# design 1

Fig. 1: design 1, M1 wires
The bar under the picture is 50 um long.
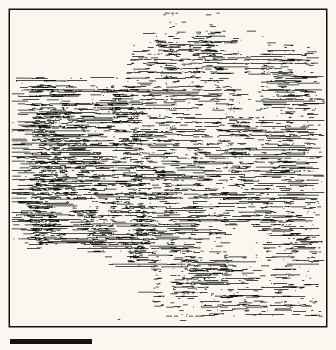
Fig. 2: design 1, met2 routing
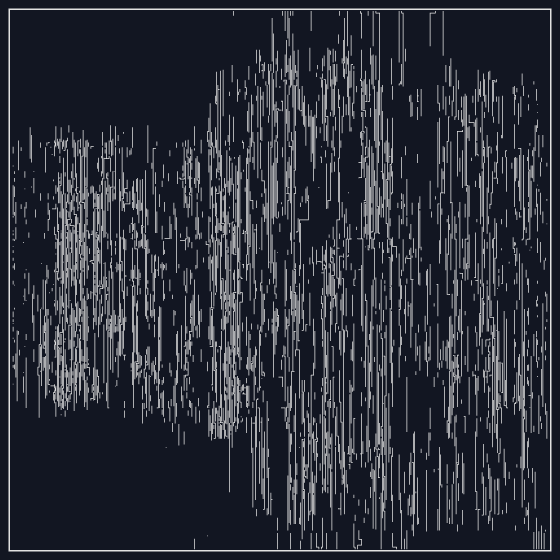
`config.mk`:
```
export PLATFORM = sky130hd
export DESIGN_NAME = if_fetch_unit
export DESIGN_NICKNAME = d
export VERILOG_FILES = /design/src/rtl/if_fetch_unit.sv
export SDC_FILE = /design/constraint.sdc
export NUM_CORES = 1
export LEC_CHECK = 0
export ABC_AREA = 0
export CAP_MARGIN = 5
export CELL_PAD_IN_SITES_DETAIL_PLACEMENT = 0
export CELL_PAD_IN_SITES_GLOBAL_PLACEMENT = 1
export CORE_UTILIZATION = 42
export DETAILED_ROUTE_END_ITERATION = 6
export PLACE_DENSITY = 0.88
export SYNTH_ARGS = -nofsm -noshare
export SYNTH_HDL_FRONTEND = slang
export SYNTH_SLANG_ARGS = --single-unit
export TNS_END_PERCENT = 20
```
`constraint.sdc`:
```
create_clock -name clk -period 4.6 [get_ports clk]
set_input_delay 0.92 -clock clk [delete_from_list [all_inputs] [get_ports clk]]
set_output_delay 0.92 -clock clk [all_outputs]
set_load 0.03 [all_outputs]
```
`src/rtl/if_fetch_unit.sv`:
```
// Instruction-fetch stage: pipelined instruction-memory requests feeding a small in-order
// {pc, inst} FIFO that supplies if_pc/if_inst to the IF/ID register, with stall and redirect.
module if_fetch_unit #(
    parameter logic [31:0] RESET_PC = 32'h0000_0000,
    parameter int unsigned DEPTH    = 4
) (
    input  logic        clk,
    input  logic        reset,
    input  logic        stop,
    input  logic        jump,
    input  logic [31:0] jump_target,
    output logic        imem_req,
    output logic [31:0] imem_addr,
    input  logic        imem_gnt,
    input  logic        imem_rvalid,
    input  logic [31:0] imem_rdata,
    output logic [31:0] if_pc,
    output logic [31:0] if_inst,
    output logic        if_valid
);

    localparam int unsigned PW  = (DEPTH > 1) ? $clog2(DEPTH) : 1;
    localparam int unsigned CW  = $clog2(DEPTH + 1);
    localparam logic [31:0] NOP = 32'h0000_0013;

    logic [31:0]   fetch_pc;
    logic [31:0]   resp_pc;
    logic [31:0]   last_pc;
    logic [PW-1:0] rd_ptr;
    logic [PW-1:0] wr_ptr;
    logic [CW-1:0] count;
    logic [CW-1:0] outstanding;
    logic [CW-1:0] discard;
    logic [31:0]   fifo_pc   [DEPTH];
    logic [31:0]   fifo_inst [DEPTH];

    logic          pop;
    logic          credit;
    logic          accept;
    logic          resp_ok;
    logic          push;
    logic          drop;
    logic [CW:0]   load;
    logic [CW-1:0] inflight;

    assign if_valid  = (count != '0);
    assign if_pc     = if_valid ? fifo_pc[rd_ptr] : last_pc;
    assign if_inst   = if_valid ? fifo_inst[rd_ptr] : NOP;
    assign imem_addr = fetch_pc;

    // Credit counts every word that is buffered or still owed by memory, stale or not.
    always_comb begin
        pop      = if_valid & ~stop & ~jump;
        load     = (CW+1)'(count) + (CW+1)'(outstanding) - (CW+1)'(pop);
        credit   = load < (CW+1)'(DEPTH);
        imem_req = ~reset & ~jump & credit;
        accept   = imem_req & imem_gnt;
        resp_ok  = imem_rvalid & (outstanding != '0);
        push     = resp_ok & ~jump & (discard == '0);
        drop     = resp_ok & ~jump & (discard != '0);
        inflight = outstanding - CW'(resp_ok);
    end

    always_ff @(posedge clk) begin
        if (reset) begin
            fetch_pc    <= RESET_PC;
            resp_pc     <= RESET_PC;
            last_pc     <= RESET_PC;
            rd_ptr      <= '0;
            wr_ptr      <= '0;
            count       <= '0;
            outstanding <= '0;
            discard     <= '0;
        end else if (jump) begin
            // Every word still in flight after this cycle belongs to the old path.
            fetch_pc    <= {jump_target[31:2], 2'b00};
            resp_pc     <= {jump_target[31:2], 2'b00};
            rd_ptr      <= '0;
            wr_ptr      <= '0;
            count       <= '0;
            outstanding <= inflight;
            discard     <= inflight;
        end else begin
            if (accept) begin
                fetch_pc <= fetch_pc + 32'd4;
            end
            if (push) begin
                wr_ptr  <= wr_ptr + PW'(1);
                resp_pc <= resp_pc + 32'd4;
            end
            if (pop) begin
                rd_ptr  <= rd_ptr + PW'(1);
                last_pc <= fifo_pc[rd_ptr];
            end
            count       <= count + CW'(push) - CW'(pop);
            outstanding <= outstanding + CW'(accept) - CW'(resp_ok);
            discard     <= discard - CW'(drop);
        end
    end

    always_ff @(posedge clk) begin
        if (!reset && push) begin
            fifo_pc[wr_ptr]   <= resp_pc;
            fifo_inst[wr_ptr] <= imem_rdata;
        end
    end

    // A response with nothing outstanding is a memory protocol violation.
    always_ff @(posedge clk) begin
        if (!reset && imem_rvalid) begin
            assert (outstanding != '0);
        end
    end

endmodule

```
==> job_summary.md <==
## Synthesis and layout report

| Metric | Value |
|---|---|
| Run status | completed |
| Critical register-to-register path startpoint | count[0] |
| Total congestion overflow after global routing | 0 |
| Core footprint | 35500 um^2 |
| Initial Util | 42.6% |
| Num ports | 168 |
| Setup_tns | 0 ps |
| Registers with the highest flip-flop counts | fifo_inst (128), fifo_pc (120) |
| Lkg Pwr | 6.08 nW |
| Kind of start point of the critical path | primary input |
| Final worst path period need | 4490 ps |
| Post-CTS Hold Buffers | 0 |
| Clock tree from TritonCTS | yes |
| WL/cell | 19.9 um |
| Via count of the first global-routing pass | 9782 |
| Top register by number of flip-flops | fifo_inst |
| Hpwl dp | 22600 um |
| Fraction of area in registers | 51.4% |
| Share of the core filled with cells | 52.4% |
| Xor/xnor cell area share of the yosys netlist | 1.97% |
| Clock Skews | 18.0 ps |
| Pin count of the biggest net entering global routing | 60 |
| Final hold slack | 456 ps |
| Number of clock buffers in the layout | 45 |
| Part of the total power dissipated in combinational logic | 13.6% |
| Combinational share of cell area | 27.6% |
Notes on Fig. 1 above:
- longest straight run: 71.3 um
- main direction: horizontal
- share of all routed wire: 43%
- nets with wire on the layer: 1226

Notes on Fig. 2 above:
- share of all routed wire: 48%
- nets with wire on the layer: 1159


# design 2

Fig. 3: design 2, met2 routing
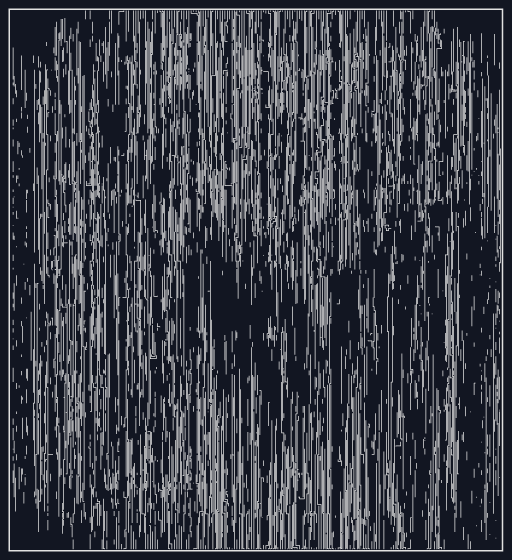
Fig. 4: design 2, M1 wires
The bar under the picture is 50 um long.
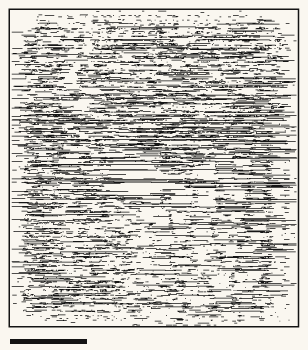
Fig. 5: design 2, the metal 4 layer
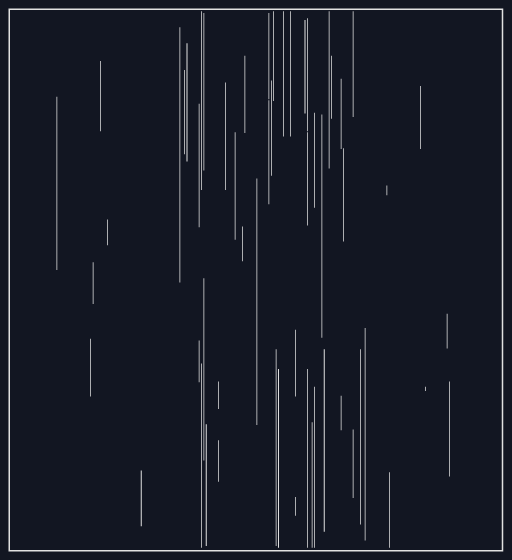
`src/rtl/adc_mp_seq.sv`:
```
// Multi-precision add/subtract sequencer driving one external 32-bit ADC32 adder, LS word first.
// Optional ADC_SEQ_ZERO_FLAG_EN adds a 'zero' output flagging an all-zero result.
module adc_mp_seq #(
   parameter int NWORDS = 4
) (
   input  logic                  clk,
   input  logic                  rst,
   input  logic                  start,
   input  logic                  sub,
   input  logic                  cin,
   input  logic [32*NWORDS-1:0]  a_in,
   input  logic [32*NWORDS-1:0]  b_in,
   output logic [31:0]           adc_A,
   output logic [31:0]           adc_B,
   output logic                  adc_C0,
   input  logic [32:0]           adc_S,
   output logic [32*NWORDS-1:0]  result,
   output logic                  cout,
   output logic                  overflow,
   output logic                  busy,
   output logic                  done
`ifdef ADC_SEQ_ZERO_FLAG_EN
   ,output logic                 zero
`endif
);

   localparam int W  = 32 * NWORDS;
   localparam int IW = $clog2(NWORDS);

   typedef enum logic [1:0] {IDLE, RUN, DONE} state_t;

   state_t          state_reg, state_next;
   logic [W-1:0]    a_reg, b_reg;
   logic            sub_reg;
   logic            carry_reg;
   logic [IW-1:0]   idx_reg;
   logic            cout_reg, overflow_reg;
   logic [31:0]     a_word [NWORDS];
   logic [31:0]     b_word [NWORDS];
   logic [31:0]     result_word_reg [NWORDS];
   logic            accept, last_word, in_run;

   assign in_run    = (state_reg == RUN);
   assign accept    = start && ((state_reg == IDLE) || (state_reg == DONE));
   assign last_word = (idx_reg == IW'(NWORDS - 1));

   // Per-word views of the latched operands and per-word result registers.
   generate
      for (genvar gi = 0; gi < NWORDS; gi++) begin : g_word
         assign a_word[gi] = a_reg[gi*32 +: 32];
         assign b_word[gi] = b_reg[gi*32 +: 32];
         assign result[gi*32 +: 32] = result_word_reg[gi];

         always_ff @(posedge clk) begin
            if (rst)
               result_word_reg[gi] <= '0;
            else if (in_run && (idx_reg == IW'(gi)))
               result_word_reg[gi] <= adc_S[31:0];
         end
      end
   endgenerate

   always_ff @(posedge clk) begin
      if (rst)
         state_reg <= IDLE;
      else
         state_reg <= state_next;
   end

   always_comb begin
      state_next = state_reg;
      busy       = 1'b0;
      done       = 1'b0;
      adc_A      = '0;
      adc_B      = '0;
      adc_C0     = 1'b0;
      case (state_reg)
         IDLE: begin
            if (start)
               state_next = RUN;
         end
         RUN: begin
            busy   = 1'b1;
            adc_A  = a_word[idx_reg];
            adc_B  = sub_reg ? ~b_word[idx_reg] : b_word[idx_reg];
            adc_C0 = carry_reg;
            if (last_word)
               state_next = DONE;
         end
         DONE: begin
            done       = 1'b1;
            state_next = start ? RUN : IDLE;
         end
         default: state_next = IDLE;
      endcase
   end

   // Subtraction is A + ~B + 1, so the initial carry is forced to 1.
   always_ff @(posedge clk) begin
      if (rst) begin
         a_reg        <= '0;
         b_reg        <= '0;
         sub_reg      <= 1'b0;
         carry_reg    <= 1'b0;
         idx_reg      <= '0;
         cout_reg     <= 1'b0;
         overflow_reg <= 1'b0;
      end else if (accept) begin
         a_reg     <= a_in;
         b_reg     <= b_in;
         sub_reg   <= sub;
         carry_reg <= sub ? 1'b1 : cin;
         idx_reg   <= '0;
      end else if (in_run) begin
         carry_reg <= adc_S[32];
         if (last_word) begin
            idx_reg      <= '0;
            cout_reg     <= adc_S[32];
            overflow_reg <= (adc_A[31] == adc_B[31]) && (adc_S[31] != adc_A[31]);
         end else begin
            idx_reg <= idx_reg + 1'b1;
         end
      end
   end

   assign cout     = cout_reg;
   assign overflow = overflow_reg;

`ifdef ADC_SEQ_ZERO_FLAG_EN
   logic zero_reg;

   // Word 0 restarts the accumulation so no clear is needed on start.
   always_ff @(posedge clk) begin
      if (rst)
         zero_reg <= 1'b0;
      else if (in_run)
         zero_reg <= (adc_S[31:0] == 32'd0) && ((idx_reg == '0) || zero_reg);
   end

   assign zero = zero_reg;
`endif

endmodule

```
`config.mk`:
```
export PLATFORM = sky130hd
export DESIGN_NAME = adc_mp_seq
export DESIGN_NICKNAME = d
export VERILOG_FILES = /design/src/rtl/adc_mp_seq.sv
export SDC_FILE = /design/constraint.sdc
export NUM_CORES = 1
export LEC_CHECK = 0
export CAP_MARGIN = 5
export CORE_ASPECT_RATIO = 1.1
export CORE_MARGIN = 2
export CORE_UTILIZATION = 43
export CTS_CLUSTER_DIAMETER = 50
export DETAILED_ROUTE_END_ITERATION = 10
export GPL_TIMING_DRIVEN = 0
export MAX_ROUTING_LAYER = met4
export PLACE_DENSITY_LB_ADDON = 0.05
export SYNTH_ARGS = -nofsm -noshare
export SYNTH_HDL_FRONTEND = slang
export SYNTH_SLANG_ARGS = --single-unit
```
`constraint.sdc`:
```
create_clock -name clk -period 2.4 [get_ports clk]
set_input_delay 0.48 -clock clk [delete_from_list [all_inputs] [get_ports clk]]
set_output_delay 0.48 -clock clk [all_outputs]
set_load 0.005 [all_outputs]
```
==> job_summary.md <==
## Synthesis and layout report

| Metric | Value |
|---|---|
| Run status | finished with violations |
| Failing checks | negative setup slack |
| Post-CTS Hold Buffers | 0 |
| Part of the total power dissipated in combinational logic | 14.2% |
| Ranking of synthesized cells by instance count | nand2_1 (519), dfxtp_1 (264), a21oi_1 (260) |
| Combinational-cell power consumption | 2.31 mW |
| Min setup slack post-route | -400 ps |
| Root buffer cell | clkbuf_16 |
| Number of endpoints failing setup at the final stage | 64 |
| Kind of start point of the critical path | register |
| Number of clock buffers in the layout | 61 |
| Flip-flop and latch area | 9130 um^2 |
| Net Count, Synth | 1917 |
| H-tree depth | 2 |
| Achievable frequency | 0.357 GHz |
| Mux cell area share | 9.01% |
| Fraction of area in registers | 38.5% |
| CTS clock-pin slew for the worst setup and hold paths | 60 ps |
About Fig. 3:
- main direction: vertical
- share of all routed wire: 50%
- nets with wire on the layer: 2064

About Fig. 4:
- share of all routed wire: 38%
- nets with wire on the layer: 2283
via count: 13750
total length of routed wires: 55500 um
met1 track utilization from global routing: 32.3%

About Fig. 5:
- main direction: vertical
- share of all routed wire: 4.2%
- nets with wire on the layer: 41


# design 3

`src/rtl/loop_stack_pkg.sv`:
```
// ---------------------------------------------------------------------------
// loop_stack_pkg
//   Constants shared between the loop-context stack and the loop-check stage.
//   - loop_type_e   : 2-bit loop type codes (NORMAL / E / NE, 11 is invalid)
//   - DEFAULT_*     : default nesting depth, address and counter widths
//   - is_valid_type : tells whether a 2-bit type code names a real loop type
// ---------------------------------------------------------------------------
package loop_stack_pkg;

  localparam int DEFAULT_DEPTH = 4;
  localparam int DEFAULT_AW    = 16;
  localparam int DEFAULT_CW    = 16;

  typedef enum logic [1:0] {
    LOOP_NORMAL  = 2'b00,
    LOOP_E       = 2'b01,
    LOOP_NE      = 2'b10,
    LOOP_INVALID = 2'b11
  } loop_type_e;

  // A type code is usable only if it is not the reserved encoding.
  function automatic logic is_valid_type(input logic [1:0] code);
    return code != LOOP_INVALID;
  endfunction

endpackage

```
`src/rtl/loop_stack_mem.sv`:
```
// ---------------------------------------------------------------------------
// loop_stack_mem
//   Register array holding the loop contexts that sit below the innermost one.
//   Storage is not reset; the owner's level counter decides which entries
//   are meaningful.
//   Ports:
//     clk     : clock, writes happen on the rising edge
//     wr_en   : write enable
//     wr_idx  : entry written when wr_en is high
//     wr_data : packed context {addr, counter, type}
//     rd_idx  : entry presented on rd_data (asynchronous read)
//     rd_data : packed context at rd_idx
// ---------------------------------------------------------------------------
module loop_stack_mem #(
  parameter int DEPTH = 4,
  parameter int W     = 34
) (
  input  logic                     clk,
  input  logic                     wr_en,
  input  logic [$clog2(DEPTH)-1:0] wr_idx,
  input  logic [W-1:0]             wr_data,
  input  logic [$clog2(DEPTH)-1:0] rd_idx,
  output logic [W-1:0]             rd_data
);

  logic [W-1:0] entries [DEPTH];

  // Single write port; entries are only ever overwritten, never cleared.
  always_ff @(posedge clk) begin
    if (wr_en) begin
      entries[wr_idx] <= wr_data;
    end
  end

  assign rd_data = entries[rd_idx];

endmodule

```
`src/rtl/loop_stack.sv`:
```
// ---------------------------------------------------------------------------
// loop_stack
//   Hardware loop-context stack feeding the loop-check stage. A loop-setup
//   push creates a context {start address, iteration count, type}; the
//   innermost context is presented on top_*; loop-check results either write
//   the counter back (taken) or pop the context (exit); brk forces a pop.
//   Ports:
//     clk, rst         : clock and synchronous active-high reset
//     push, push_*     : create a new context (count 0 is stored as 1)
//     upd, upd_taken,
//     upd_counter      : loop-check result for the innermost context
//     brk              : forced exit of the innermost loop (wins over upd)
//     top_valid, top_* : innermost context, all zero while empty
//     full, empty,
//     level            : occupancy
//     err_ovf/udf/type : sticky error flags, cleared only by rst
// ---------------------------------------------------------------------------
module loop_stack
  import loop_stack_pkg::*;
#(
  parameter int DEPTH = DEFAULT_DEPTH,
  parameter int AW    = DEFAULT_AW,
  parameter int CW    = DEFAULT_CW
) (
  input  logic                     clk,
  input  logic                     rst,
  input  logic                     push,
  input  logic [AW-1:0]            push_addr,
  input  logic [CW-1:0]            push_count,
  input  logic [1:0]               push_type,
  input  logic                     upd,
  input  logic                     upd_taken,
  input  logic [CW-1:0]            upd_counter,
  input  logic                     brk,
  output logic                     top_valid,
  output logic [AW-1:0]            top_addr,
  output logic [CW-1:0]            top_counter,
  output logic [1:0]               top_type,
  output logic                     full,
  output logic                     empty,
  output logic [$clog2(DEPTH):0]   level,
  output logic                     err_ovf,
  output logic                     err_udf,
  output logic                     err_type
);

  localparam int IW = $clog2(DEPTH);
  localparam int LW = IW + 1;
  localparam int EW = AW + CW + 2;

  // The innermost context is kept in dedicated registers; the array only
  // holds the outer ones. That way a counter write-back plus a push in the
  // same cycle needs just one array write (spill the updated top).
  logic [LW-1:0] level_q, level_d;
  logic [AW-1:0] top_addr_q, top_addr_d;
  logic [CW-1:0] top_cnt_q, top_cnt_d;
  logic [1:0]    top_type_q, top_type_d;
  logic          err_ovf_q, err_udf_q, err_type_q;

  logic          has_top, is_full;
  logic          do_pop, do_wr, udf_evt, type_bad, push_ok, ovf_evt;
  logic [CW-1:0] new_count;

  logic          wr_en;
  logic [IW-1:0] wr_idx, rd_idx;
  logic [EW-1:0] wr_data, rd_data;

  assign has_top   = level_q != '0;
  assign is_full   = level_q == LW'(DEPTH);

  // Decode this cycle's request. brk masks upd completely, and anything
  // aimed at an empty stack is dropped and flagged.
  assign do_pop    = has_top & (brk | (upd & ~upd_taken));
  assign do_wr     = has_top & ~brk & upd & upd_taken;
  assign udf_evt   = ~has_top & (upd | brk);
  assign type_bad  = push & ~is_valid_type(push_type);
  assign push_ok   = push & ~type_bad & (do_pop | ~is_full);
  assign ovf_evt   = push & ~type_bad & ~do_pop & is_full;
  assign new_count = (push_count == '0) ? CW'(1) : push_count;

  // Spill slot is the current top's position; refill comes from the one below.
  assign wr_idx  = IW'(level_q - LW'(1));
  assign rd_idx  = IW'(level_q - LW'(2));

  loop_stack_mem #(
    .DEPTH (DEPTH),
    .W     (EW)
  ) u_mem (
    .clk     (clk),
    .wr_en   (wr_en),
    .wr_idx  (wr_idx),
    .wr_data (wr_data),
    .rd_idx  (rd_idx),
    .rd_data (rd_data)
  );

  // Next-state selection. Pop/counter-write act on the current top first,
  // then an accepted push lands on top: pop+push is an in-place replace,
  // while write+push spills the freshly written top into the array.
  always_comb begin
    level_d    = level_q;
    top_addr_d = top_addr_q;
    top_cnt_d  = top_cnt_q;
    top_type_d = top_type_q;
    wr_en      = 1'b0;
    wr_data    = {top_addr_q, (do_wr ? upd_counter : top_cnt_q), top_type_q};

    if (push_ok && do_pop) begin
      top_addr_d = push_addr;
      top_cnt_d  = new_count;
      top_type_d = push_type;
    end else if (push_ok) begin
      wr_en      = has_top;
      top_addr_d = push_addr;
      top_cnt_d  = new_count;
      top_type_d = push_type;
      level_d    = level_q + LW'(1);
    end else if (do_pop) begin
      level_d = level_q - LW'(1);
      if (level_q == LW'(1)) begin
        top_addr_d = '0;
        top_cnt_d  = '0;
        top_type_d = '0;
      end else begin
        top_addr_d = rd_data[EW-1 -: AW];
        top_cnt_d  = rd_data[CW+1 -: CW];
        top_type_d = rd_data[1:0];
      end
    end else if (do_wr) begin
      top_cnt_d = upd_counter;
    end
  end

  // State and sticky error registers; reset drops every context at once.
  always_ff @(posedge clk) begin
    if (rst) begin
      level_q    <= '0;
      top_addr_q <= '0;
      top_cnt_q  <= '0;
      top_type_q <= '0;
      err_ovf_q  <= 1'b0;
      err_udf_q  <= 1'b0;
      err_type_q <= 1'b0;
    end else begin
      level_q    <= level_d;
      top_addr_q <= top_addr_d;
      top_cnt_q  <= top_cnt_d;
      top_type_q <= top_type_d;
      err_ovf_q  <= err_ovf_q | ovf_evt;
      err_udf_q  <= err_udf_q | udf_evt;
      err_type_q <= err_type_q | type_bad;
    end
  end

  assign top_valid   = has_top;
  assign top_addr    = has_top ? top_addr_q : '0;
  assign top_counter = has_top ? top_cnt_q  : '0;
  assign top_type    = has_top ? top_type_q : '0;
  assign full        = is_full;
  assign empty       = ~has_top;
  assign level       = level_q;
  assign err_ovf     = err_ovf_q;
  assign err_udf     = err_udf_q;
  assign err_type    = err_type_q;

endmodule

```
`config.mk`:
```
export PLATFORM = sky130hd
export DESIGN_NAME = loop_stack
export DESIGN_NICKNAME = d
export VERILOG_FILES = /design/src/rtl/loop_stack_pkg.sv /design/src/rtl/loop_stack_mem.sv /design/src/rtl/loop_stack.sv
export SDC_FILE = /design/constraint.sdc
export NUM_CORES = 1
export LEC_CHECK = 0
export CAP_MARGIN = 40
export CORE_AREA = 2 2 115 117
export CTS_CLUSTER_SIZE = 25
export DETAILED_ROUTE_END_ITERATION = 12
export DIE_AREA = 0 0 117 119
export DONT_BUFFER_PORTS = 1
export GPL_TIMING_DRIVEN = 0
export PLACE_DENSITY = 0.75
export REMOVE_ABC_BUFFERS = 1
export SETUP_SLACK_MARGIN = 0.05
export SYNTH_ARGS = -nofsm -noshare
export SYNTH_HDL_FRONTEND = slang
export SYNTH_SLANG_ARGS = --single-unit
export TNS_END_PERCENT = 20
```
`constraint.sdc`:
```
create_clock -name clk -period 3.3 [get_ports clk]
set_input_delay 0.66 -clock clk [delete_from_list [all_inputs] [get_ports clk]]
set_output_delay 0.66 -clock clk [all_outputs]
set_load 0.01 [all_outputs]
```
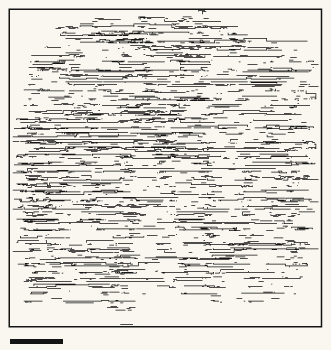
Fig. 6. M1 wires (design 3).
The bar under the picture is 20 um long.
- wire length on this layer: 6580 um
- share of all routed wire: 40%
- nets with wire on the layer: 564
- longest straight run: 39.6 um
total length of routed wires: 16400 um
met1 track utilization from global routing: 30.5%
via count: 4418

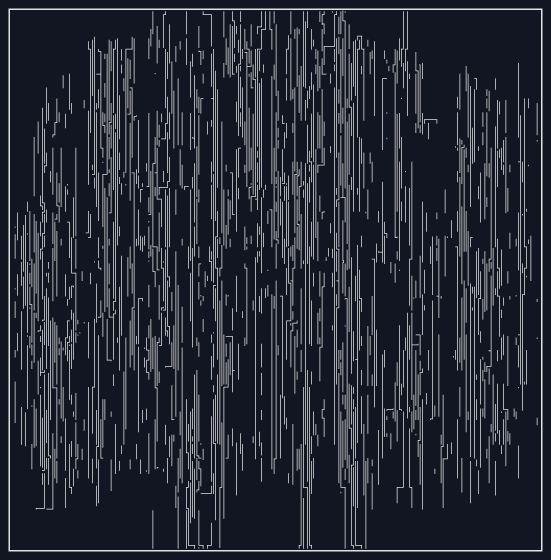
Fig. 7. Met2 routing (design 3).
- wire length on this layer: 8460 um
- longest straight run: 78.5 um

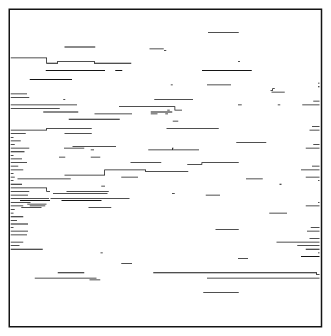
Fig. 8. M3 wires (design 3).
- share of all routed wire: 6.6%
- longest straight run: 61.4 um
met3 usage in global routing: 6.26%

==> job_summary.md <==
## Synthesis and layout report

| Metric | Value |
|---|---|
| Run status | completed |
| Mux cell area share | 12.0% |
| Final GP Congestion | 0.734 |
| Stage-log warning count | 30 |
| Cells along the critical path | inv_1, ha_1, nand2b_2, buf_16, inv_1, buf_8, nor2_1 |
| Number of buffers between clock root and the deepest sink | 2 |
| Top cells by area | edfxtp_1 (55%), dfxtp_1 (11%), mux4_2 (10%) |
| Biggest fanout along the worst timing path | 21 |
| Die Footprint | 13900 um^2 |
| Well-Tap Cells | 176 |
| Combinational share of cell area | 28.0% |
| Buffers outside the clock class | 15 |
| Final total power | 7.28 mW |
| Num ports | 99 |
| Comb_multi_in | 288 |
| Highest metal layer with signal wires | met4 |
| Share of cells above drive strength 1 | 20.8% |

# design 4

`src/rtl/filter_p2s3.sv`:
```
// Output serializer for the 3-way parallel FIR: buffers triplets in a FIFO and
// replays them as lane 0, 1, 2 on a single valid/ready stream.
module filter_p2s3 #(
   parameter int unsigned NB    = 8,
   parameter int unsigned DEPTH = 4
) (
   input  logic                    CLK,
   input  logic                    RST,
   input  logic [NB-1:0]           DIN0,
   input  logic [NB-1:0]           DIN1,
   input  logic [NB-1:0]           DIN2,
   input  logic                    VIN,
   output logic [NB-1:0]           DOUT,
   output logic                    VOUT,
   input  logic                    READY,
   output logic [1:0]              IDX,
   output logic [$clog2(DEPTH):0]  COUNT,
   output logic                    OVF
);

   localparam int unsigned AW = $clog2(DEPTH);
   localparam logic [AW:0] FULL = (AW+1)'(DEPTH);

   typedef enum logic [1:0] {
      LANE0 = 2'd0,
      LANE1 = 2'd1,
      LANE2 = 2'd2
   } lane_t;

   logic [3*NB-1:0] mem [DEPTH];
   logic [AW-1:0]   wptr;
   logic [AW-1:0]   rptr;
   logic [AW:0]     count;
   logic            ovf;
   lane_t           sel;
   lane_t           sel_next;
   logic [3*NB-1:0] head;
   logic            vout;
   logic            xfer;
   logic            pop;
   logic            push;
   logic            drop;

   assign vout = (count != '0);
   assign xfer = vout & READY;
   assign pop  = xfer & (sel == LANE2);
   // A pop on the same edge frees the slot, so a full FIFO can still accept.
   assign push = VIN & ((count != FULL) | pop);
   assign drop = VIN & ~push;

   always_comb begin
      sel_next = sel;
      if (xfer) begin
         case (sel)
            LANE0:   sel_next = LANE1;
            LANE1:   sel_next = LANE2;
            LANE2:   sel_next = LANE0;
            default: sel_next = LANE0;
         endcase
      end
   end

   always_ff @(posedge CLK) begin
      if (RST) begin
         sel <= LANE0;
      end else begin
         sel <= sel_next;
      end
   end

   always_ff @(posedge CLK) begin
      if (RST) begin
         for (int unsigned i = 0; i < DEPTH; i++) begin
            mem[i] <= '0;
         end
         wptr  <= '0;
         rptr  <= '0;
         count <= '0;
         ovf   <= 1'b0;
      end else begin
         if (push) begin
            mem[wptr] <= {DIN2, DIN1, DIN0};
            wptr      <= wptr + AW'(1);
         end
         if (pop) begin
            rptr <= rptr + AW'(1);
         end
         case ({push, pop})
            2'b10:   count <= count + (AW+1)'(1);
            2'b01:   count <= count - (AW+1)'(1);
            default: count <= count;
         endcase
         if (drop) begin
            ovf <= 1'b1;
         end
      end
   end

   always_comb begin
      head = mem[rptr];
      DOUT = '0;
      case (sel)
         LANE0:   DOUT = head[NB-1:0];
         LANE1:   DOUT = head[2*NB-1:NB];
         LANE2:   DOUT = head[3*NB-1:2*NB];
         default: DOUT = '0;
      endcase
   end

   assign VOUT  = vout;
   assign IDX   = sel;
   assign COUNT = count;
   assign OVF   = ovf;

endmodule

```
`config.mk`:
```
export PLATFORM = sky130hd
export DESIGN_NAME = filter_p2s3
export DESIGN_NICKNAME = d
export VERILOG_FILES = /design/src/rtl/filter_p2s3.sv
export SDC_FILE = /design/constraint.sdc
export NUM_CORES = 1
export LEC_CHECK = 0
export CAP_MARGIN = 20
export CORE_AREA = 2 2 96 98
export CTS_CLUSTER_SIZE = 12
export DETAILED_ROUTE_END_ITERATION = 6
export DIE_AREA = 0 0 98 100
export PLACE_DENSITY = 0.75
export SETUP_SLACK_MARGIN = 0.3
export SKIP_LAST_GASP = 1
export SLEW_MARGIN = 20
export SYNTH_ARGS = -nofsm -noshare
export SYNTH_HDL_FRONTEND = slang
export SYNTH_SLANG_ARGS = --single-unit
export TNS_END_PERCENT = 1
```
`constraint.sdc`:
```
create_clock -name CLK -period 3.4 [get_ports CLK]
set_input_delay 0.34 -clock CLK [delete_from_list [all_inputs] [get_ports CLK]]
set_output_delay 0.34 -clock CLK [all_outputs]
set_load 0.1 [all_outputs]
```
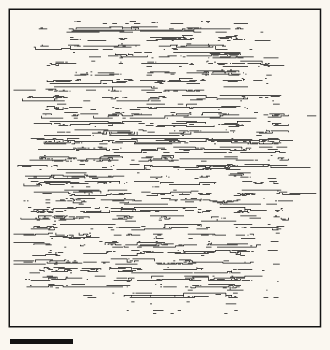
Fig. 9. M1 wires (design 4).
The bar under the picture is 20 um long.
- share of all routed wire: 40%
- nets with wire on the layer: 393
- wire length on this layer: 3820 um
- main direction: horizontal
total length of routed wires: 9590 um
via count: 2854

==> job_summary.md <==
## Synthesis and layout report

| Metric | Value |
|---|---|
| Combinational-cell power consumption | 514 uW |
| Run status | completed |
| Met3 layer wire length in the routed design | 657 um |
| Cells along the critical path | buf_4, mux4_2, a22oi_1, nand2_1, buf_12 |
| Number of endpoints failing setup at the final stage | 0 |
| Most frequent logic cells in the routed design | nor2_1 (101), edfxtp_1 (96), nand2_1 (44) |
| TritonCTS Buffers | 9 |
| Total congestion overflow after global routing | 0 |
| Stage-log warning count | 27 |
| Met1 track utilization from global routing | 28.2% |
| Synth-to-Final Area Change | 17.1% |
| Clk Latency, worst-skew pair | 350 ps |
| Count of different cell masters after synthesis | 29 |
| Number of flip-flops under the largest register name | 96 |
| Slowest stage cell on the critical path | mux4_2 |
| Final worst path period need | 2590 ps |
| Largest delay share family, worst path | buffers and inverters |
| Count of flip-flops and latches | 108 |
| CTS-repair resized insts | 0 |
| Synthesized chip area reported by yosys | 4710 um^2 |
| Achievable frequency | 0.386 GHz |
| DP Area | 5330 um^2 |
| Max_cap viols | 0 |
| Register bit total from synthesis | 108 |

# design 5

Fig. 10: design 5, M1 wires
The bar under the picture is 50 um long.
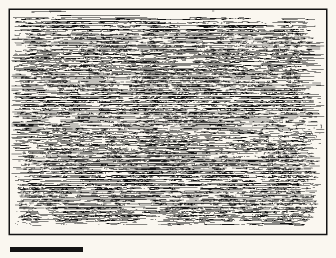
Fig. 11: design 5, met2 routing
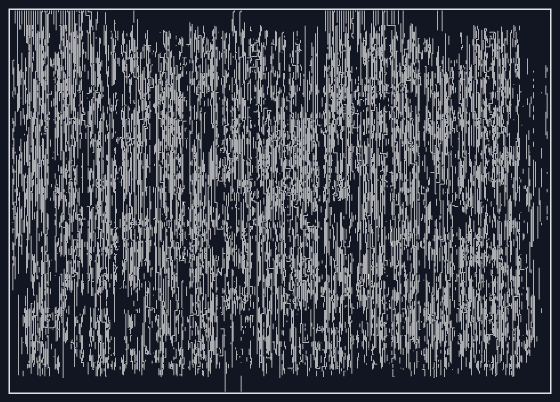
File: src/rtl/ex_muldiv_if.sv
// -----------------------------------------------------------------------------
// ex_muldiv_if
// Purpose : Bundles the ID/EX-side operands of the HI/LO unit together with the
//           results and stall it returns to the pipeline.
// Signals :
//   valid_id_ex     ID/EX holds a real instruction (0 for bubbles)
//   opcode_id_ex    opcode from ID/EX
//   func_id_ex      function field from ID/EX
//   rd0_data_id_ex  rs operand (dividend / multiplicand / MTHI-MTLO source)
//   rd1_data_id_ex  rt operand (divisor / multiplier)
//   busy            iterative multiply/divide in progress
//   stall           EX instruction must be held and re-presented
//   hilo_rd_data    HI for MFHI, LO for MFLO, else 0
//   hi, lo          architectural HI/LO registers
// Modports: master = pipeline side, slave = ex_muldiv.
// -----------------------------------------------------------------------------
interface ex_muldiv_if #(
   parameter int WIDTH = 32
);
   logic             valid_id_ex;
   logic [5:0]       opcode_id_ex;
   logic [5:0]       func_id_ex;
   logic [WIDTH-1:0] rd0_data_id_ex;
   logic [WIDTH-1:0] rd1_data_id_ex;
   logic             busy;
   logic             stall;
   logic [WIDTH-1:0] hilo_rd_data;
   logic [WIDTH-1:0] hi;
   logic [WIDTH-1:0] lo;

   modport master (
      output valid_id_ex, opcode_id_ex, func_id_ex, rd0_data_id_ex, rd1_data_id_ex,
      input  busy, stall, hilo_rd_data, hi, lo
   );

   modport slave (
      input  valid_id_ex, opcode_id_ex, func_id_ex, rd0_data_id_ex, rd1_data_id_ex,
      output busy, stall, hilo_rd_data, hi, lo
   );
endinterface

File: src/rtl/ex_muldiv.sv
// -----------------------------------------------------------------------------
// ex_muldiv
// Purpose : Execute-stage HI/LO unit. Decodes MULT/MULTU/DIV/DIVU/MFHI/MFLO/
//           MTHI/MTLO from ID/EX, runs multiply (shift-add) and divide
//           (restoring) one bit per cycle, and owns the HI/LO registers.
// Ports   :
//   clk  pipeline clock
//   rst  synchronous active-high reset
//   bus  ex_muldiv_if.slave (ID/EX operands in; busy/stall/hilo_rd_data/hi/lo out)
// -----------------------------------------------------------------------------
module ex_muldiv #(
   parameter int WIDTH = 32,
   parameter int CNT_W = 5
) (
   input logic        clk,
   input logic        rst,
   ex_muldiv_if.slave bus
);

   localparam logic [CNT_W-1:0] CNT_ONE  = CNT_W'(1);
   localparam logic [CNT_W-1:0] CNT_LAST = CNT_W'(WIDTH - 1);

   typedef enum logic [1:0] {StIdle, StRun, StFix} state_e;

   state_e               r_state;
   state_e               w_state_nxt;
   logic [CNT_W-1:0]     r_cnt;
   logic [2*WIDTH-1:0]   r_acc;    // mul: {partial product, multiplier}; div: quotient in low half
   logic [WIDTH-1:0]     r_opb;    // mul: multiplicand; div: divisor
   logic [WIDTH-1:0]     r_rem;
   logic                 r_is_div;
   logic                 r_sgn_a;  // operand signs, already zero for unsigned ops
   logic                 r_sgn_b;
   logic [WIDTH-1:0]     r_hi;
   logic [WIDTH-1:0]     r_lo;

   // Decode
   logic w_dec, w_mult, w_multu, w_div, w_divu, w_mfhi, w_mthi, w_mflo, w_mtlo;
   logic w_is_mul, w_is_div, w_signed, w_hilo_op, w_busy, w_start;

   assign w_dec     = bus.valid_id_ex && (bus.opcode_id_ex == 6'h00);
   assign w_mult    = w_dec && (bus.func_id_ex == 6'h18);
   assign w_multu   = w_dec && (bus.func_id_ex == 6'h19);
   assign w_div     = w_dec && (bus.func_id_ex == 6'h1A);
   assign w_divu    = w_dec && (bus.func_id_ex == 6'h1B);
   assign w_mfhi    = w_dec && (bus.func_id_ex == 6'h10);
   assign w_mthi    = w_dec && (bus.func_id_ex == 6'h11);
   assign w_mflo    = w_dec && (bus.func_id_ex == 6'h12);
   assign w_mtlo    = w_dec && (bus.func_id_ex == 6'h13);
   assign w_is_mul  = w_mult || w_multu;
   assign w_is_div  = w_div || w_divu;
   assign w_signed  = w_mult || w_div;
   assign w_hilo_op = w_is_mul || w_is_div || w_mfhi || w_mthi || w_mflo || w_mtlo;
   assign w_busy    = (r_state != StIdle);
   // Divide by zero is silently dropped: HI/LO stay put and the unit never goes busy.
   assign w_start   = !w_busy && (w_is_mul || (w_is_div && (bus.rd1_data_id_ex != '0)));

   logic [WIDTH-1:0] w_rs_abs, w_rt_abs;
   assign w_rs_abs = (w_signed && bus.rd0_data_id_ex[WIDTH-1]) ? -bus.rd0_data_id_ex
                                                               : bus.rd0_data_id_ex;
   assign w_rt_abs = (w_signed && bus.rd1_data_id_ex[WIDTH-1]) ? -bus.rd1_data_id_ex
                                                               : bus.rd1_data_id_ex;

   // Shift-add step: add multiplicand into the upper half when the current
   // multiplier bit is set, then shift the whole accumulator right by one.
   logic [WIDTH:0]     w_mul_sum;
   logic [2*WIDTH-1:0] w_mul_nxt;
   assign w_mul_sum = {1'b0, r_acc[2*WIDTH-1:WIDTH]} + (r_acc[0] ? {1'b0, r_opb} : '0);
   assign w_mul_nxt = {w_mul_sum, r_acc[WIDTH-1:1]};

   // Restoring divide step on a WIDTH+1-bit partial remainder.
   logic [WIDTH:0]   w_div_shift;
   logic             w_div_ge;
   logic [WIDTH-1:0] w_div_diff;
   assign w_div_shift = {r_rem, r_acc[WIDTH-1]};
   assign w_div_ge    = (w_div_shift >= {1'b0, r_opb});
   assign w_div_diff  = w_div_shift[WIDTH-1:0] - r_opb;

   // Sign correction applied in StFix.
   logic [2*WIDTH-1:0] w_prod_fix;
   logic [WIDTH-1:0]   w_quo_fix, w_rem_fix;
   assign w_prod_fix = (r_sgn_a ^ r_sgn_b) ? -r_acc : r_acc;
   assign w_quo_fix  = (r_sgn_a ^ r_sgn_b) ? -r_acc[WIDTH-1:0] : r_acc[WIDTH-1:0];
   assign w_rem_fix  = r_sgn_a ? -r_rem : r_rem;

   // FSM state register
   always_ff @(posedge clk) begin
      if (rst) r_state <= StIdle;
      else     r_state <= w_state_nxt;
   end

   // FSM next state
   always_comb begin
      w_state_nxt = r_state;
      unique case (r_state)
         StIdle:  if (w_start) w_state_nxt = StRun;
         StRun:   if (r_cnt == CNT_LAST) w_state_nxt = StFix;
         StFix:   w_state_nxt = StIdle;
         default: w_state_nxt = StIdle;
      endcase
   end

   // Datapath and HI/LO
   always_ff @(posedge clk) begin
      if (rst) begin
         r_cnt    <= '0;
         r_acc    <= '0;
         r_opb    <= '0;
         r_rem    <= '0;
         r_is_div <= 1'b0;
         r_sgn_a  <= 1'b0;
         r_sgn_b  <= 1'b0;
         r_hi     <= '0;
         r_lo     <= '0;
      end else begin
         unique case (r_state)
            StIdle: begin
               if (w_start) begin
                  r_cnt    <= '0;
                  r_is_div <= w_is_div;
                  r_sgn_a  <= w_signed && bus.rd0_data_id_ex[WIDTH-1];
                  r_sgn_b  <= w_signed && bus.rd1_data_id_ex[WIDTH-1];
                  r_rem    <= '0;
                  r_opb    <= w_is_div ? w_rt_abs : w_rs_abs;
                  r_acc    <= {{WIDTH{1'b0}}, (w_is_div ? w_rs_abs : w_rt_abs)};
               end else if (w_mthi) begin
                  r_hi <= bus.rd0_data_id_ex;
               end else if (w_mtlo) begin
                  r_lo <= bus.rd0_data_id_ex;
               end
            end
            StRun: begin
               r_cnt <= r_cnt + CNT_ONE;
               if (r_is_div) begin
                  r_rem              <= w_div_ge ? w_div_diff : w_div_shift[WIDTH-1:0];
                  r_acc[WIDTH-1:0]   <= {r_acc[WIDTH-2:0], w_div_ge};
               end else begin
                  r_acc <= w_mul_nxt;
               end
            end
            StFix: begin
               if (r_is_div) begin
                  r_lo <= w_quo_fix;
                  r_hi <= w_rem_fix;
               end else begin
                  r_hi <= w_prod_fix[2*WIDTH-1:WIDTH];
                  r_lo <= w_prod_fix[WIDTH-1:0];
               end
            end
            default: ;
         endcase
      end
   end

   assign bus.busy         = w_busy;
   assign bus.stall        = w_busy && w_hilo_op;
   assign bus.hilo_rd_data = w_mfhi ? r_hi : (w_mflo ? r_lo : '0);
   assign bus.hi           = r_hi;
   assign bus.lo           = r_lo;

endmodule
File: src/flat_wrapper.sv
// flat-port wrapper written by rule: the top's interface ports become plain ports
module ex_muldiv_flat 
#(
   parameter int WIDTH = 32,
   parameter int CNT_W = 5
)
  (clk, rst, bus_valid_id_ex, bus_opcode_id_ex, bus_func_id_ex, bus_rd0_data_id_ex, bus_rd1_data_id_ex, bus_busy, bus_stall, bus_hilo_rd_data, bus_hi, bus_lo);
  ex_muldiv_if #(.WIDTH(WIDTH)) bus_i ();
  input logic clk;
  input logic rst;
  input wire logic [$bits(bus_i.valid_id_ex)-1:0] bus_valid_id_ex;
  input wire logic [$bits(bus_i.opcode_id_ex)-1:0] bus_opcode_id_ex;
  input wire logic [$bits(bus_i.func_id_ex)-1:0] bus_func_id_ex;
  input wire logic [$bits(bus_i.rd0_data_id_ex)-1:0] bus_rd0_data_id_ex;
  input wire logic [$bits(bus_i.rd1_data_id_ex)-1:0] bus_rd1_data_id_ex;
  output wire logic [$bits(bus_i.busy)-1:0] bus_busy;
  output wire logic [$bits(bus_i.stall)-1:0] bus_stall;
  output wire logic [$bits(bus_i.hilo_rd_data)-1:0] bus_hilo_rd_data;
  output wire logic [$bits(bus_i.hi)-1:0] bus_hi;
  output wire logic [$bits(bus_i.lo)-1:0] bus_lo;
  assign bus_i.valid_id_ex = bus_valid_id_ex;
  assign bus_i.opcode_id_ex = bus_opcode_id_ex;
  assign bus_i.func_id_ex = bus_func_id_ex;
  assign bus_i.rd0_data_id_ex = bus_rd0_data_id_ex;
  assign bus_i.rd1_data_id_ex = bus_rd1_data_id_ex;
  assign bus_busy = bus_i.busy;
  assign bus_stall = bus_i.stall;
  assign bus_hilo_rd_data = bus_i.hilo_rd_data;
  assign bus_hi = bus_i.hi;
  assign bus_lo = bus_i.lo;
  ex_muldiv #(.WIDTH(WIDTH), .CNT_W(CNT_W)) u_core (.clk(clk), .rst(rst), .bus(bus_i));
endmodule
File: config.mk
export PLATFORM = sky130hd
export DESIGN_NAME = ex_muldiv_flat
export DESIGN_NICKNAME = d
export VERILOG_FILES = /design/src/rtl/ex_muldiv_if.sv /design/src/rtl/ex_muldiv.sv /design/src/flat_wrapper.sv
export SDC_FILE = /design/constraint.sdc
export NUM_CORES = 1
export LEC_CHECK = 0
export CORE_ASPECT_RATIO = 0.7
export CORE_MARGIN = 3
export CORE_UTILIZATION = 53
export DETAILED_ROUTE_END_ITERATION = 12
export MAX_ROUTING_LAYER = met4
export PLACE_DENSITY = 0.78
export SLEW_MARGIN = 20
export SYNTH_ARGS = -nofsm -noshare
export SYNTH_HDL_FRONTEND = slang
export SYNTH_SLANG_ARGS = --single-unit
File: constraint.sdc
create_clock -name clk -period 3.13 [get_ports clk]
set_clock_uncertainty 0.05 [all_clocks]
set_input_delay 0.626 -clock clk [delete_from_list [all_inputs] [get_ports clk]]
set_output_delay 0.626 -clock clk [all_outputs]
set_load 0.02 [all_outputs]
==> job_summary.md <==
## Synthesis and layout report

| Metric | Value |
|---|---|
| Top non-seq family | AND-OR/OR-AND gates |
| Total length of routed wires | 77500 um |
| Iter 0 DRT Violations | 3146 |
| Portion of the post-synthesis area used by sequential elements | 24.3% |
| Final standard cell count with taps included and fillers excluded | 3181 |
| Number of buffers between clock root and the deepest sink | 3 |
| Number of endpoints failing setup at the final stage | 10 |
| Run status | finished with violations |
| Share of cells above drive strength 1 | 22.0% |
| Initial Util | 54.6% |
| Instance count along the most critical hold path | 2 |
| Antenna diode count | 0 |
| Number of clock buffers in the layout | 29 |
| Register bit total from synthesis | 202 |
| Share of power burned in the clock network | 48.5% |
| Number of cells on the worst reg-to-reg path | 10 |
| Hpwl dp | 57800 um |
| Arrival @ worst endpoint | 3670 ps |
| Failing checks | negative setup slack |
| Hold Path Origin | u_core.r_opb[21] |
| Min setup slack post-route | -112 ps |
| Achievable frequency | 0.308 GHz |
| Count of flip-flops and latches | 202 |
| Final worst path period need | 3240 ps |
| Endpoint of the worst hold-timing path | u_core.r_opb[21] |
| Yosys adder share | 5.51% |
Notes on Fig. 10 above:
- share of all routed wire: 41%
- nets with wire on the layer: 2718
- wire length on this layer: 31.7 mm

Notes on Fig. 11 above:
- share of all routed wire: 38%
- longest straight run: 72.2 um
- main direction: vertical
- wire length on this layer: 29.7 mm
fraction of met2 tracks used by global routing: 57.8%
via count: 20695


# design 6

Fig. 12: design 6, M1 wires
The bar under the picture is 20 um long.
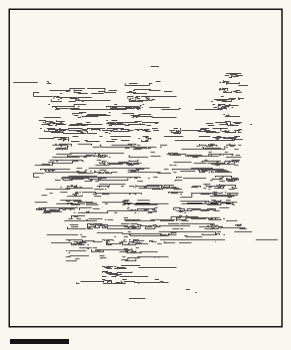
**config.mk**
```make
export PLATFORM = sky130hd
export DESIGN_NAME = shot_clock_top_flat
export DESIGN_NICKNAME = d
export VERILOG_FILES = /design/src/rtl/shot_clock_if.sv /design/src/rtl/shot_clock_top.sv /design/src/flat_wrapper.sv
export SDC_FILE = /design/constraint.sdc
export NUM_CORES = 1
export LEC_CHECK = 0
export ABC_CLOCK_PERIOD_IN_PS = 8900
export CAP_MARGIN = 10
export CORE_ASPECT_RATIO = 1.2
export CORE_MARGIN = 8
export CORE_UTILIZATION = 35
export DETAILED_ROUTE_END_ITERATION = 16
export GPL_ROUTABILITY_DRIVEN = 0
export PLACE_DENSITY = 0.61
export SYNTH_ARGS = -nofsm -noshare
export SYNTH_HDL_FRONTEND = slang
export SYNTH_SLANG_ARGS = --single-unit
```
**constraint.sdc**
```tcl
create_clock -name clk -period 8.9 [get_ports clk]
set_input_delay 1.335 -clock clk [delete_from_list [all_inputs] [get_ports clk]]
set_output_delay 1.335 -clock clk [all_outputs]
set_load 0.01 [all_outputs]
```
**src/rtl/shot_clock_if.sv**
```systemverilog
// Shot-clock board I/O bundle: switch inputs and the two segment digits.
// The design consumes the switches and drives the display through the slave side.
interface shot_clock_if;
    logic       pause;
    logic       mode_switch;
    logic [6:0] seg0;
    logic [6:0] seg1;

    modport master (
        output pause,
        output mode_switch,
        input  seg0,
        input  seg1
    );

    modport slave (
        input  pause,
        input  mode_switch,
        output seg0,
        output seg1
    );
endinterface

```
**src/rtl/shot_clock_top.sv**
```systemverilog
// Basketball shot clock: whole-second countdown from 24 or 30 to 00,
// with pause, reload on reset and two active-low seven-segment digits.
module shot_clock_top #(
    parameter int TICK_COUNT  = 50_000_000,
    parameter int SHORT_START = 24,
    parameter int LONG_START  = 30
) (
    input  logic        clk,
    input  logic        rst,
    shot_clock_if.slave io
);
    localparam int PW = (TICK_COUNT > 1) ? $clog2(TICK_COUNT) : 1;
    localparam logic [PW-1:0] LAST    = PW'(TICK_COUNT - 1);
    localparam logic [4:0]    SHORT_V = 5'(SHORT_START);
    localparam logic [4:0]    LONG_V  = 5'(LONG_START);

    logic [1:0]    pause_q;
    logic [1:0]    mode_q;
    logic          pause_s;
    logic          mode_s;
    logic [4:0]    count;
    logic [PW-1:0] prescaler;
    logic          load_pending;
    logic [4:0]    tens;
    logic [4:0]    ones;

    // Synchronizers are left unreset so they settle while rst is held.
    always_ff @(posedge clk) begin
        pause_q <= {pause_q[0], io.pause};
        mode_q  <= {mode_q[0], io.mode_switch};
    end

    assign pause_s = pause_q[1];
    assign mode_s  = mode_q[1];

    always_ff @(posedge clk or negedge rst) begin
        if (!rst) begin
            count        <= '0;
            prescaler    <= '0;
            load_pending <= 1'b1;
        end else if (load_pending) begin
            count        <= mode_s ? LONG_V : SHORT_V;
            prescaler    <= '0;
            load_pending <= 1'b0;
        end else if (!pause_s && count != 5'd0) begin
            if (prescaler == LAST) begin
                prescaler <= '0;
                count     <= count - 5'd1;
            end else begin
                prescaler <= prescaler + 1'b1;
            end
        end
    end

    function automatic logic [6:0] seg7(input logic [4:0] d);
        logic [6:0] s;
        case (d)
            5'd0:    s = 7'b1000000;
            5'd1:    s = 7'b1111001;
            5'd2:    s = 7'b0100100;
            5'd3:    s = 7'b0110000;
            5'd4:    s = 7'b0011001;
            5'd5:    s = 7'b0010010;
            5'd6:    s = 7'b0000010;
            5'd7:    s = 7'b1111000;
            5'd8:    s = 7'b0000000;
            5'd9:    s = 7'b0010000;
            default: s = 7'h7F;
        endcase
        return s;
    endfunction

    assign tens = count / 5'd10;
    assign ones = count % 5'd10;

    assign io.seg0 = load_pending ? 7'h7F : seg7(ones);
    assign io.seg1 = load_pending ? 7'h7F : seg7(tens);
endmodule

```
**src/flat_wrapper.sv**
```systemverilog
// flat-port wrapper written by rule: the top's interface ports become plain ports
module shot_clock_top_flat 
#(
    parameter int TICK_COUNT  = 50_000_000,
    parameter int SHORT_START = 24,
    parameter int LONG_START  = 30
)
  (clk, rst, io_pause, io_mode_switch, io_seg0, io_seg1);
  shot_clock_if io_i ();
  input  logic clk;
  input  logic rst;
  input wire logic [$bits(io_i.pause)-1:0] io_pause;
  input wire logic [$bits(io_i.mode_switch)-1:0] io_mode_switch;
  output wire logic [$bits(io_i.seg0)-1:0] io_seg0;
  output wire logic [$bits(io_i.seg1)-1:0] io_seg1;
  assign io_i.pause = io_pause;
  assign io_i.mode_switch = io_mode_switch;
  assign io_seg0 = io_i.seg0;
  assign io_seg1 = io_i.seg1;
  shot_clock_top #(.TICK_COUNT(TICK_COUNT), .SHORT_START(SHORT_START), .LONG_START(LONG_START)) u_core (.clk(clk), .rst(rst), .io(io_i));
endmodule
```
==> job_summary.md <==
## Synthesis and layout report

| Metric | Value |
|---|---|
| Run status | completed |
| Stage-log warning count | 31 |
| Largest delay share family, worst path | simple AND/OR/NAND/NOR gates |
| Nets@finish | 315 |
| Met1 track utilization from global routing | 14.9% |
| Layout fillers | 681 |
| FFs w/ async S/R, synth | 88.9% |
| Most frequent logic cells in the routed design | dfrtp_1 (31), nand2_1 (25), a21oi_1 (22) |
| Input/output buffers | 17 |
| Worst IR Drop VDD | 71.5 uV |
| Total area of multi-input combinational cells | 1470 um^2 |
| Portion of the post-synthesis area used by sequential elements | 35.8% |
| Total length of routed wires | 5840 um |
| Cell Int Power | 265 uW |
| Place WS | 4420 ps |
| Slowest stage cell on the critical path | dfrtp_1 |
| Buf/Inv on CP | 1 |
| Critical Path Start | u_core.count[4] |
| Final worst path period need | 4820 ps |
| Lkg Pwr | 1.08 nW |
| Critical register-to-register path startpoint | u_core.count[1] |
| Most common cell in the synthesized netlist | dfrtp_1 |
| Pin count of the biggest net entering global routing | 33 |
| Top FF cell, synth | dfrtp_1 |
| Period Utilization, post-route | 54.2% |
| CTS-repair resized insts | 0 |
| Number of placed instances with taps included | 382 |
| Clock Skews | 5.77 ps |
| Yosys adder share | 4.57% |
## Picture notes: Fig. 12
- share of all routed wire: 45%
- longest straight run: 26.7 um


# design 7

Fig. 13: design 7, M1 wires
The bar under the picture is 20 um long.
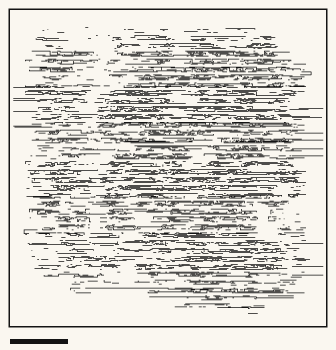
Fig. 14: design 7, met2 routing
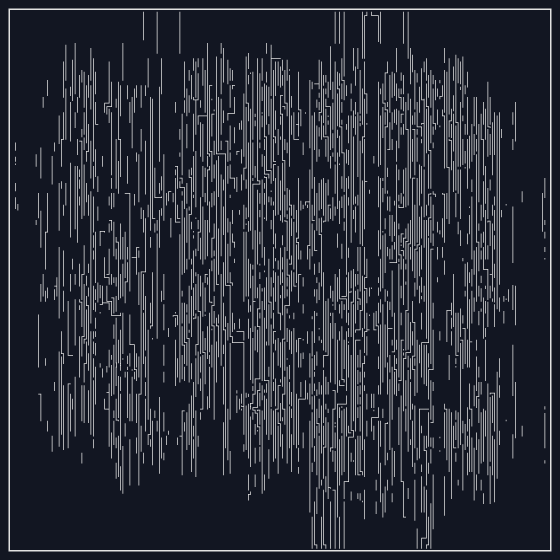
Fig. 15: design 7, M3 wires
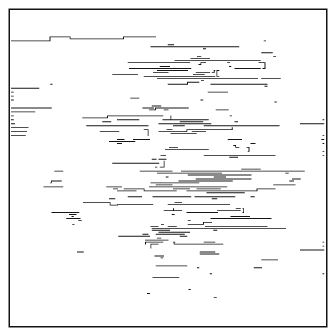
## src/rtl/goal_player.sv

```systemverilog
// rtl/goal_player.sv - goal jingle sequencer and square-wave tone synthesizer
module goal_player #(
  parameter int CLK_FREQ   = 100_000_000,
  parameter int BEAT_TICKS = 25_000_000,
  parameter int NUM_BEATS  = 2
) (
  input  logic        clk,
  input  logic        rst,
  input  logic        start,
  output logic [7:0]  beatnum,
  input  logic [31:0] tone,
  input  logic        pmod4,
  output logic        audio_out,
  output logic        amp_en,
  output logic        busy,
  output logic        done
);

  localparam int            CW        = (BEAT_TICKS > 1) ? $clog2(BEAT_TICKS) : 1;
  localparam logic [CW-1:0] LAST_TICK = CW'(BEAT_TICKS - 1);
  localparam logic [7:0]    LAST_BEAT = 8'(NUM_BEATS - 1);
  localparam logic [33:0]   MODULUS   = 34'(CLK_FREQ);

  typedef enum logic [1:0] {IDLE, PLAY, DONE} state_t;

  state_t        state;
  state_t        state_next;
  logic [7:0]    beat;
  logic [CW-1:0] cnt;
  logic [33:0]   acc;
  logic          phase;
  logic          beat_end;
  logic          last_beat;
  logic          synth_en;
  logic [33:0]   sum;

  assign beat_end  = (cnt == LAST_TICK);
  assign last_beat = (beat == LAST_BEAT);
  assign synth_en  = (tone != 32'd0) && pmod4;
  // Adding twice the tone gives one phase toggle per half period of the requested frequency.
  assign sum       = acc + {1'b0, tone, 1'b0};

  // State register.
  always_ff @(posedge clk) begin
    if (rst) begin
      state <= IDLE;
    end else begin
      state <= state_next;
    end
  end

  // Next-state logic and state-dependent output gating.
  always_comb begin
    state_next = state;
    beatnum    = 8'hFF;
    audio_out  = 1'b0;
    amp_en     = 1'b0;
    busy       = 1'b0;
    done       = 1'b0;
    case (state)
      IDLE: begin
        if (start) state_next = PLAY;
      end
      PLAY: begin
        beatnum   = beat;
        audio_out = phase;
        amp_en    = pmod4;
        busy      = 1'b1;
        if (beat_end && last_beat) state_next = DONE;
      end
      DONE: begin
        done       = 1'b1;
        state_next = IDLE;
      end
      default: state_next = IDLE;
    endcase
  end

  // Beat sequencing and phase accumulator; everything sits at zero outside PLAY so a new play starts clean.
  always_ff @(posedge clk) begin
    if (rst || state != PLAY) begin
      beat  <= 8'd0;
      cnt   <= '0;
      acc   <= 34'd0;
      phase <= 1'b0;
    end else if (beat_end) begin
      // Every beat starts low with an empty accumulator.
      cnt   <= '0;
      acc   <= 34'd0;
      phase <= 1'b0;
      if (!last_beat) beat <= beat + 8'd1;
    end else begin
      cnt <= cnt + 1'b1;
      if (!synth_en) begin
        acc   <= 34'd0;
        phase <= 1'b0;
      end else if (sum >= MODULUS) begin
        acc   <= sum - MODULUS;
        phase <= ~phase;
      end else begin
        acc <= sum;
      end
    end
  end

endmodule

```

## config.mk

```make
export PLATFORM = sky130hd
export DESIGN_NAME = goal_player
export DESIGN_NICKNAME = d
export VERILOG_FILES = /design/src/rtl/goal_player.sv
export SDC_FILE = /design/constraint.sdc
export NUM_CORES = 1
export LEC_CHECK = 0
export CORE_MARGIN = 5
export CORE_UTILIZATION = 60
export CTS_BUF_LIST = sky130_fd_sc_hd__clkbuf_4
export DETAILED_ROUTE_END_ITERATION = 7
export GPL_ROUTABILITY_DRIVEN = 1
export PLACE_DENSITY = 0.89
export SYNTH_ARGS = -nofsm -noshare
export SYNTH_HDL_FRONTEND = slang
export SYNTH_SLANG_ARGS = --single-unit
```

## constraint.sdc

```tcl
create_clock -name clk -period 5.8 [get_ports clk]
set_input_delay 1.16 -clock clk [delete_from_list [all_inputs] [get_ports clk]]
set_output_delay 1.16 -clock clk [all_outputs]
set_load 0.005 [all_outputs]
```

==> job_summary.md <==
## Synthesis and layout report

| Metric | Value |
|---|---|
| Antenna diode count | 0 |
| Pin count of the biggest net entering global routing | 27 |
| Input/output buffers | 47 |
| Registers with the highest flip-flop counts | acc (33), cnt (25), beat (8) |
| WP depth | 17 |
| Portion of the post-synthesis area used by sequential elements | 23.5% |
| Clock Skews | 11.1 ps |
| Number of nets with antenna violations after detailed routing | 0 |
| Number of logic inverters in the finished layout | 12 |
| Critical setup path kind | primary input to register |
| Clk Latency, worst-skew pair | 450 ps |
| Layout Cell Area excl Fill | 6640 um^2 |
| Max_cap viols | 0 |
| Highest metal layer with signal wires | met4 |
| Run status | completed |
| Transition time at the pin with the least slew margin | 863 ps |
| Place WS | -24.5 ps |
Notes on Fig. 13 above:
- main direction: horizontal
- wire length on this layer: 7160 um

Notes on Fig. 14 above:
- share of all routed wire: 47%
- wire length on this layer: 8130 um
- nets with wire on the layer: 805

Notes on Fig. 15 above:
- longest straight run: 46.0 um
- wire length on this layer: 1390 um
- share of all routed wire: 8.1%
- main direction: horizontal
- nets with wire on the layer: 141
met3 usage in global routing: 4.68%
total length of routed wires: 17100 um
via count: 6336


# design 8

Fig. 16: design 8, M1 wires
The bar under the picture is 50 um long.
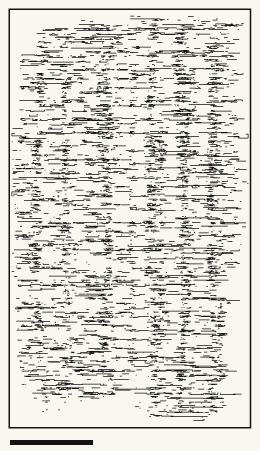
### src/rtl/cic_interpolator.sv
// Multi-stage CIC interpolator: comb chain on the low-rate strobe, zero-stuffing upsampler,
// integrator chain on the high-rate strobe. Define CIC_INTERP_ROUND_EN for round-half-up output.
module cic_interpolator #(
  parameter int NUM_STAGES = 3,
  parameter int STG_GSZ    = 5,
  parameter int ISZ        = 16,
  parameter int OSZ        = 16
) (
  input  logic                  clk,
  input  logic                  reset,
  input  logic                  in_rate,
  input  logic                  out_rate,
  input  logic signed [ISZ-1:0] in,
  output logic signed [OSZ-1:0] out,
  output logic                  out_valid,
  output logic                  rate_err
);
  localparam int ASZ = ISZ + NUM_STAGES*STG_GSZ;
  localparam int GSZ = (NUM_STAGES-1)*STG_GSZ;
  localparam int LSB = ISZ + GSZ - OSZ;

  logic                           lo_vld;
  logic [NUM_STAGES:0][ASZ-1:0]   comb_diff;
  logic [NUM_STAGES-1:0][ASZ-1:0] comb_dly;
  logic [NUM_STAGES-1:0][ASZ-1:0] integ;
  logic [ASZ-1:0]                 us;
  logic [ASZ-1:0]                 out_acc;

  assign lo_vld = in_rate & out_rate;

  // Comb stages all shift together; wrap-around is cancelled by the integrators.
  always_ff @(posedge clk or negedge reset) begin
    if (!reset) begin
      comb_diff <= '0;
      comb_dly  <= '0;
    end else if (lo_vld) begin
      comb_diff[0] <= {{(ASZ-ISZ){in[ISZ-1]}}, in};
      for (int j = 1; j <= NUM_STAGES; j++) begin
        comb_diff[j]  <= comb_diff[j-1] - comb_dly[j-1];
        comb_dly[j-1] <= comb_diff[j-1];
      end
    end
  end

  always_ff @(posedge clk or negedge reset) begin
    if (!reset) begin
      us    <= '0;
      integ <= '0;
    end else if (out_rate) begin
      us       <= in_rate ? comb_diff[NUM_STAGES] : '0;
      integ[0] <= integ[0] + us;
      for (int i = 1; i < NUM_STAGES; i++)
        integ[i] <= integ[i] + integ[i-1];
    end
  end

`ifdef CIC_INTERP_ROUND_EN
  if (LSB > 0) begin : g_rnd
    assign out_acc = integ[NUM_STAGES-1] + (ASZ'(1) << (LSB-1));
  end else begin : g_nornd
    assign out_acc = integ[NUM_STAGES-1];
  end
`else
  assign out_acc = integ[NUM_STAGES-1];
`endif

  // Divide by the DC gain 2^GSZ, then drop the low bits down to OSZ.
  always_ff @(posedge clk or negedge reset) begin
    if (!reset) begin
      out       <= '0;
      out_valid <= 1'b0;
      rate_err  <= 1'b0;
    end else begin
      out_valid <= out_rate;
      if (out_rate) out <= OSZ'(out_acc >> LSB);
      if (in_rate && !out_rate) rate_err <= 1'b1;
    end
  end
endmodule

### config.mk
export PLATFORM = sky130hd
export DESIGN_NAME = cic_interpolator
export DESIGN_NICKNAME = d
export VERILOG_FILES = /design/src/rtl/cic_interpolator.sv
export SDC_FILE = /design/constraint.sdc
export NUM_CORES = 1
export LEC_CHECK = 0
export CAP_MARGIN = 20
export CORE_ASPECT_RATIO = 1.75
export CORE_UTILIZATION = 45
export DETAILED_ROUTE_END_ITERATION = 8
export HOLD_SLACK_MARGIN = 0.15
export PLACE_DENSITY_LB_ADDON = 0.08
export SLEW_MARGIN = 20
export SYNTH_ARGS = -nofsm -noshare
export SYNTH_HDL_FRONTEND = slang
export SYNTH_SLANG_ARGS = --single-unit
### constraint.sdc
create_clock -name clk -period 8.26 [get_ports clk]
set_clock_uncertainty 0.2 [all_clocks]
set_input_delay 1.652 -clock clk [delete_from_list [all_inputs] [get_ports clk]]
set_output_delay 1.652 -clock clk [all_outputs]
set_load 0.02 [all_outputs]
==> job_summary.md <==
## Synthesis and layout report

| Metric | Value |
|---|---|
| Run status | completed |
| Combinational-cell power consumption | 4.70 mW |
| Transition time at the pin with the least slew margin | 893 ps |
| Basic Gates by Area | 13.2% |
| Slowest stage cell on the critical path | and2_4 |
| Total length of routed wires | 31700 um |
| FFs w/ async S/R, synth | 100% |
| Instance count along the most critical hold path | 1 |
| Input/output buffers | 37 |
| Met3 usage in global routing | 1.90% |
| Share of cells above drive strength 1 | 8.41% |
| Top non-seq family | AND-OR/OR-AND gates |
| Largest delay share family, worst path | buffers and inverters |
| Via count | 11999 |
| Critical setup path kind | primary input to register |
About Fig. 16:
- longest straight run: 30.8 um
- wire length on this layer: 12200 um
- main direction: horizontal
- nets with wire on the layer: 1790
- share of all routed wire: 39%


# design 9

### src/rtl/alu_pkg.sv
// Shared types for the multi-cycle ALU: operation codes, controller states and op classification.
package alu_pkg;

  typedef enum logic [4:0] {
    OP_ADD   = 5'h00,
    OP_SUB   = 5'h01,
    OP_MUL   = 5'h02,
    OP_DIV   = 5'h03,
    OP_SLL   = 5'h04,
    OP_SRL   = 5'h05,
    OP_ROL   = 5'h06,
    OP_ROR   = 5'h07,
    OP_AND   = 5'h08,
    OP_OR    = 5'h09,
    OP_XOR   = 5'h0A,
    OP_NOR   = 5'h0B,
    OP_NAND  = 5'h0C,
    OP_SLTU  = 5'h0D,
    OP_SLT   = 5'h0E,
    OP_SRA   = 5'h0F,
    OP_SEXTB = 5'h10,
    OP_SEXTH = 5'h11,
    OP_ZEXTB = 5'h12,
    OP_ZEXTH = 5'h13,
    OP_REM   = 5'h14,
    OP_DIVU  = 5'h15,
    OP_REMU  = 5'h16,
    OP_MULHU = 5'h17
  } alu_op_e;

  typedef enum logic [2:0] {
    ST_IDLE,
    ST_EXEC,
    ST_DIV_ITER,
    ST_DIV_FIX,
    ST_DONE
  } state_e;

  function automatic logic is_div(input alu_op_e op);
    return op inside {OP_DIV, OP_REM, OP_DIVU, OP_REMU};
  endfunction

  function automatic logic is_signed_div(input alu_op_e op);
    return op inside {OP_DIV, OP_REM};
  endfunction

endpackage

### src/rtl/alu_divider.sv
// Restoring unsigned divider: one quotient bit per cycle, WIDTH cycles from start (start cycle included).
module alu_divider #(
  parameter int WIDTH = 32
) (
  input  logic             clk,
  input  logic             rst,
  input  logic             start,
  input  logic [WIDTH-1:0] dividend,
  input  logic [WIDTH-1:0] divisor,
  output logic             busy,
  output logic [WIDTH-1:0] quotient,
  output logic [WIDTH-1:0] remainder
);

  localparam int CW = $clog2(WIDTH);

  logic [CW-1:0]    cnt_q, cnt_d;
  logic [WIDTH-1:0] quo_q, quo_d, rem_q, rem_d, dvs_q, dvs_d;
  logic [WIDTH-1:0] quo_src, rem_src, dvs_src;
  logic [WIDTH:0]   shifted, trial;

  // The first iteration runs on the start cycle directly from the input operands.
  always_comb begin
    quo_src = start ? dividend : quo_q;
    rem_src = start ? '0 : rem_q;
    dvs_src = start ? divisor : dvs_q;
    shifted = {rem_src, quo_src[WIDTH-1]};
    trial   = shifted - {1'b0, dvs_src};
    // NOTE: every _d takes its _q value first so no path through this block infers a latch.
    cnt_d = cnt_q;
    quo_d = quo_q;
    rem_d = rem_q;
    dvs_d = dvs_q;
    if (start || cnt_q != '0) begin
      dvs_d = dvs_src;
      rem_d = trial[WIDTH] ? shifted[WIDTH-1:0] : trial[WIDTH-1:0];
      quo_d = {quo_src[WIDTH-2:0], ~trial[WIDTH]};
      cnt_d = start ? CW'(WIDTH - 1) : cnt_q - 1'b1;
    end
  end

  // NOTE: sequential state is written with non-blocking assignments only.
  always_ff @(posedge clk or posedge rst) begin
    if (rst) begin
      cnt_q <= '0;
      quo_q <= '0;
      rem_q <= '0;
      dvs_q <= '0;
    end else begin
      cnt_q <= cnt_d;
      quo_q <= quo_d;
      rem_q <= rem_d;
      dvs_q <= dvs_d;
    end
  end

  assign busy      = (cnt_q != '0);
  assign quotient  = quo_q;
  assign remainder = rem_q;

endmodule

### src/rtl/alu_mc.sv
// Handshaked multi-cycle ALU. Define ALU_DIV_EN to build the iterative divider; without it
// divide/remainder ops finish on the EXEC path with an all-ones result and dbz set.
module alu_mc
  import alu_pkg::*;
#(
  parameter  int WIDTH = 32,
  localparam int SHW   = $clog2(WIDTH)
) (
  input  logic             clk,
  input  logic             rst,
  input  logic             in_valid,
  output logic             in_ready,
  input  alu_op_e          op,
  input  logic [WIDTH-1:0] a,
  input  logic [WIDTH-1:0] b,
  input  logic             flush,
  output logic             out_valid,
  input  logic             out_ready,
  output logic [WIDTH-1:0] result,
  output logic             zero,
  output logic             carry,
  output logic             ovf,
  output logic             dbz
);

  state_e           state_q, state_d;
  alu_op_e          op_q, op_d;
  logic [WIDTH-1:0] a_q, a_d, b_q, b_d, result_q, result_d;
  logic             zero_q, zero_d, carry_q, carry_d, ovf_q, ovf_d, dbz_q, dbz_d;
  logic             out_valid_q, out_valid_d;
  logic             accept;

  logic [WIDTH-1:0]   ex_res;
  logic               ex_carry, ex_ovf, ex_dbz;
  logic [WIDTH:0]     add_w, sub_w;
  logic [2*WIDTH-1:0] prod, rot_l, rot_r;
  logic [SHW-1:0]     sh;

  assign in_ready = !rst && (state_q == ST_IDLE || (state_q == ST_DONE && out_ready));
  assign accept   = in_valid && in_ready && !flush;

  always_comb begin
    sh    = b_q[SHW-1:0];
    add_w = {1'b0, a_q} + {1'b0, b_q};
    sub_w = {1'b0, a_q} + {1'b0, ~b_q} + {{WIDTH{1'b0}}, 1'b1};
    prod  = {{WIDTH{1'b0}}, a_q} * {{WIDTH{1'b0}}, b_q};
    rot_l = {a_q, a_q} << sh;
    rot_r = {a_q, a_q} >> sh;
    ex_carry = 1'b0;
    ex_ovf   = 1'b0;
    ex_dbz   = 1'b0;
    case (op_q)
      OP_SUB: begin
        ex_res   = sub_w[WIDTH-1:0];
        ex_carry = sub_w[WIDTH];
        ex_ovf   = (a_q[WIDTH-1] != b_q[WIDTH-1]) && (sub_w[WIDTH-1] != a_q[WIDTH-1]);
      end
      OP_MUL:   ex_res = prod[WIDTH-1:0];
      OP_MULHU: ex_res = prod[2*WIDTH-1:WIDTH];
      OP_SLL:   ex_res = a_q << sh;
      OP_SRL:   ex_res = a_q >> sh;
      OP_SRA:   ex_res = $signed(a_q) >>> sh;
      OP_ROL:   ex_res = rot_l[2*WIDTH-1:WIDTH];
      OP_ROR:   ex_res = rot_r[WIDTH-1:0];
      OP_AND:   ex_res = a_q & b_q;
      OP_OR:    ex_res = a_q | b_q;
      OP_XOR:   ex_res = a_q ^ b_q;
      OP_NOR:   ex_res = ~(a_q | b_q);
      OP_NAND:  ex_res = ~(a_q & b_q);
      OP_SLTU:  ex_res = {{(WIDTH-1){1'b0}}, a_q < b_q};
      OP_SLT:   ex_res = {{(WIDTH-1){1'b0}}, $signed(a_q) < $signed(b_q)};
      OP_SEXTB: ex_res = {{(WIDTH-8){a_q[7]}}, a_q[7:0]};
      OP_SEXTH: ex_res = {{(WIDTH-16){a_q[15]}}, a_q[15:0]};
      OP_ZEXTB: ex_res = {{(WIDTH-8){1'b0}}, a_q[7:0]};
      OP_ZEXTH: ex_res = {{(WIDTH-16){1'b0}}, a_q[15:0]};
      // Only reachable without the divider: divide ops report unsupported.
      OP_DIV, OP_REM, OP_DIVU, OP_REMU: begin
        ex_res = '1;
        ex_dbz = 1'b1;
      end
      default: begin
        ex_res   = add_w[WIDTH-1:0];
        ex_carry = add_w[WIDTH];
        ex_ovf   = (a_q[WIDTH-1] == b_q[WIDTH-1]) && (add_w[WIDTH-1] != a_q[WIDTH-1]);
      end
    endcase
  end

`ifdef ALU_DIV_EN
  localparam logic [WIDTH-1:0] MIN_VAL = {1'b1, {(WIDTH-1){1'b0}}};

  logic             div_start, div_busy, div_special;
  logic [WIDTH-1:0] div_quo, div_rem, dvd_abs, dvs_abs, fx_res;
  logic             fx_ovf, fx_dbz, fx_sgn, fx_rem;

  // Divider sees magnitudes; signs are reapplied from the captured operands in DIV_FIX.
  assign dvd_abs     = (is_signed_div(op) && a[WIDTH-1]) ? -a : a;
  assign dvs_abs     = (is_signed_div(op) && b[WIDTH-1]) ? -b : b;
  assign div_special = (b == '0) || (is_signed_div(op) && a == MIN_VAL && b == '1);
  assign div_start   = accept && is_div(op) && !div_special;

  alu_divider #(.WIDTH(WIDTH)) u_div (
    .clk      (clk),
    .rst      (rst),
    .start    (div_start),
    .dividend (dvd_abs),
    .divisor  (dvs_abs),
    .busy     (div_busy),
    .quotient (div_quo),
    .remainder(div_rem)
  );

  always_comb begin
    fx_sgn = is_signed_div(op_q);
    fx_rem = op_q inside {OP_REM, OP_REMU};
    fx_ovf = 1'b0;
    fx_dbz = 1'b0;
    if (b_q == '0) begin
      fx_dbz = 1'b1;
      fx_res = fx_rem ? a_q : '1;
    end else if (fx_sgn && a_q == MIN_VAL && b_q == '1) begin
      fx_ovf = 1'b1;
      fx_res = fx_rem ? '0 : MIN_VAL;
    end else if (fx_rem) begin
      fx_res = (fx_sgn && a_q[WIDTH-1]) ? -div_rem : div_rem;
    end else begin
      fx_res = (fx_sgn && (a_q[WIDTH-1] ^ b_q[WIDTH-1])) ? -div_quo : div_quo;
    end
  end
`endif

  always_comb begin
    state_d     = state_q;
    op_d        = op_q;
    a_d         = a_q;
    b_d         = b_q;
    result_d    = result_q;
    zero_d      = zero_q;
    carry_d     = carry_q;
    ovf_d       = ovf_q;
    dbz_d       = dbz_q;
    out_valid_d = out_valid_q;
    if (flush) begin
      state_d     = ST_IDLE;
      out_valid_d = 1'b0;
    end else begin
      case (state_q)
        ST_EXEC: begin
          state_d     = ST_DONE;
          out_valid_d = 1'b1;
          result_d    = ex_res;
          zero_d      = (ex_res == '0);
          carry_d     = ex_carry;
          ovf_d       = ex_ovf;
          dbz_d       = ex_dbz;
        end
`ifdef ALU_DIV_EN
        ST_DIV_ITER: if (!div_busy) state_d = ST_DIV_FIX;
        ST_DIV_FIX: begin
          state_d     = ST_DONE;
          out_valid_d = 1'b1;
          result_d    = fx_res;
          zero_d      = (fx_res == '0);
          carry_d     = 1'b0;
          ovf_d       = fx_ovf;
          dbz_d       = fx_dbz;
        end
`endif
        ST_DONE: if (out_ready) begin
          state_d     = ST_IDLE;
          out_valid_d = 1'b0;
        end
        default: ;
      endcase
      if (accept) begin
        op_d        = op;
        a_d         = a;
        b_d         = b;
        out_valid_d = 1'b0;
        state_d     = ST_EXEC;
`ifdef ALU_DIV_EN
        if (is_div(op)) state_d = div_special ? ST_DIV_FIX : ST_DIV_ITER;
`endif
      end
    end
  end

  always_ff @(posedge clk or posedge rst) begin
    if (rst) begin
      state_q     <= ST_IDLE;
      op_q        <= OP_ADD;
      a_q         <= '0;
      b_q         <= '0;
      result_q    <= '0;
      zero_q      <= 1'b0;
      carry_q     <= 1'b0;
      ovf_q       <= 1'b0;
      dbz_q       <= 1'b0;
      out_valid_q <= 1'b0;
    end else begin
      state_q     <= state_d;
      op_q        <= op_d;
      a_q         <= a_d;
      b_q         <= b_d;
      result_q    <= result_d;
      zero_q      <= zero_d;
      carry_q     <= carry_d;
      ovf_q       <= ovf_d;
      dbz_q       <= dbz_d;
      out_valid_q <= out_valid_d;
    end
  end

  assign out_valid = out_valid_q;
  assign result    = result_q;
  assign zero      = zero_q;
  assign carry     = carry_q;
  assign ovf       = ovf_q;
  assign dbz       = dbz_q;

endmodule

### config.mk
export PLATFORM = sky130hd
export DESIGN_NAME = alu_mc
export DESIGN_NICKNAME = d
export VERILOG_FILES = /design/src/rtl/alu_pkg.sv /design/src/rtl/alu_divider.sv /design/src/rtl/alu_mc.sv
export SDC_FILE = /design/constraint.sdc
export NUM_CORES = 2
export LEC_CHECK = 0
export CAP_MARGIN = 20
export CORE_ASPECT_RATIO = 0.7
export CORE_MARGIN = 8
export CORE_UTILIZATION = 55
export CTS_CLUSTER_SIZE = 40
export DETAILED_ROUTE_END_ITERATION = 16
export PLACE_DENSITY_LB_ADDON = 0.25
export SLEW_MARGIN = 0
export SYNTH_ARGS = -nofsm -noshare
export SYNTH_HDL_FRONTEND = slang
export SYNTH_SLANG_ARGS = --single-unit
### constraint.sdc
create_clock -name clk -period 9.5 [get_ports clk]
set_input_delay 1.9 -clock clk [delete_from_list [all_inputs] [get_ports clk]]
set_output_delay 1.9 -clock clk [all_outputs]
set_load 0.05 [all_outputs]
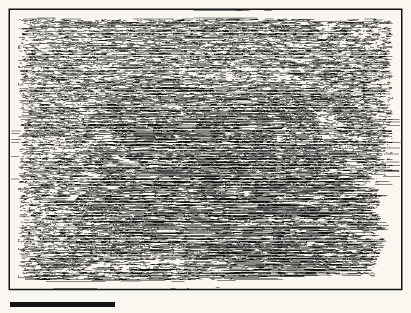
Fig. 17. M1 wires (design 9).
The bar under the picture is 100 um long.
- share of all routed wire: 36%
- wire length on this layer: 92.1 mm
- nets with wire on the layer: 6829
- main direction: horizontal
- longest straight run: 110 um

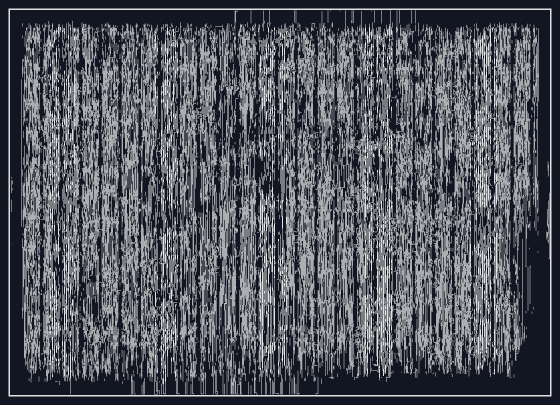
Fig. 18. Met2 routing (design 9).
- wire length on this layer: 93.2 mm
- longest straight run: 102 um
total length of routed wires: 253000 um
via count: 50051
fraction of met2 tracks used by global routing: 64.5%

==> job_summary.md <==
## Synthesis and layout report

| Metric | Value |
|---|---|
| Run status | completed |
| Count of different cell masters after synthesis | 93 |
| Min setup slack post-route | 70.1 ps |
| CP endpoint kind | register |
| WL met1 | 92100 um |
| Critical register-to-register path startpoint | a_q[29] |
| Average instance area after synthesis | 8.19 um^2 |
| Net Count, Synth | 7355 |
| Yosys adder share | 45.7% |
| Compound-Gate Fraction of Synth Area | 13.0% |
| Final worst path period need | 9430 ps |
| Arrival @ worst endpoint | 9810 ps |
| Final Hold Violation Tally | 0 |
| Stage-log warning count | 93 |
| Share of the core filled with cells | 59.8% |
| Final hold slack | 482 ps |
| Non-clock buffer contribution to total cell area | 7.36% |
| Clock Skews | 45.3 ps |
| Area-dominant class | logic gates |
| Iter 0 DRT Violations | 7986 |
| Synth Cell Area | 49300 um^2 |
| Worst slew margin | 13.2% |
| Xor/xnor cell area share of the yosys netlist | 1.87% |
| Type of the tightest min-delay check | register to register |

# design 10

Fig. 19: design 10, M1 wires
The bar under the picture is 20 um long.
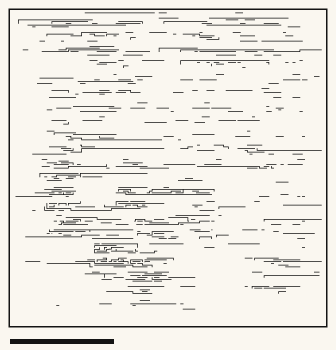
Fig. 20: design 10, met2 routing
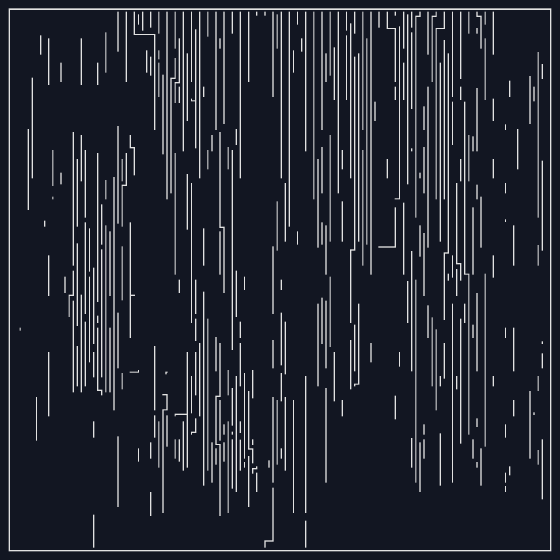
--- src/rtl/fifo_arb_pkg.sv ---
// Shared types and sizing helpers for the fifo_arb burst arbiter.
package fifo_arb_pkg;

  typedef enum logic {
    IDLE = 1'b0,
    LOCK = 1'b1
  } arb_state_t;

  // Width of a requester index; never below one bit.
  function automatic int fifo_arb_idw(input int n);
    return (n < 2) ? 1 : $clog2(n);
  endfunction

  // Width of the beat counter, able to hold 0..BURST.
  function automatic int fifo_arb_cntw(input int b);
    return $clog2(b + 1);
  endfunction

endpackage

--- src/rtl/fifo_arb_pick.sv ---
// Rotating priority encoder: first set bit of i_valid at or above i_base,
// wrapping modulo NUM_REQ. Tie i_base to zero for plain fixed priority.
module fifo_arb_pick
  import fifo_arb_pkg::*;
#(
  parameter int NUM_REQ = 4
) (
  input  logic [NUM_REQ-1:0]               i_valid,
  input  logic [fifo_arb_idw(NUM_REQ)-1:0] i_base,
  output logic [fifo_arb_idw(NUM_REQ)-1:0] o_win,
  output logic                             o_any
);

  localparam int IDW = fifo_arb_idw(NUM_REQ);

  logic [IDW-1:0] w_idx;

  // Walk offsets from far to near so the nearest valid index is written last.
  always_comb begin
    w_idx = '0;
    o_win = '0;
    o_any = |i_valid;
    for (int k = NUM_REQ - 1; k >= 0; k--) begin
      w_idx = IDW'((int'(i_base) + k) % NUM_REQ);
      if (i_valid[w_idx]) o_win = w_idx;
    end
  end

endmodule

--- src/rtl/fifo_arb.sv ---
// Burst arbiter in front of a shared FIFO write port. One requester is
// locked per grant and passed through combinationally until BURST beats
// have moved or the grantee drops valid.
// Build option: define FIFO_ARB_FIXED_PRIO_EN for lowest-index-wins
// arbitration; otherwise round-robin from a pointer past the last grantee.
module fifo_arb
  import fifo_arb_pkg::*;
#(
  parameter int NUM_REQ = 4,
  parameter int DIN     = 16,
  parameter int BURST   = 8
) (
  input  logic                                 clk,
  input  logic                                 rst,
  input  logic [NUM_REQ*DIN-1:0]               din_data,
  input  logic [NUM_REQ-1:0]                   din_valid,
  output logic [NUM_REQ-1:0]                   din_ready,
  output logic                                 dout_valid,
  input  logic                                 dout_ready,
  output logic [DIN+fifo_arb_idw(NUM_REQ)-1:0] dout_data,
  output logic [fifo_arb_idw(NUM_REQ)-1:0]     grant_id,
  output logic                                 busy
);

  localparam int IDW = fifo_arb_idw(NUM_REQ);
  localparam int CW  = fifo_arb_cntw(BURST);

  arb_state_t     r_state, w_state_nxt;
  logic [IDW-1:0] r_grant_id;
  logic [CW-1:0]  r_beat_cnt;
  logic [IDW-1:0] w_win, w_base;
  logic           w_any, w_lock, w_gvalid, w_hs, w_last, w_release;

  assign w_lock   = (r_state == LOCK);
  assign w_gvalid = din_valid[r_grant_id];
  assign w_hs     = w_lock & w_gvalid & dout_ready;
  assign w_last   = (r_beat_cnt == CW'(BURST - 1));

  fifo_arb_pick #(.NUM_REQ(NUM_REQ)) u_pick (
    .i_valid (din_valid),
    .i_base  (w_base),
    .o_win   (w_win),
    .o_any   (w_any)
  );

`ifdef FIFO_ARB_FIXED_PRIO_EN
  assign w_base = '0;
`else
  logic [IDW-1:0] r_rr_ptr;
  logic [IDW-1:0] w_gid_inc;

  // Explicit wrap so non-power-of-two NUM_REQ never points past the last requester.
  assign w_gid_inc = (r_grant_id == IDW'(NUM_REQ - 1)) ? '0 : r_grant_id + 1'b1;
  assign w_base    = r_rr_ptr;

  // Round-robin pointer moves past the grantee on every release.
  always_ff @(posedge clk or negedge rst) begin
    if (!rst)           r_rr_ptr <= '0;
    else if (w_release) r_rr_ptr <= w_gid_inc;
  end
`endif

  // Zero-latency passthrough of the locked requester.
  assign dout_valid = w_lock & w_gvalid;
  assign dout_data  = {r_grant_id, din_data[r_grant_id*DIN +: DIN]};
  assign grant_id   = r_grant_id;
  assign busy       = w_lock;

  // Only the grantee ever sees ready; nobody is ready while arbitrating.
  always_comb begin
    din_ready = '0;
    if (w_lock) din_ready[r_grant_id] = dout_ready;
  end

  // Next state: lock on any request, release on bubble or final beat.
  always_comb begin
    w_state_nxt = r_state;
    w_release   = 1'b0;
    case (r_state)
      IDLE: if (w_any) w_state_nxt = LOCK;
      LOCK: if (!w_gvalid || (dout_ready && w_last)) begin
        w_state_nxt = IDLE;
        w_release   = 1'b1;
      end
      default: w_state_nxt = IDLE;
    endcase
  end

  // State register.
  always_ff @(posedge clk or negedge rst) begin
    if (!rst) r_state <= IDLE;
    else      r_state <= w_state_nxt;
  end

  // Grant capture and beat counting; counted beats are dropped on release.
  always_ff @(posedge clk or negedge rst) begin
    if (!rst) begin
      r_grant_id <= '0;
      r_beat_cnt <= '0;
    end else if (r_state == IDLE) begin
      if (w_any) begin
        r_grant_id <= w_win;
        r_beat_cnt <= '0;
      end
    end else if (w_release) begin
      r_beat_cnt <= '0;
    end else if (w_hs) begin
      r_beat_cnt <= r_beat_cnt + 1'b1;
    end
  end

endmodule

--- config.mk ---
export PLATFORM = sky130hd
export DESIGN_NAME = fifo_arb
export DESIGN_NICKNAME = d
export VERILOG_FILES = /design/src/rtl/fifo_arb_pkg.sv /design/src/rtl/fifo_arb_pick.sv /design/src/rtl/fifo_arb.sv
export SDC_FILE = /design/constraint.sdc
export NUM_CORES = 1
export LEC_CHECK = 0
export CAP_MARGIN = 15
export CORE_MARGIN = 1
export CORE_UTILIZATION = 30
export CTS_BUF_LIST = sky130_fd_sc_hd__clkbuf_8
export CTS_CLUSTER_SIZE = 10
export DETAILED_ROUTE_END_ITERATION = 12
export PLACE_DENSITY_LB_ADDON = 0.12
export SKIP_LAST_GASP = 1
export SYNTH_ARGS = -nofsm -noshare
export SYNTH_HDL_FRONTEND = slang
export SYNTH_HIERARCHICAL = 1
export SYNTH_SLANG_ARGS = --single-unit
--- constraint.sdc ---
create_clock -name clk -period 1.9 [get_ports clk]
set_input_delay 0.19 -clock clk [delete_from_list [all_inputs] [get_ports clk]]
set_output_delay 0.19 -clock clk [all_outputs]
set_load 0.02 [all_outputs]
==> job_summary.md <==
## Synthesis and layout report

| Metric | Value |
|---|---|
| Iter 0 DRT Violations | 28 |
| Max_cap viols | 0 |
| Number of cells in Yosys stat | 90 |
| Arrival @ worst endpoint | 1660 ps |
| Achievable frequency | 0.540 GHz |
| RSZ-0062 raised after global routing | false |
| Count of flip-flops and latches | 9 |
| Count of flip-flops with a built-in enable after synthesis | 0 |
| Met3 layer wire length in the routed design | 359 um |
| Number of nets with antenna violations after detailed routing | 0 |
| Clk pwr | 223 uW |
| TritonCTS Buffers | 3 |
| Num ports | 97 |
| Run status | completed |
| DP Area | 2120 um^2 |
| Kind of start point of the critical path | register |
| Clock network area share | 2.09% |
| Clock tree from TritonCTS | yes |
| Basic Gates by Area | 15.7% |
| Critical register-to-register path endpoint | r_rr_ptr[1] |
| Core footprint | 3340 um^2 |
| Gr busiest metal | met2 |
| Biggest fanout along the worst timing path | 16 |
| Top register by number of flip-flops | r_beat_cnt |
## Picture notes: Fig. 19
- wire length on this layer: 1320 um
- longest straight run: 18.9 um
- main direction: horizontal
- nets with wire on the layer: 228
- share of all routed wire: 35%
met1 track utilization from global routing: 19.5%
via count: 1220

## Picture notes: Fig. 20
- main direction: vertical
- nets with wire on the layer: 249
- wire length on this layer: 2080 um
- share of all routed wire: 55%
- longest straight run: 29.5 um


# design 11

Fig. 21: design 11, M1 wires
The bar under the picture is 50 um long.
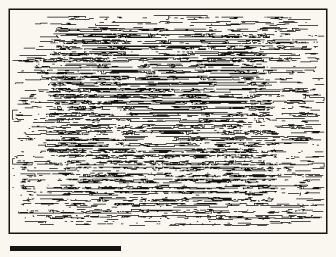
Fig. 22: design 11, met2 routing
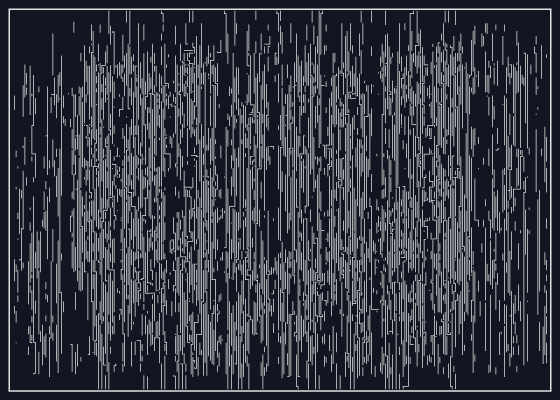
<file path="src/rtl/shift_arbiter_if.sv">
// Handshake bundle for shift_arbiter: two request ports plus one response port.
// The slave modport is the arbiter side, the master modport is the requester/consumer side.
interface shift_arbiter_if;
   logic        i_req0_valid;
   logic        o_req0_ready;
   logic [31:0] i_req0_a;
   logic [4:0]  i_req0_shamt;
   logic [1:0]  i_req0_mode;
   logic        i_req1_valid;
   logic        o_req1_ready;
   logic [31:0] i_req1_a;
   logic [4:0]  i_req1_shamt;
   logic [1:0]  i_req1_mode;
   logic        o_rsp_valid;
   logic        i_rsp_ready;
   logic [31:0] o_rsp_y;
   logic        o_rsp_id;

   modport slave (
      input  i_req0_valid, i_req0_a, i_req0_shamt, i_req0_mode,
      input  i_req1_valid, i_req1_a, i_req1_shamt, i_req1_mode,
      input  i_rsp_ready,
      output o_req0_ready, o_req1_ready,
      output o_rsp_valid, o_rsp_y, o_rsp_id
   );

   modport master (
      output i_req0_valid, i_req0_a, i_req0_shamt, i_req0_mode,
      output i_req1_valid, i_req1_a, i_req1_shamt, i_req1_mode,
      output i_rsp_ready,
      input  o_req0_ready, o_req1_ready,
      input  o_rsp_valid, o_rsp_y, o_rsp_id
   );
endinterface

</file>
<file path="src/rtl/shift_arbiter.sv">
// Two-port arbiter sharing one 32-bit barrel shifter through a two-stage pipeline.
// Define SHIFT_ARB_RR_EN for round-robin tie breaking; otherwise port 0 has fixed priority.
module shift_arbiter (
   input logic            i_clk,
   input logic            i_reset,
   shift_arbiter_if.slave bus
);

   localparam logic [1:0] MODE_SLL = 2'b00;
   localparam logic [1:0] MODE_SRL = 2'b01;

   logic        s1Valid;
   logic [31:0] s1A;
   logic [4:0]  s1Shamt;
   logic [1:0]  s1Mode;
   logic        s1Id;
   logic        s2Valid;
   logic [31:0] s2Y;
   logic        s2Id;
   logic        s2Load;
   logic        s1Load;
   logic        grant0;
   logic        grant1;
   logic [31:0] shiftY;

   assign s2Load = !s2Valid || bus.i_rsp_ready;
   assign s1Load = !s1Valid || s2Load;

`ifdef SHIFT_ARB_RR_EN
   logic lastGrant;

   // On a tie the port that did not win most recently goes first.
   assign grant0 = i_reset && s1Load && bus.i_req0_valid && (!bus.i_req1_valid || lastGrant);
   assign grant1 = i_reset && s1Load && bus.i_req1_valid && (!bus.i_req0_valid || !lastGrant);

   always_ff @(posedge i_clk or negedge i_reset) begin
      if (!i_reset) begin
         lastGrant <= 1'b1;
      end else if (grant0 || grant1) begin
         lastGrant <= grant1;
      end
   end
`else
   assign grant0 = i_reset && s1Load && bus.i_req0_valid;
   assign grant1 = i_reset && s1Load && bus.i_req1_valid && !bus.i_req0_valid;
`endif

   assign bus.o_req0_ready = grant0;
   assign bus.o_req1_ready = grant1;

   always_comb begin
      shiftY = s1A;
      case (s1Mode)
         MODE_SLL: shiftY = s1A << s1Shamt;
         MODE_SRL: shiftY = s1A >> s1Shamt;
         default:  shiftY = $unsigned($signed(s1A) >>> s1Shamt);
      endcase
   end

   always_ff @(posedge i_clk or negedge i_reset) begin
      if (!i_reset) begin
         s1Valid <= 1'b0;
         s1A     <= '0;
         s1Shamt <= '0;
         s1Mode  <= '0;
         s1Id    <= 1'b0;
      end else if (s1Load) begin
         s1Valid <= grant0 || grant1;
         if (grant0) begin
            s1A     <= bus.i_req0_a;
            s1Shamt <= bus.i_req0_shamt;
            s1Mode  <= bus.i_req0_mode;
            s1Id    <= 1'b0;
         end else if (grant1) begin
            s1A     <= bus.i_req1_a;
            s1Shamt <= bus.i_req1_shamt;
            s1Mode  <= bus.i_req1_mode;
            s1Id    <= 1'b1;
         end
      end
   end

   // S2 holds its result while the consumer stalls, so the response stays stable.
   always_ff @(posedge i_clk or negedge i_reset) begin
      if (!i_reset) begin
         s2Valid <= 1'b0;
         s2Y     <= '0;
         s2Id    <= 1'b0;
      end else if (s2Load) begin
         s2Valid <= s1Valid;
         s2Y     <= shiftY;
         s2Id    <= s1Id;
      end
   end

   assign bus.o_rsp_valid = s2Valid;
   assign bus.o_rsp_y     = s2Y;
   assign bus.o_rsp_id    = s2Id;

endmodule

</file>
<file path="src/flat_wrapper.sv">
// flat-port wrapper written by rule: the top's interface ports become plain ports
module shift_arbiter_flat 
  (i_clk, i_reset, bus_i_req0_valid, bus_i_req0_a, bus_i_req0_shamt, bus_i_req0_mode, bus_i_req1_valid, bus_i_req1_a, bus_i_req1_shamt, bus_i_req1_mode, bus_i_rsp_ready, bus_o_req0_ready, bus_o_req1_ready, bus_o_rsp_valid, bus_o_rsp_y, bus_o_rsp_id);
  shift_arbiter_if bus_i ();
  input logic i_clk;
  input logic i_reset;
  input wire logic [$bits(bus_i.i_req0_valid)-1:0] bus_i_req0_valid;
  input wire logic [$bits(bus_i.i_req0_a)-1:0] bus_i_req0_a;
  input wire logic [$bits(bus_i.i_req0_shamt)-1:0] bus_i_req0_shamt;
  input wire logic [$bits(bus_i.i_req0_mode)-1:0] bus_i_req0_mode;
  input wire logic [$bits(bus_i.i_req1_valid)-1:0] bus_i_req1_valid;
  input wire logic [$bits(bus_i.i_req1_a)-1:0] bus_i_req1_a;
  input wire logic [$bits(bus_i.i_req1_shamt)-1:0] bus_i_req1_shamt;
  input wire logic [$bits(bus_i.i_req1_mode)-1:0] bus_i_req1_mode;
  input wire logic [$bits(bus_i.i_rsp_ready)-1:0] bus_i_rsp_ready;
  output wire logic [$bits(bus_i.o_req0_ready)-1:0] bus_o_req0_ready;
  output wire logic [$bits(bus_i.o_req1_ready)-1:0] bus_o_req1_ready;
  output wire logic [$bits(bus_i.o_rsp_valid)-1:0] bus_o_rsp_valid;
  output wire logic [$bits(bus_i.o_rsp_y)-1:0] bus_o_rsp_y;
  output wire logic [$bits(bus_i.o_rsp_id)-1:0] bus_o_rsp_id;
  assign bus_i.i_req0_valid = bus_i_req0_valid;
  assign bus_i.i_req0_a = bus_i_req0_a;
  assign bus_i.i_req0_shamt = bus_i_req0_shamt;
  assign bus_i.i_req0_mode = bus_i_req0_mode;
  assign bus_i.i_req1_valid = bus_i_req1_valid;
  assign bus_i.i_req1_a = bus_i_req1_a;
  assign bus_i.i_req1_shamt = bus_i_req1_shamt;
  assign bus_i.i_req1_mode = bus_i_req1_mode;
  assign bus_i.i_rsp_ready = bus_i_rsp_ready;
  assign bus_o_req0_ready = bus_i.o_req0_ready;
  assign bus_o_req1_ready = bus_i.o_req1_ready;
  assign bus_o_rsp_valid = bus_i.o_rsp_valid;
  assign bus_o_rsp_y = bus_i.o_rsp_y;
  assign bus_o_rsp_id = bus_i.o_rsp_id;
  shift_arbiter u_core (.i_clk(i_clk), .i_reset(i_reset), .bus(bus_i));
endmodule
</file>
<file path="config.mk">
export PLATFORM = sky130hd
export DESIGN_NAME = shift_arbiter_flat
export DESIGN_NICKNAME = d
export VERILOG_FILES = /design/src/rtl/shift_arbiter_if.sv /design/src/rtl/shift_arbiter.sv /design/src/flat_wrapper.sv
export SDC_FILE = /design/constraint.sdc
export NUM_CORES = 1
export LEC_CHECK = 0
export CORE_ASPECT_RATIO = 0.7
export CORE_UTILIZATION = 56
export DETAILED_ROUTE_END_ITERATION = 16
export PLACE_DENSITY_LB_ADDON = 0.1
export SLEW_MARGIN = 10
export SYNTH_ARGS = -nofsm -noshare
export SYNTH_HDL_FRONTEND = slang
export SYNTH_SLANG_ARGS = --single-unit
</file>
<file path="constraint.sdc">
create_clock -name i_clk -period 3.5 [get_ports i_clk]
set_clock_uncertainty 0.05 [all_clocks]
set_input_delay 1.05 -clock i_clk [delete_from_list [all_inputs] [get_ports i_clk]]
set_output_delay 1.05 -clock i_clk [all_outputs]
set_load 0.1 [all_outputs]
</file>
==> job_summary.md <==
## Synthesis and layout report

| Metric | Value |
|---|---|
| Critical Path Start | bus_i_rsp_ready |
| DP Area | 8870 um^2 |
| FFs w/ async S/R, synth | 100% |
| Input/output buffers | 118 |
| Xor/xnor cell area share of the yosys netlist | 0% |
| Run status | completed |
| Number of endpoints failing setup at the final stage | 0 |
| TritonCTS Buffers | 9 |
| Clock network area share | 3.79% |
| Core footprint | 13300 um^2 |
| Hold Path Origin | u_core.s1Valid |
| Most common cell after layout, fill and taps aside | nor2_1 |
| Non-clock buffer contribution to total cell area | 15.8% |
| Achievable frequency | 0.301 GHz |
| H-tree depth | 3 |
| Yosys adder share | 0% |
| Portion of the post-synthesis area used by sequential elements | 24.5% |
| Part of the total power dissipated in sequential elements | 20.9% |
| Final GP Congestion | 1.02 |
| Critical register-to-register path endpoint | u_core.bus.o_rsp_y[7] |
| Post-synthesis instance total | 844 |
| Gr busiest metal | met2 |
| Cell Int Power | 3.47 mW |
| CP endpoint kind | output port |
Notes on Fig. 21 above:
- main direction: horizontal
- longest straight run: 43.2 um
- nets with wire on the layer: 904
- wire length on this layer: 10900 um
met1 track utilization from global routing: 58.1%
via count: 7901
total length of routed wires: 28900 um

Notes on Fig. 22 above:
- main direction: vertical
- nets with wire on the layer: 846
- longest straight run: 45.4 um
- share of all routed wire: 44%
- wire length on this layer: 12700 um
fraction of met2 tracks used by global routing: 64.0%


# design 12

--- src/rtl/mips_pkg.sv ---
// Shared MIPS encoding constants: opcodes, funct codes, ALUControl codes and the request-kind enum.
package mips_pkg;

  typedef enum logic [1:0] {
    KIND_R  = 2'b00,
    KIND_I  = 2'b01,
    KIND_LW = 2'b10,
    KIND_SW = 2'b11
  } kind_e;

  localparam logic [3:0] ALU_ADD   = 4'b0100;
  localparam logic [3:0] ALU_SUB   = 4'b0101;
  localparam logic [3:0] ALU_MULTU = 4'b0110;
  localparam logic [3:0] ALU_OR    = 4'b1000;
  localparam logic [3:0] ALU_AND   = 4'b1010;
  localparam logic [3:0] ALU_XOR   = 4'b1011;
  localparam logic [3:0] ALU_SLL   = 4'b1100;
  localparam logic [3:0] ALU_SRL   = 4'b1101;
  localparam logic [3:0] ALU_SRA   = 4'b1110;

  localparam logic [5:0] OPC_RTYPE = 6'b000000;
  localparam logic [5:0] OPC_ADDI  = 6'b001000;
  localparam logic [5:0] OPC_ANDI  = 6'b001100;
  localparam logic [5:0] OPC_ORI   = 6'b001101;
  localparam logic [5:0] OPC_XORI  = 6'b001110;
  localparam logic [5:0] OPC_LW    = 6'b100011;
  localparam logic [5:0] OPC_SW    = 6'b101011;

  localparam logic [5:0] FN_ADD    = 6'b100000;
  localparam logic [5:0] FN_SUB    = 6'b100010;
  localparam logic [5:0] FN_MULTU  = 6'b011001;
  localparam logic [5:0] FN_OR     = 6'b100101;
  localparam logic [5:0] FN_AND    = 6'b100100;
  localparam logic [5:0] FN_XOR    = 6'b100110;
  localparam logic [5:0] FN_SLL    = 6'b000000;
  localparam logic [5:0] FN_SRL    = 6'b000010;
  localparam logic [5:0] FN_SRA    = 6'b000011;

  function automatic logic is_shift(input logic [3:0] op);
    return (op == ALU_SLL) || (op == ALU_SRL) || (op == ALU_SRA);
  endfunction

endpackage

--- src/rtl/instr_fields_enc.sv ---
// Combinational field packer: maps kind/op/register fields to a MIPS word plus a legality flag.
module instr_fields_enc
  import mips_pkg::*;
(
  input  kind_e       i_kind,
  input  logic [3:0]  i_op,
  input  logic [4:0]  i_rs,
  input  logic [4:0]  i_rt,
  input  logic [4:0]  i_rd,
  input  logic [4:0]  i_shamt,
  input  logic [15:0] i_imm,
  output logic        o_legal,
  output logic [31:0] o_word
);

  logic [5:0] w_funct;
  logic [5:0] w_iopc;
  logic       w_flegal;
  logic       w_ilegal;

  always_comb begin
    w_funct  = FN_ADD;
    w_flegal = 1'b1;
    unique case (i_op)
      ALU_ADD:   w_funct = FN_ADD;
      ALU_SUB:   w_funct = FN_SUB;
      ALU_MULTU: w_funct = FN_MULTU;
      ALU_OR:    w_funct = FN_OR;
      ALU_AND:   w_funct = FN_AND;
      ALU_XOR:   w_funct = FN_XOR;
      ALU_SLL:   w_funct = FN_SLL;
      ALU_SRL:   w_funct = FN_SRL;
      ALU_SRA:   w_funct = FN_SRA;
      default:   w_flegal = 1'b0;
    endcase
  end

  always_comb begin
    w_iopc   = OPC_ADDI;
    w_ilegal = 1'b1;
    unique case (i_op)
      ALU_ADD: w_iopc = OPC_ADDI;
      ALU_AND: w_iopc = OPC_ANDI;
      ALU_OR:  w_iopc = OPC_ORI;
      ALU_XOR: w_iopc = OPC_XORI;
      default: w_ilegal = 1'b0;
    endcase
  end

  always_comb begin
    o_legal = 1'b0;
    o_word  = 32'd0;
    unique case (i_kind)
      KIND_R: begin
        o_legal = w_flegal;
        // Shifts take no rs operand; everything else takes no shift amount.
        if (is_shift(i_op))
          o_word = {OPC_RTYPE, 5'd0, i_rt, i_rd, i_shamt, w_funct};
        else
          o_word = {OPC_RTYPE, i_rs, i_rt, i_rd, 5'd0, w_funct};
      end
      KIND_I: begin
        o_legal = w_ilegal;
        o_word  = {w_iopc, i_rs, i_rt, i_imm};
      end
      KIND_LW: begin
        o_legal = (i_op == ALU_ADD);
        o_word  = {OPC_LW, i_rs, i_rt, i_imm};
      end
      KIND_SW: begin
        o_legal = (i_op == ALU_ADD);
        o_word  = {OPC_SW, i_rs, i_rt, i_imm};
      end
      default: ;
    endcase
  end

endmodule

--- src/rtl/instr_encoder.sv ---
// Instruction encoder with a single-entry output register and auto-incrementing write pointer.
// Optional illegal-request counter enabled by defining INSTR_ENC_ILLEGAL_CNT_EN.
module instr_encoder
  import mips_pkg::*;
#(
  parameter int ADDR_W = 8
) (
  input  logic              clk,
  input  logic              rst,
  input  logic              in_valid,
  output logic              in_ready,
  input  logic [1:0]        kind,
  input  logic [3:0]        op,
  input  logic [4:0]        rs,
  input  logic [4:0]        rt,
  input  logic [4:0]        rd,
  input  logic [4:0]        shamt,
  input  logic [15:0]       imm,
  input  logic              addr_load,
  input  logic [ADDR_W-1:0] addr_in,
  output logic              imem_valid,
  input  logic              imem_ready,
  output logic [ADDR_W-1:0] imem_addr,
  output logic [31:0]       imem_wdata,
`ifdef INSTR_ENC_ILLEGAL_CNT_EN
  output logic [7:0]        err_count,
`endif
  output logic              err_pulse
);

  localparam logic [ADDR_W-1:0] PTR_ONE = ADDR_W'(1);

  logic              w_legal_p0;
  logic [31:0]       w_word_p0;
  logic              w_accept_p0;
  logic              w_done_p1;
  logic              r_vld_p1;
  logic [31:0]       r_wdata_p1;
  logic [ADDR_W-1:0] r_ptr;
  logic              r_err_p1;

  instr_fields_enc u_fields (
    .i_kind  (kind_e'(kind)),
    .i_op    (op),
    .i_rs    (rs),
    .i_rt    (rt),
    .i_rd    (rd),
    .i_shamt (shamt),
    .i_imm   (imm),
    .o_legal (w_legal_p0),
    .o_word  (w_word_p0)
  );

  assign in_ready    = !r_vld_p1 || imem_ready;
  assign w_accept_p0 = in_valid && in_ready;
  assign w_done_p1   = r_vld_p1 && imem_ready;

  // p0 -> p1: accepted request lands in the output register
  always_ff @(posedge clk) begin
    if (rst) begin
      r_vld_p1   <= 1'b0;
      r_wdata_p1 <= 32'd0;
      r_ptr      <= '0;
      r_err_p1   <= 1'b0;
    end else begin
      r_err_p1 <= w_accept_p0 && !w_legal_p0;
      if (w_accept_p0 && w_legal_p0) begin
        r_vld_p1   <= 1'b1;
        r_wdata_p1 <= w_word_p0;
      end else if (w_done_p1) begin
        r_vld_p1 <= 1'b0;
      end
      // A load retargets even a pending word, and wins over the post-write increment.
      if (addr_load)
        r_ptr <= addr_in;
      else if (w_done_p1)
        r_ptr <= r_ptr + PTR_ONE;
    end
  end

`ifdef INSTR_ENC_ILLEGAL_CNT_EN
  logic [7:0] r_err_cnt;

  always_ff @(posedge clk) begin
    if (rst)
      r_err_cnt <= 8'd0;
    else if (w_accept_p0 && !w_legal_p0 && (r_err_cnt != 8'hFF))
      r_err_cnt <= r_err_cnt + 8'd1;
  end

  assign err_count = r_err_cnt;
`endif

  assign imem_valid = r_vld_p1;
  assign imem_wdata = r_wdata_p1;
  assign imem_addr  = r_ptr;
  assign err_pulse  = r_err_p1;

endmodule
--- config.mk ---
export PLATFORM = sky130hd
export DESIGN_NAME = instr_encoder
export DESIGN_NICKNAME = d
export VERILOG_FILES = /design/src/rtl/mips_pkg.sv /design/src/rtl/instr_fields_enc.sv /design/src/rtl/instr_encoder.sv
export SDC_FILE = /design/constraint.sdc
export NUM_CORES = 1
export LEC_CHECK = 0
export ABC_AREA = 1
export CAP_MARGIN = 40
export CORE_MARGIN = 3
export CORE_UTILIZATION = 42
export DETAILED_ROUTE_END_ITERATION = 12
export HOLD_SLACK_MARGIN = 0.12
export PLACE_DENSITY = 0.79
export SKIP_CTS_REPAIR_TIMING = 1
export SLEW_MARGIN = 20
export SYNTH_ARGS = -nofsm -noshare
export SYNTH_HDL_FRONTEND = slang
export SYNTH_HIERARCHICAL = 1
export SYNTH_SLANG_ARGS = --single-unit
--- constraint.sdc ---
create_clock -name clk -period 1.6 [get_ports clk]
set_clock_uncertainty 0.2 [all_clocks]
set_input_delay 0.32 -clock clk [delete_from_list [all_inputs] [get_ports clk]]
set_output_delay 0.32 -clock clk [all_outputs]
set_load 0.05 [all_outputs]
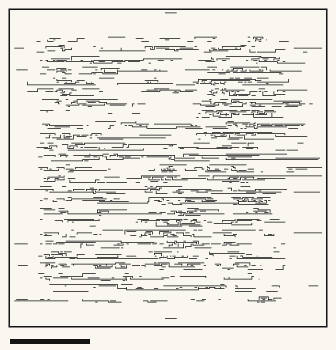
Fig. 23. M1 wires (design 12).
The bar under the picture is 20 um long.
- nets with wire on the layer: 436
- longest straight run: 27.1 um
met1 track utilization from global routing: 23.0%
total length of routed wires: 7040 um

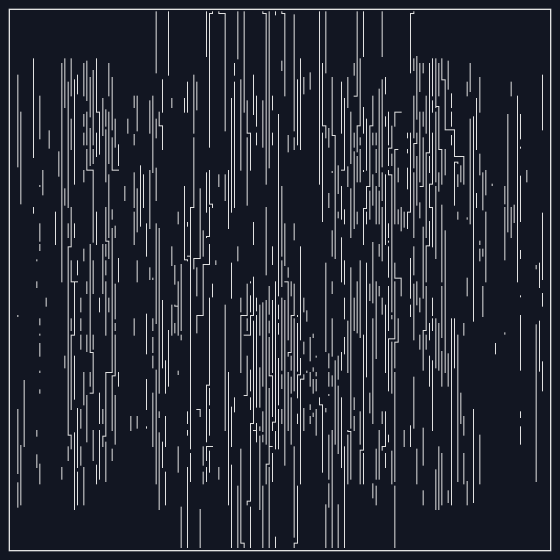
Fig. 24. Met2 routing (design 12).
- main direction: vertical
- share of all routed wire: 51%
- longest straight run: 35.4 um

==> job_summary.md <==
## Synthesis and layout report

| Metric | Value |
|---|---|
| Global-route wire length before repair | 10800 um |
| Number of detailed-route iterations in the first pass | 4 |
| Instance count along the most critical hold path | 3 |
| Yosys adder share | 0.558% |
| Met3 usage in global routing | 7.26% |
| Initial antenna violation count | 0 |
| Total area of multi-input combinational cells | 1190 um^2 |
| Compound-Gate Fraction of Synth Area | 13.5% |
| Most frequent logic cells in the routed design | nand2_1 (132), clkdlybuf4s50_1 (46), buf_12 (46) |
| Vias per Instance | 4.95 |
| Cell Int Power | 1.97 mW |
| Number of cells on the worst reg-to-reg path | 5 |
| Achievable frequency | 0.637 GHz |
| Critical register-to-register path startpoint | imem_addr[2] |
| CP endpoint kind | output port |
| Net Count, Synth | 389 |
| Run status | completed |
| Input/output buffers | 97 |
| Kind of start point of the critical path | register |
| Critical path destination | in_ready |
| Min setup slack post-route | 29.0 ps |
| Maximum single-stage delay on the critical path | 400 ps |
| Share of power burned in the clock network | 29.9% |
| Comb_multi_in | 240 |
| Seq group | 1.14 mW |
| Number of endpoints failing setup at the final stage | 0 |

# design 13

--- config.mk ---
export PLATFORM = sky130hd
export DESIGN_NAME = paddle_array_ctrl
export DESIGN_NICKNAME = d
export VERILOG_FILES = /design/src/rtl/paddle_array_ctrl.sv
export SDC_FILE = /design/constraint.sdc
export NUM_CORES = 1
export LEC_CHECK = 0
export ABC_CLOCK_PERIOD_IN_PS = 4150
export CAP_MARGIN = 0
export CELL_PAD_IN_SITES_DETAIL_PLACEMENT = 1
export CELL_PAD_IN_SITES_GLOBAL_PLACEMENT = 1
export CORE_MARGIN = 5
export CORE_UTILIZATION = 43
export DETAILED_ROUTE_END_ITERATION = 6
export PLACE_DENSITY = 0.92
export REMOVE_ABC_BUFFERS = 1
export SYNTH_ARGS = -nofsm -noshare
export SYNTH_HDL_FRONTEND = slang
export SYNTH_SLANG_ARGS = --single-unit
export TNS_END_PERCENT = 30
--- constraint.sdc ---
create_clock -name clk -period 4.15 [get_ports clk]
set_clock_uncertainty 0.1 [all_clocks]
set_input_delay 0.415 -clock clk [delete_from_list [all_inputs] [get_ports clk]]
set_output_delay 0.415 -clock clk [all_outputs]
set_load 0.03 [all_outputs]
--- src/rtl/paddle_array_ctrl.sv ---
// rtl/paddle_array_ctrl.sv - multi-channel paddle Y controller with clamp, recenter and tick-paced motion
// Optional hold-to-accelerate is enabled by defining PADDLE_ACCEL_EN.
module paddle_array_ctrl #(
   parameter int NUM_PADDLES = 2,
   parameter int Y_W         = 10,
   parameter int SCREEN_H    = 480,
   parameter int PAD_H_SMALL = 40,
   parameter int PAD_H_LARGE = 80,
   parameter int STEP        = 4,
   parameter int TICK_DIV    = 200000,
   parameter int ACCEL_TICKS = 16
) (
   input  logic                       clk,
   input  logic                       rst,
   input  logic                       bat_size,
   input  logic                       recenter,
   input  logic [NUM_PADDLES-1:0]     btn_up,
   input  logic [NUM_PADDLES-1:0]     btn_dn,
   input  logic [NUM_PADDLES-1:0]     ai_en,
   input  logic [NUM_PADDLES-1:0]     ai_up,
   input  logic [NUM_PADDLES-1:0]     ai_dn,
   output logic [NUM_PADDLES*Y_W-1:0] pad_y,
   output logic [NUM_PADDLES-1:0]     moving,
   output logic                       tick
);

   localparam int CENTER = (SCREEN_H - PAD_H_LARGE) / 2;
   localparam int CNT_W  = (TICK_DIV > 2) ? $clog2(TICK_DIV) : 1;

   typedef enum logic [1:0] {DIR_HOLD, DIR_UP, DIR_DN} dir_t;

   logic [CNT_W-1:0] cnt_q, cnt_d;
   logic             tick_q, tick_d;
   logic [Y_W:0]     limit;

   assign limit = bat_size ? (Y_W+1)'(SCREEN_H - PAD_H_LARGE) : (Y_W+1)'(SCREEN_H - PAD_H_SMALL);

   always_comb begin
      tick_d = (cnt_q == CNT_W'(TICK_DIV - 1));
      cnt_d  = tick_d ? '0 : cnt_q + CNT_W'(1);
   end

   always_ff @(posedge clk) begin
      if (rst) begin
         cnt_q  <= '0;
         tick_q <= 1'b0;
      end else begin
         cnt_q  <= cnt_d;
         tick_q <= tick_d;
      end
   end

   assign tick = tick_q;

   for (genvar g = 0; g < NUM_PADDLES; g++) begin : g_ch
      logic [Y_W-1:0] y_q, y_d;
      logic           mov_q, mov_d;
      logic           up, dn;
      dir_t           dir;
      logic [Y_W:0]   step, y_ext, y_sum, y_new;

      // Auto-player fully replaces the buttons while selected.
      assign up  = ai_en[g] ? ai_up[g] : btn_up[g];
      assign dn  = ai_en[g] ? ai_dn[g] : btn_dn[g];
      assign dir = (up && !dn) ? DIR_UP : ((dn && !up) ? DIR_DN : DIR_HOLD);

`ifdef PADDLE_ACCEL_EN
      localparam int RUN_W = $clog2(ACCEL_TICKS) + 1;
      logic [RUN_W-1:0] run_q, run_d;
      dir_t             last_q, last_d;

      // Step is chosen from the run length before this tick is counted.
      assign step = (run_q >= RUN_W'(ACCEL_TICKS)) ? (Y_W+1)'(2 * STEP) : (Y_W+1)'(STEP);

      always_comb begin
         run_d  = run_q;
         last_d = last_q;
         if (recenter) begin
            run_d  = '0;
            last_d = DIR_HOLD;
         end else if (tick_q) begin
            last_d = dir;
            if (dir != DIR_HOLD && dir == last_q)
               run_d = (run_q == '1) ? run_q : run_q + RUN_W'(1);
            else
               run_d = (dir != DIR_HOLD) ? RUN_W'(1) : '0;
         end
      end

      always_ff @(posedge clk) begin
         if (rst) begin
            run_q  <= '0;
            last_q <= DIR_HOLD;
         end else begin
            run_q  <= run_d;
            last_q <= last_d;
         end
      end
`else
      assign step = (Y_W+1)'(STEP);
`endif

      assign y_ext = {1'b0, y_q};
      assign y_sum = y_ext + step;

      always_comb begin
         y_d   = y_q;
         mov_d = mov_q;
         y_new = y_ext;
         case (dir)
            DIR_UP:  y_new = (y_ext >= step) ? y_ext - step : '0;
            DIR_DN:  y_new = (y_sum <= limit) ? y_sum : limit;
            default: y_new = y_ext;
         endcase
         if (recenter) begin
            y_d   = Y_W'(CENTER);
            mov_d = 1'b0;
         end else if (y_ext > limit) begin
            y_d = limit[Y_W-1:0];
         end else if (tick_q) begin
            y_d   = y_new[Y_W-1:0];
            mov_d = (y_new != y_ext);
         end
      end

      always_ff @(posedge clk) begin
         if (rst) begin
            y_q   <= Y_W'(CENTER);
            mov_q <= 1'b0;
         end else begin
            y_q   <= y_d;
            mov_q <= mov_d;
         end
      end

      assign pad_y[g*Y_W +: Y_W] = y_q;
      assign moving[g]           = mov_q;
   end

endmodule
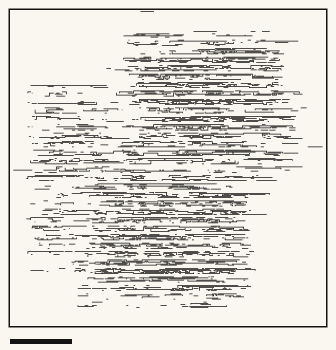
Fig. 25. M1 wires (design 13).
The bar under the picture is 20 um long.
- main direction: horizontal
- wire length on this layer: 5040 um
- nets with wire on the layer: 484

==> job_summary.md <==
## Synthesis and layout report

| Metric | Value |
|---|---|
| Final worst path period need | 3660 ps |
| Final hold slack | 385 ps |
| Placement row count | 33 |
| Well-Tap Cells | 105 |
| Share of the core filled with cells | 49.1% |
| Clk Latency, worst-skew pair | 310 ps |
| Part of the total power dissipated in sequential elements | 45.8% |
| Arrival @ worst endpoint | 3750 ps |
| Antenna diode count | 0 |
| Run status | completed |
| Num ports | 37 |
| Floorplan die width | 102 um |
| Transition time at the pin with the least slew margin | 943 ps |
| Number of placed instances with taps included | 587 |
| Max_cap viols | 0 |
| Total length of routed wires | 11500 um |
| Critical setup path kind | register to register |
| Net switching component of the power | 240 uW |
| Net switching share of the total power | 27.6% |
| H-tree depth | 2 |
| CTS clock-pin slew for the worst setup and hold paths | 90 ps |
| Number of clock buffers in the layout | 6 |
| Synth-to-Final Area Change | 11.7% |
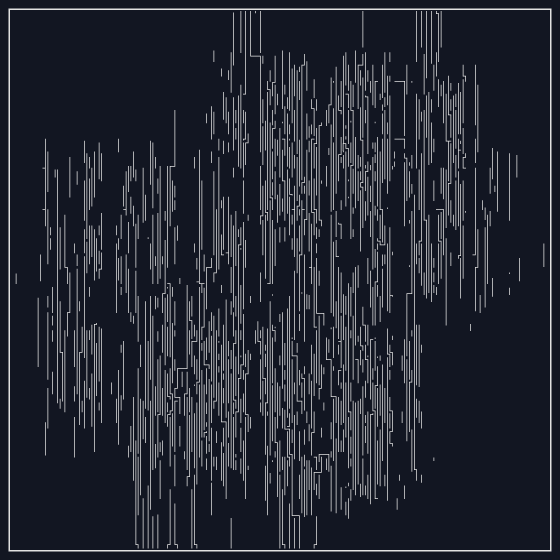
Fig. 26. Met2 routing (design 13).
- longest straight run: 51.7 um
- share of all routed wire: 49%
- main direction: vertical
- nets with wire on the layer: 474


# design 14

Fig. 27: design 14, M1 wires
The bar under the picture is 20 um long.
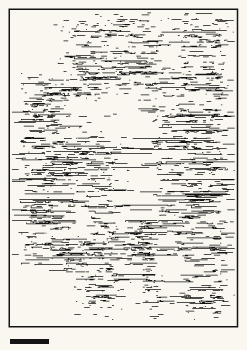
Fig. 28: design 14, met2 routing
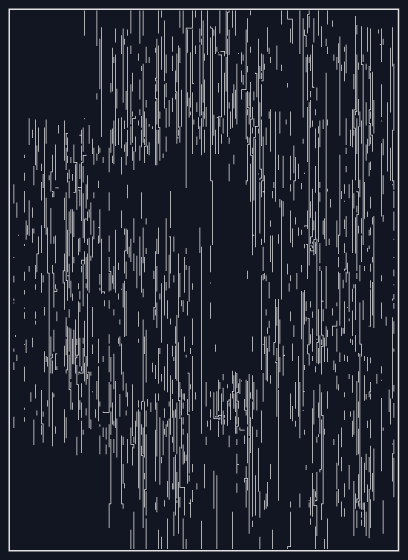
Fig. 29: design 14, M3 wires
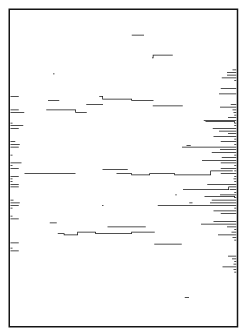
<file path="config.mk">
export PLATFORM = sky130hd
export DESIGN_NAME = seq_multiplier32
export DESIGN_NICKNAME = d
export VERILOG_FILES = /design/src/rtl/mul_pkg.sv /design/src/rtl/fulladder32.sv /design/src/rtl/seq_multiplier32.sv
export SDC_FILE = /design/constraint.sdc
export NUM_CORES = 1
export LEC_CHECK = 0
export CAP_MARGIN = 10
export CORE_ASPECT_RATIO = 1.4
export CORE_UTILIZATION = 40
export CTS_CLUSTER_SIZE = 40
export DETAILED_ROUTE_END_ITERATION = 7
export GPL_ROUTABILITY_DRIVEN = 0
export PLACE_DENSITY = 0.66
export RECOVER_POWER = 100
export REMOVE_ABC_BUFFERS = 1
export SYNTH_ARGS = -nofsm -noshare
export SYNTH_HDL_FRONTEND = slang
export SYNTH_SLANG_ARGS = --single-unit
</file>
<file path="constraint.sdc">
create_clock -name clk -period 14.2 [get_ports clk]
set_input_delay 2.13 -clock clk [delete_from_list [all_inputs] [get_ports clk]]
set_output_delay 2.13 -clock clk [all_outputs]
set_load 0.05 [all_outputs]
</file>
<file path="src/rtl/mul_pkg.sv">
// Shared constants and state encoding for the sequential 32x32 multiplier.
package mul_pkg;
    localparam int MUL_W = 32;
    localparam int CNT_W = 5;
    localparam logic [CNT_W-1:0] LAST_ITER = 5'd31;

    typedef enum logic [1:0] {
        S_IDLE = 2'd0,
        S_CALC = 2'd1,
        S_DONE = 2'd2
    } mul_state_t;
endpackage

</file>
<file path="src/rtl/fulladder32.sv">
// 32-bit ripple-carry adder: {c,s} = a + b + pin.
module fulladder32 (
    input  logic [31:0] a,
    input  logic [31:0] b,
    input  logic        pin,
    output logic [31:0] s,
    output logic        c
);
    logic [32:0] cy;

    assign cy[0] = pin;

    for (genvar i = 0; i < 32; i++) begin : g_bit
        assign s[i]    = a[i] ^ b[i] ^ cy[i];
        assign cy[i+1] = (a[i] & b[i]) | (cy[i] & (a[i] ^ b[i]));
    end

    assign c = cy[32];
endmodule

</file>
<file path="src/rtl/seq_multiplier32.sv">
// Multi-cycle unsigned 32x32->64 shift-and-add multiplier, one adder pass per clock.
module seq_multiplier32
    import mul_pkg::*;
(
    input  logic                 clk,
    input  logic                 rst_n,
    input  logic                 start,
    input  logic [MUL_W-1:0]     a,
    input  logic [MUL_W-1:0]     b,
    output logic                 busy,
    output logic                 done,
    output logic [2*MUL_W-1:0]   product
);
    mul_state_t state, state_nxt;

    logic [MUL_W-1:0] m, p_hi, p_lo;
    logic [CNT_W-1:0] cnt;
    logic [MUL_W-1:0] addend, sum;
    logic             cout;
    logic [2*MUL_W-1:0] shifted;

    assign addend  = p_lo[0] ? m : '0;
    // Carry-out becomes the new MSB, so the 65-bit right shift never loses a bit.
    assign shifted = {cout, sum, p_lo[MUL_W-1:1]};

    fulladder32 u_add (
        .a   (p_hi),
        .b   (addend),
        .pin (1'b0),
        .s   (sum),
        .c   (cout)
    );

    always_ff @(posedge clk or negedge rst_n) begin
        if (!rst_n) state <= S_IDLE;
        else        state <= state_nxt;
    end

    always_comb begin
        state_nxt = state;
        busy      = 1'b0;
        done      = 1'b0;
        case (state)
            S_IDLE: if (start) state_nxt = S_CALC;
            S_CALC: begin
                busy = 1'b1;
                if (cnt == LAST_ITER) state_nxt = S_DONE;
            end
            S_DONE: begin
                busy      = 1'b1;
                done      = 1'b1;
                state_nxt = S_IDLE;
            end
            default: state_nxt = S_IDLE;
        endcase
    end

    always_ff @(posedge clk or negedge rst_n) begin
        if (!rst_n) begin
            m       <= '0;
            p_hi    <= '0;
            p_lo    <= '0;
            cnt     <= '0;
            product <= '0;
        end else begin
            case (state)
                S_IDLE: if (start) begin
                    m    <= a;
                    p_hi <= '0;
                    p_lo <= b;
                    cnt  <= '0;
                end
                S_CALC: begin
                    {p_hi, p_lo} <= shifted;
                    cnt          <= cnt + 5'd1;
                    if (cnt == LAST_ITER) product <= shifted;
                end
                default: ;
            endcase
        end
    end
endmodule
</file>
==> job_summary.md <==
## Synthesis and layout report

| Metric | Value |
|---|---|
| Run status | finished with violations |
| Failing checks | max-capacitance violations, max-slew violations |
| Mux cell area share | 14.8% |
| Final-report max-slew violation count | 269 |
| Top FF cell, synth | dfrtp_1 |
| Total area of multi-input combinational cells | 2810 um^2 |
| Buf/Inv on CP | 3 |
| Clock tree from TritonCTS | yes |
| Yosys adder share | 9.57% |
| Synthesized chip area reported by yosys | 7270 um^2 |
| Arrival @ worst endpoint | 13910 ps |
| Max_cap viols | 4 |
| Basic Gates by Area | 6.03% |
| CTS-repair resized insts | 0 |
| Area-dominant class | flip-flops and latches |
About Fig. 27:
- longest straight run: 43.7 um
- wire length on this layer: 6370 um

About Fig. 28:
- main direction: vertical
- longest straight run: 55.8 um
- wire length on this layer: 7660 um
- nets with wire on the layer: 727
- share of all routed wire: 51%
total length of routed wires: 15000 um
fraction of met2 tracks used by global routing: 28.8%

About Fig. 29:
- longest straight run: 39.8 um
- main direction: horizontal
- wire length on this layer: 825 um



==> screenshots <==
Wires at chosen ports, followed through buffers.
The bar under the picture is 20 um long.
(a)
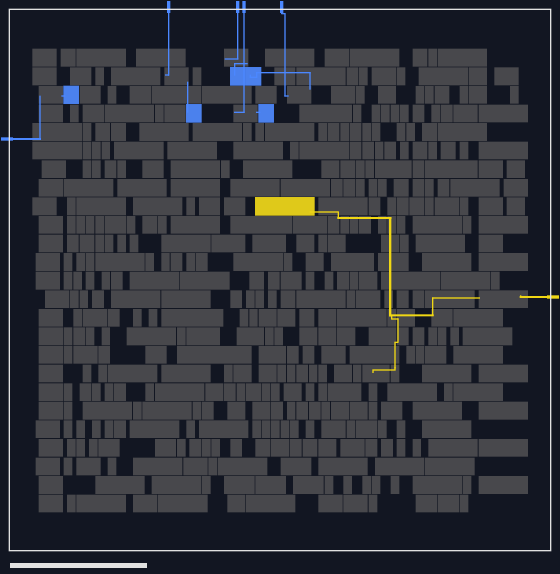
(b)
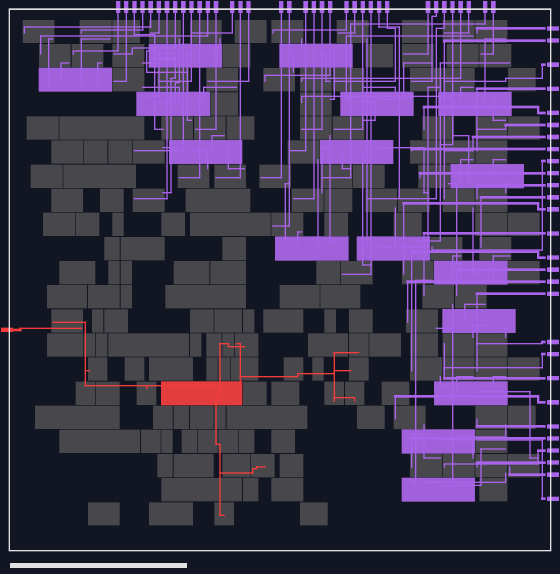
(c)
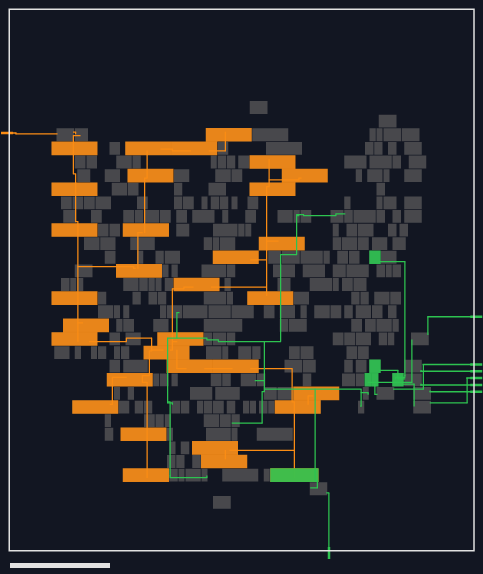
(d)
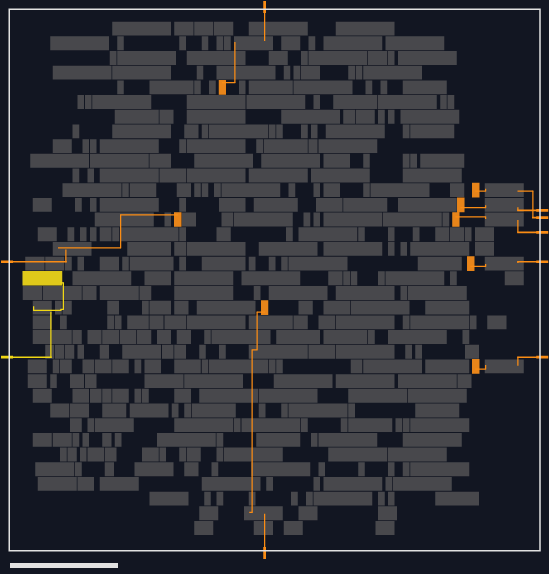
Of these, fewest cells: (b)
Of these, smallest die: (b)
- (a) = design 12
- (c) = design 6
- (d) = design 4
- (b) = design 10

Key to (d):
- DOUT: orange (direction output; edge 5 right, 1 bottom, 1 left, 1 top; end cells 8; buffers 8; wire 147 um)
- OVF: yellow (direction output; edge left; end cells 1; buffers 1; wire 27.2 um)


==> gallery <==
M3 wires.
picture 1
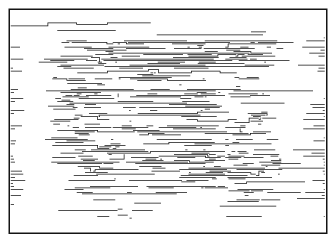
picture 2
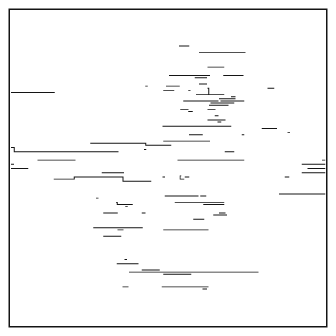
picture 3
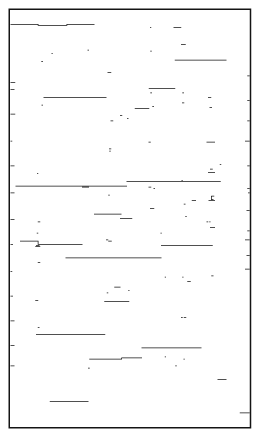
picture 4
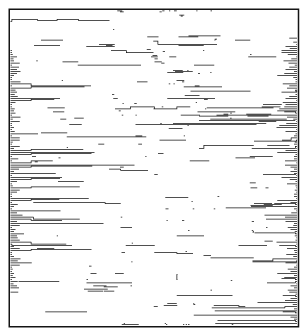
picture 5
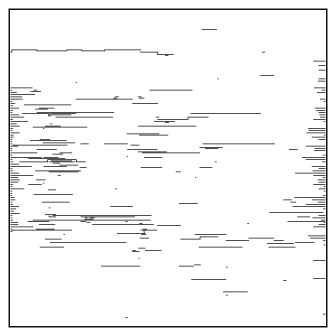
picture 6
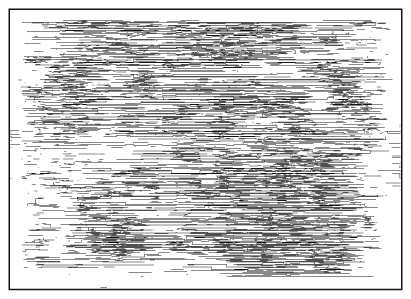
picture 5: design 1
picture 3: design 8
picture 2: design 13
picture 4: design 2
picture 1: design 11
picture 6: design 9

Key to picture 3:
- main direction: horizontal
- share of all routed wire: 2.2%
- wire length on this layer: 702 um
- longest straight run: 67.2 um
- nets with wire on the layer: 62

No activity file was given, so power comes from the tool's default toggle rates.
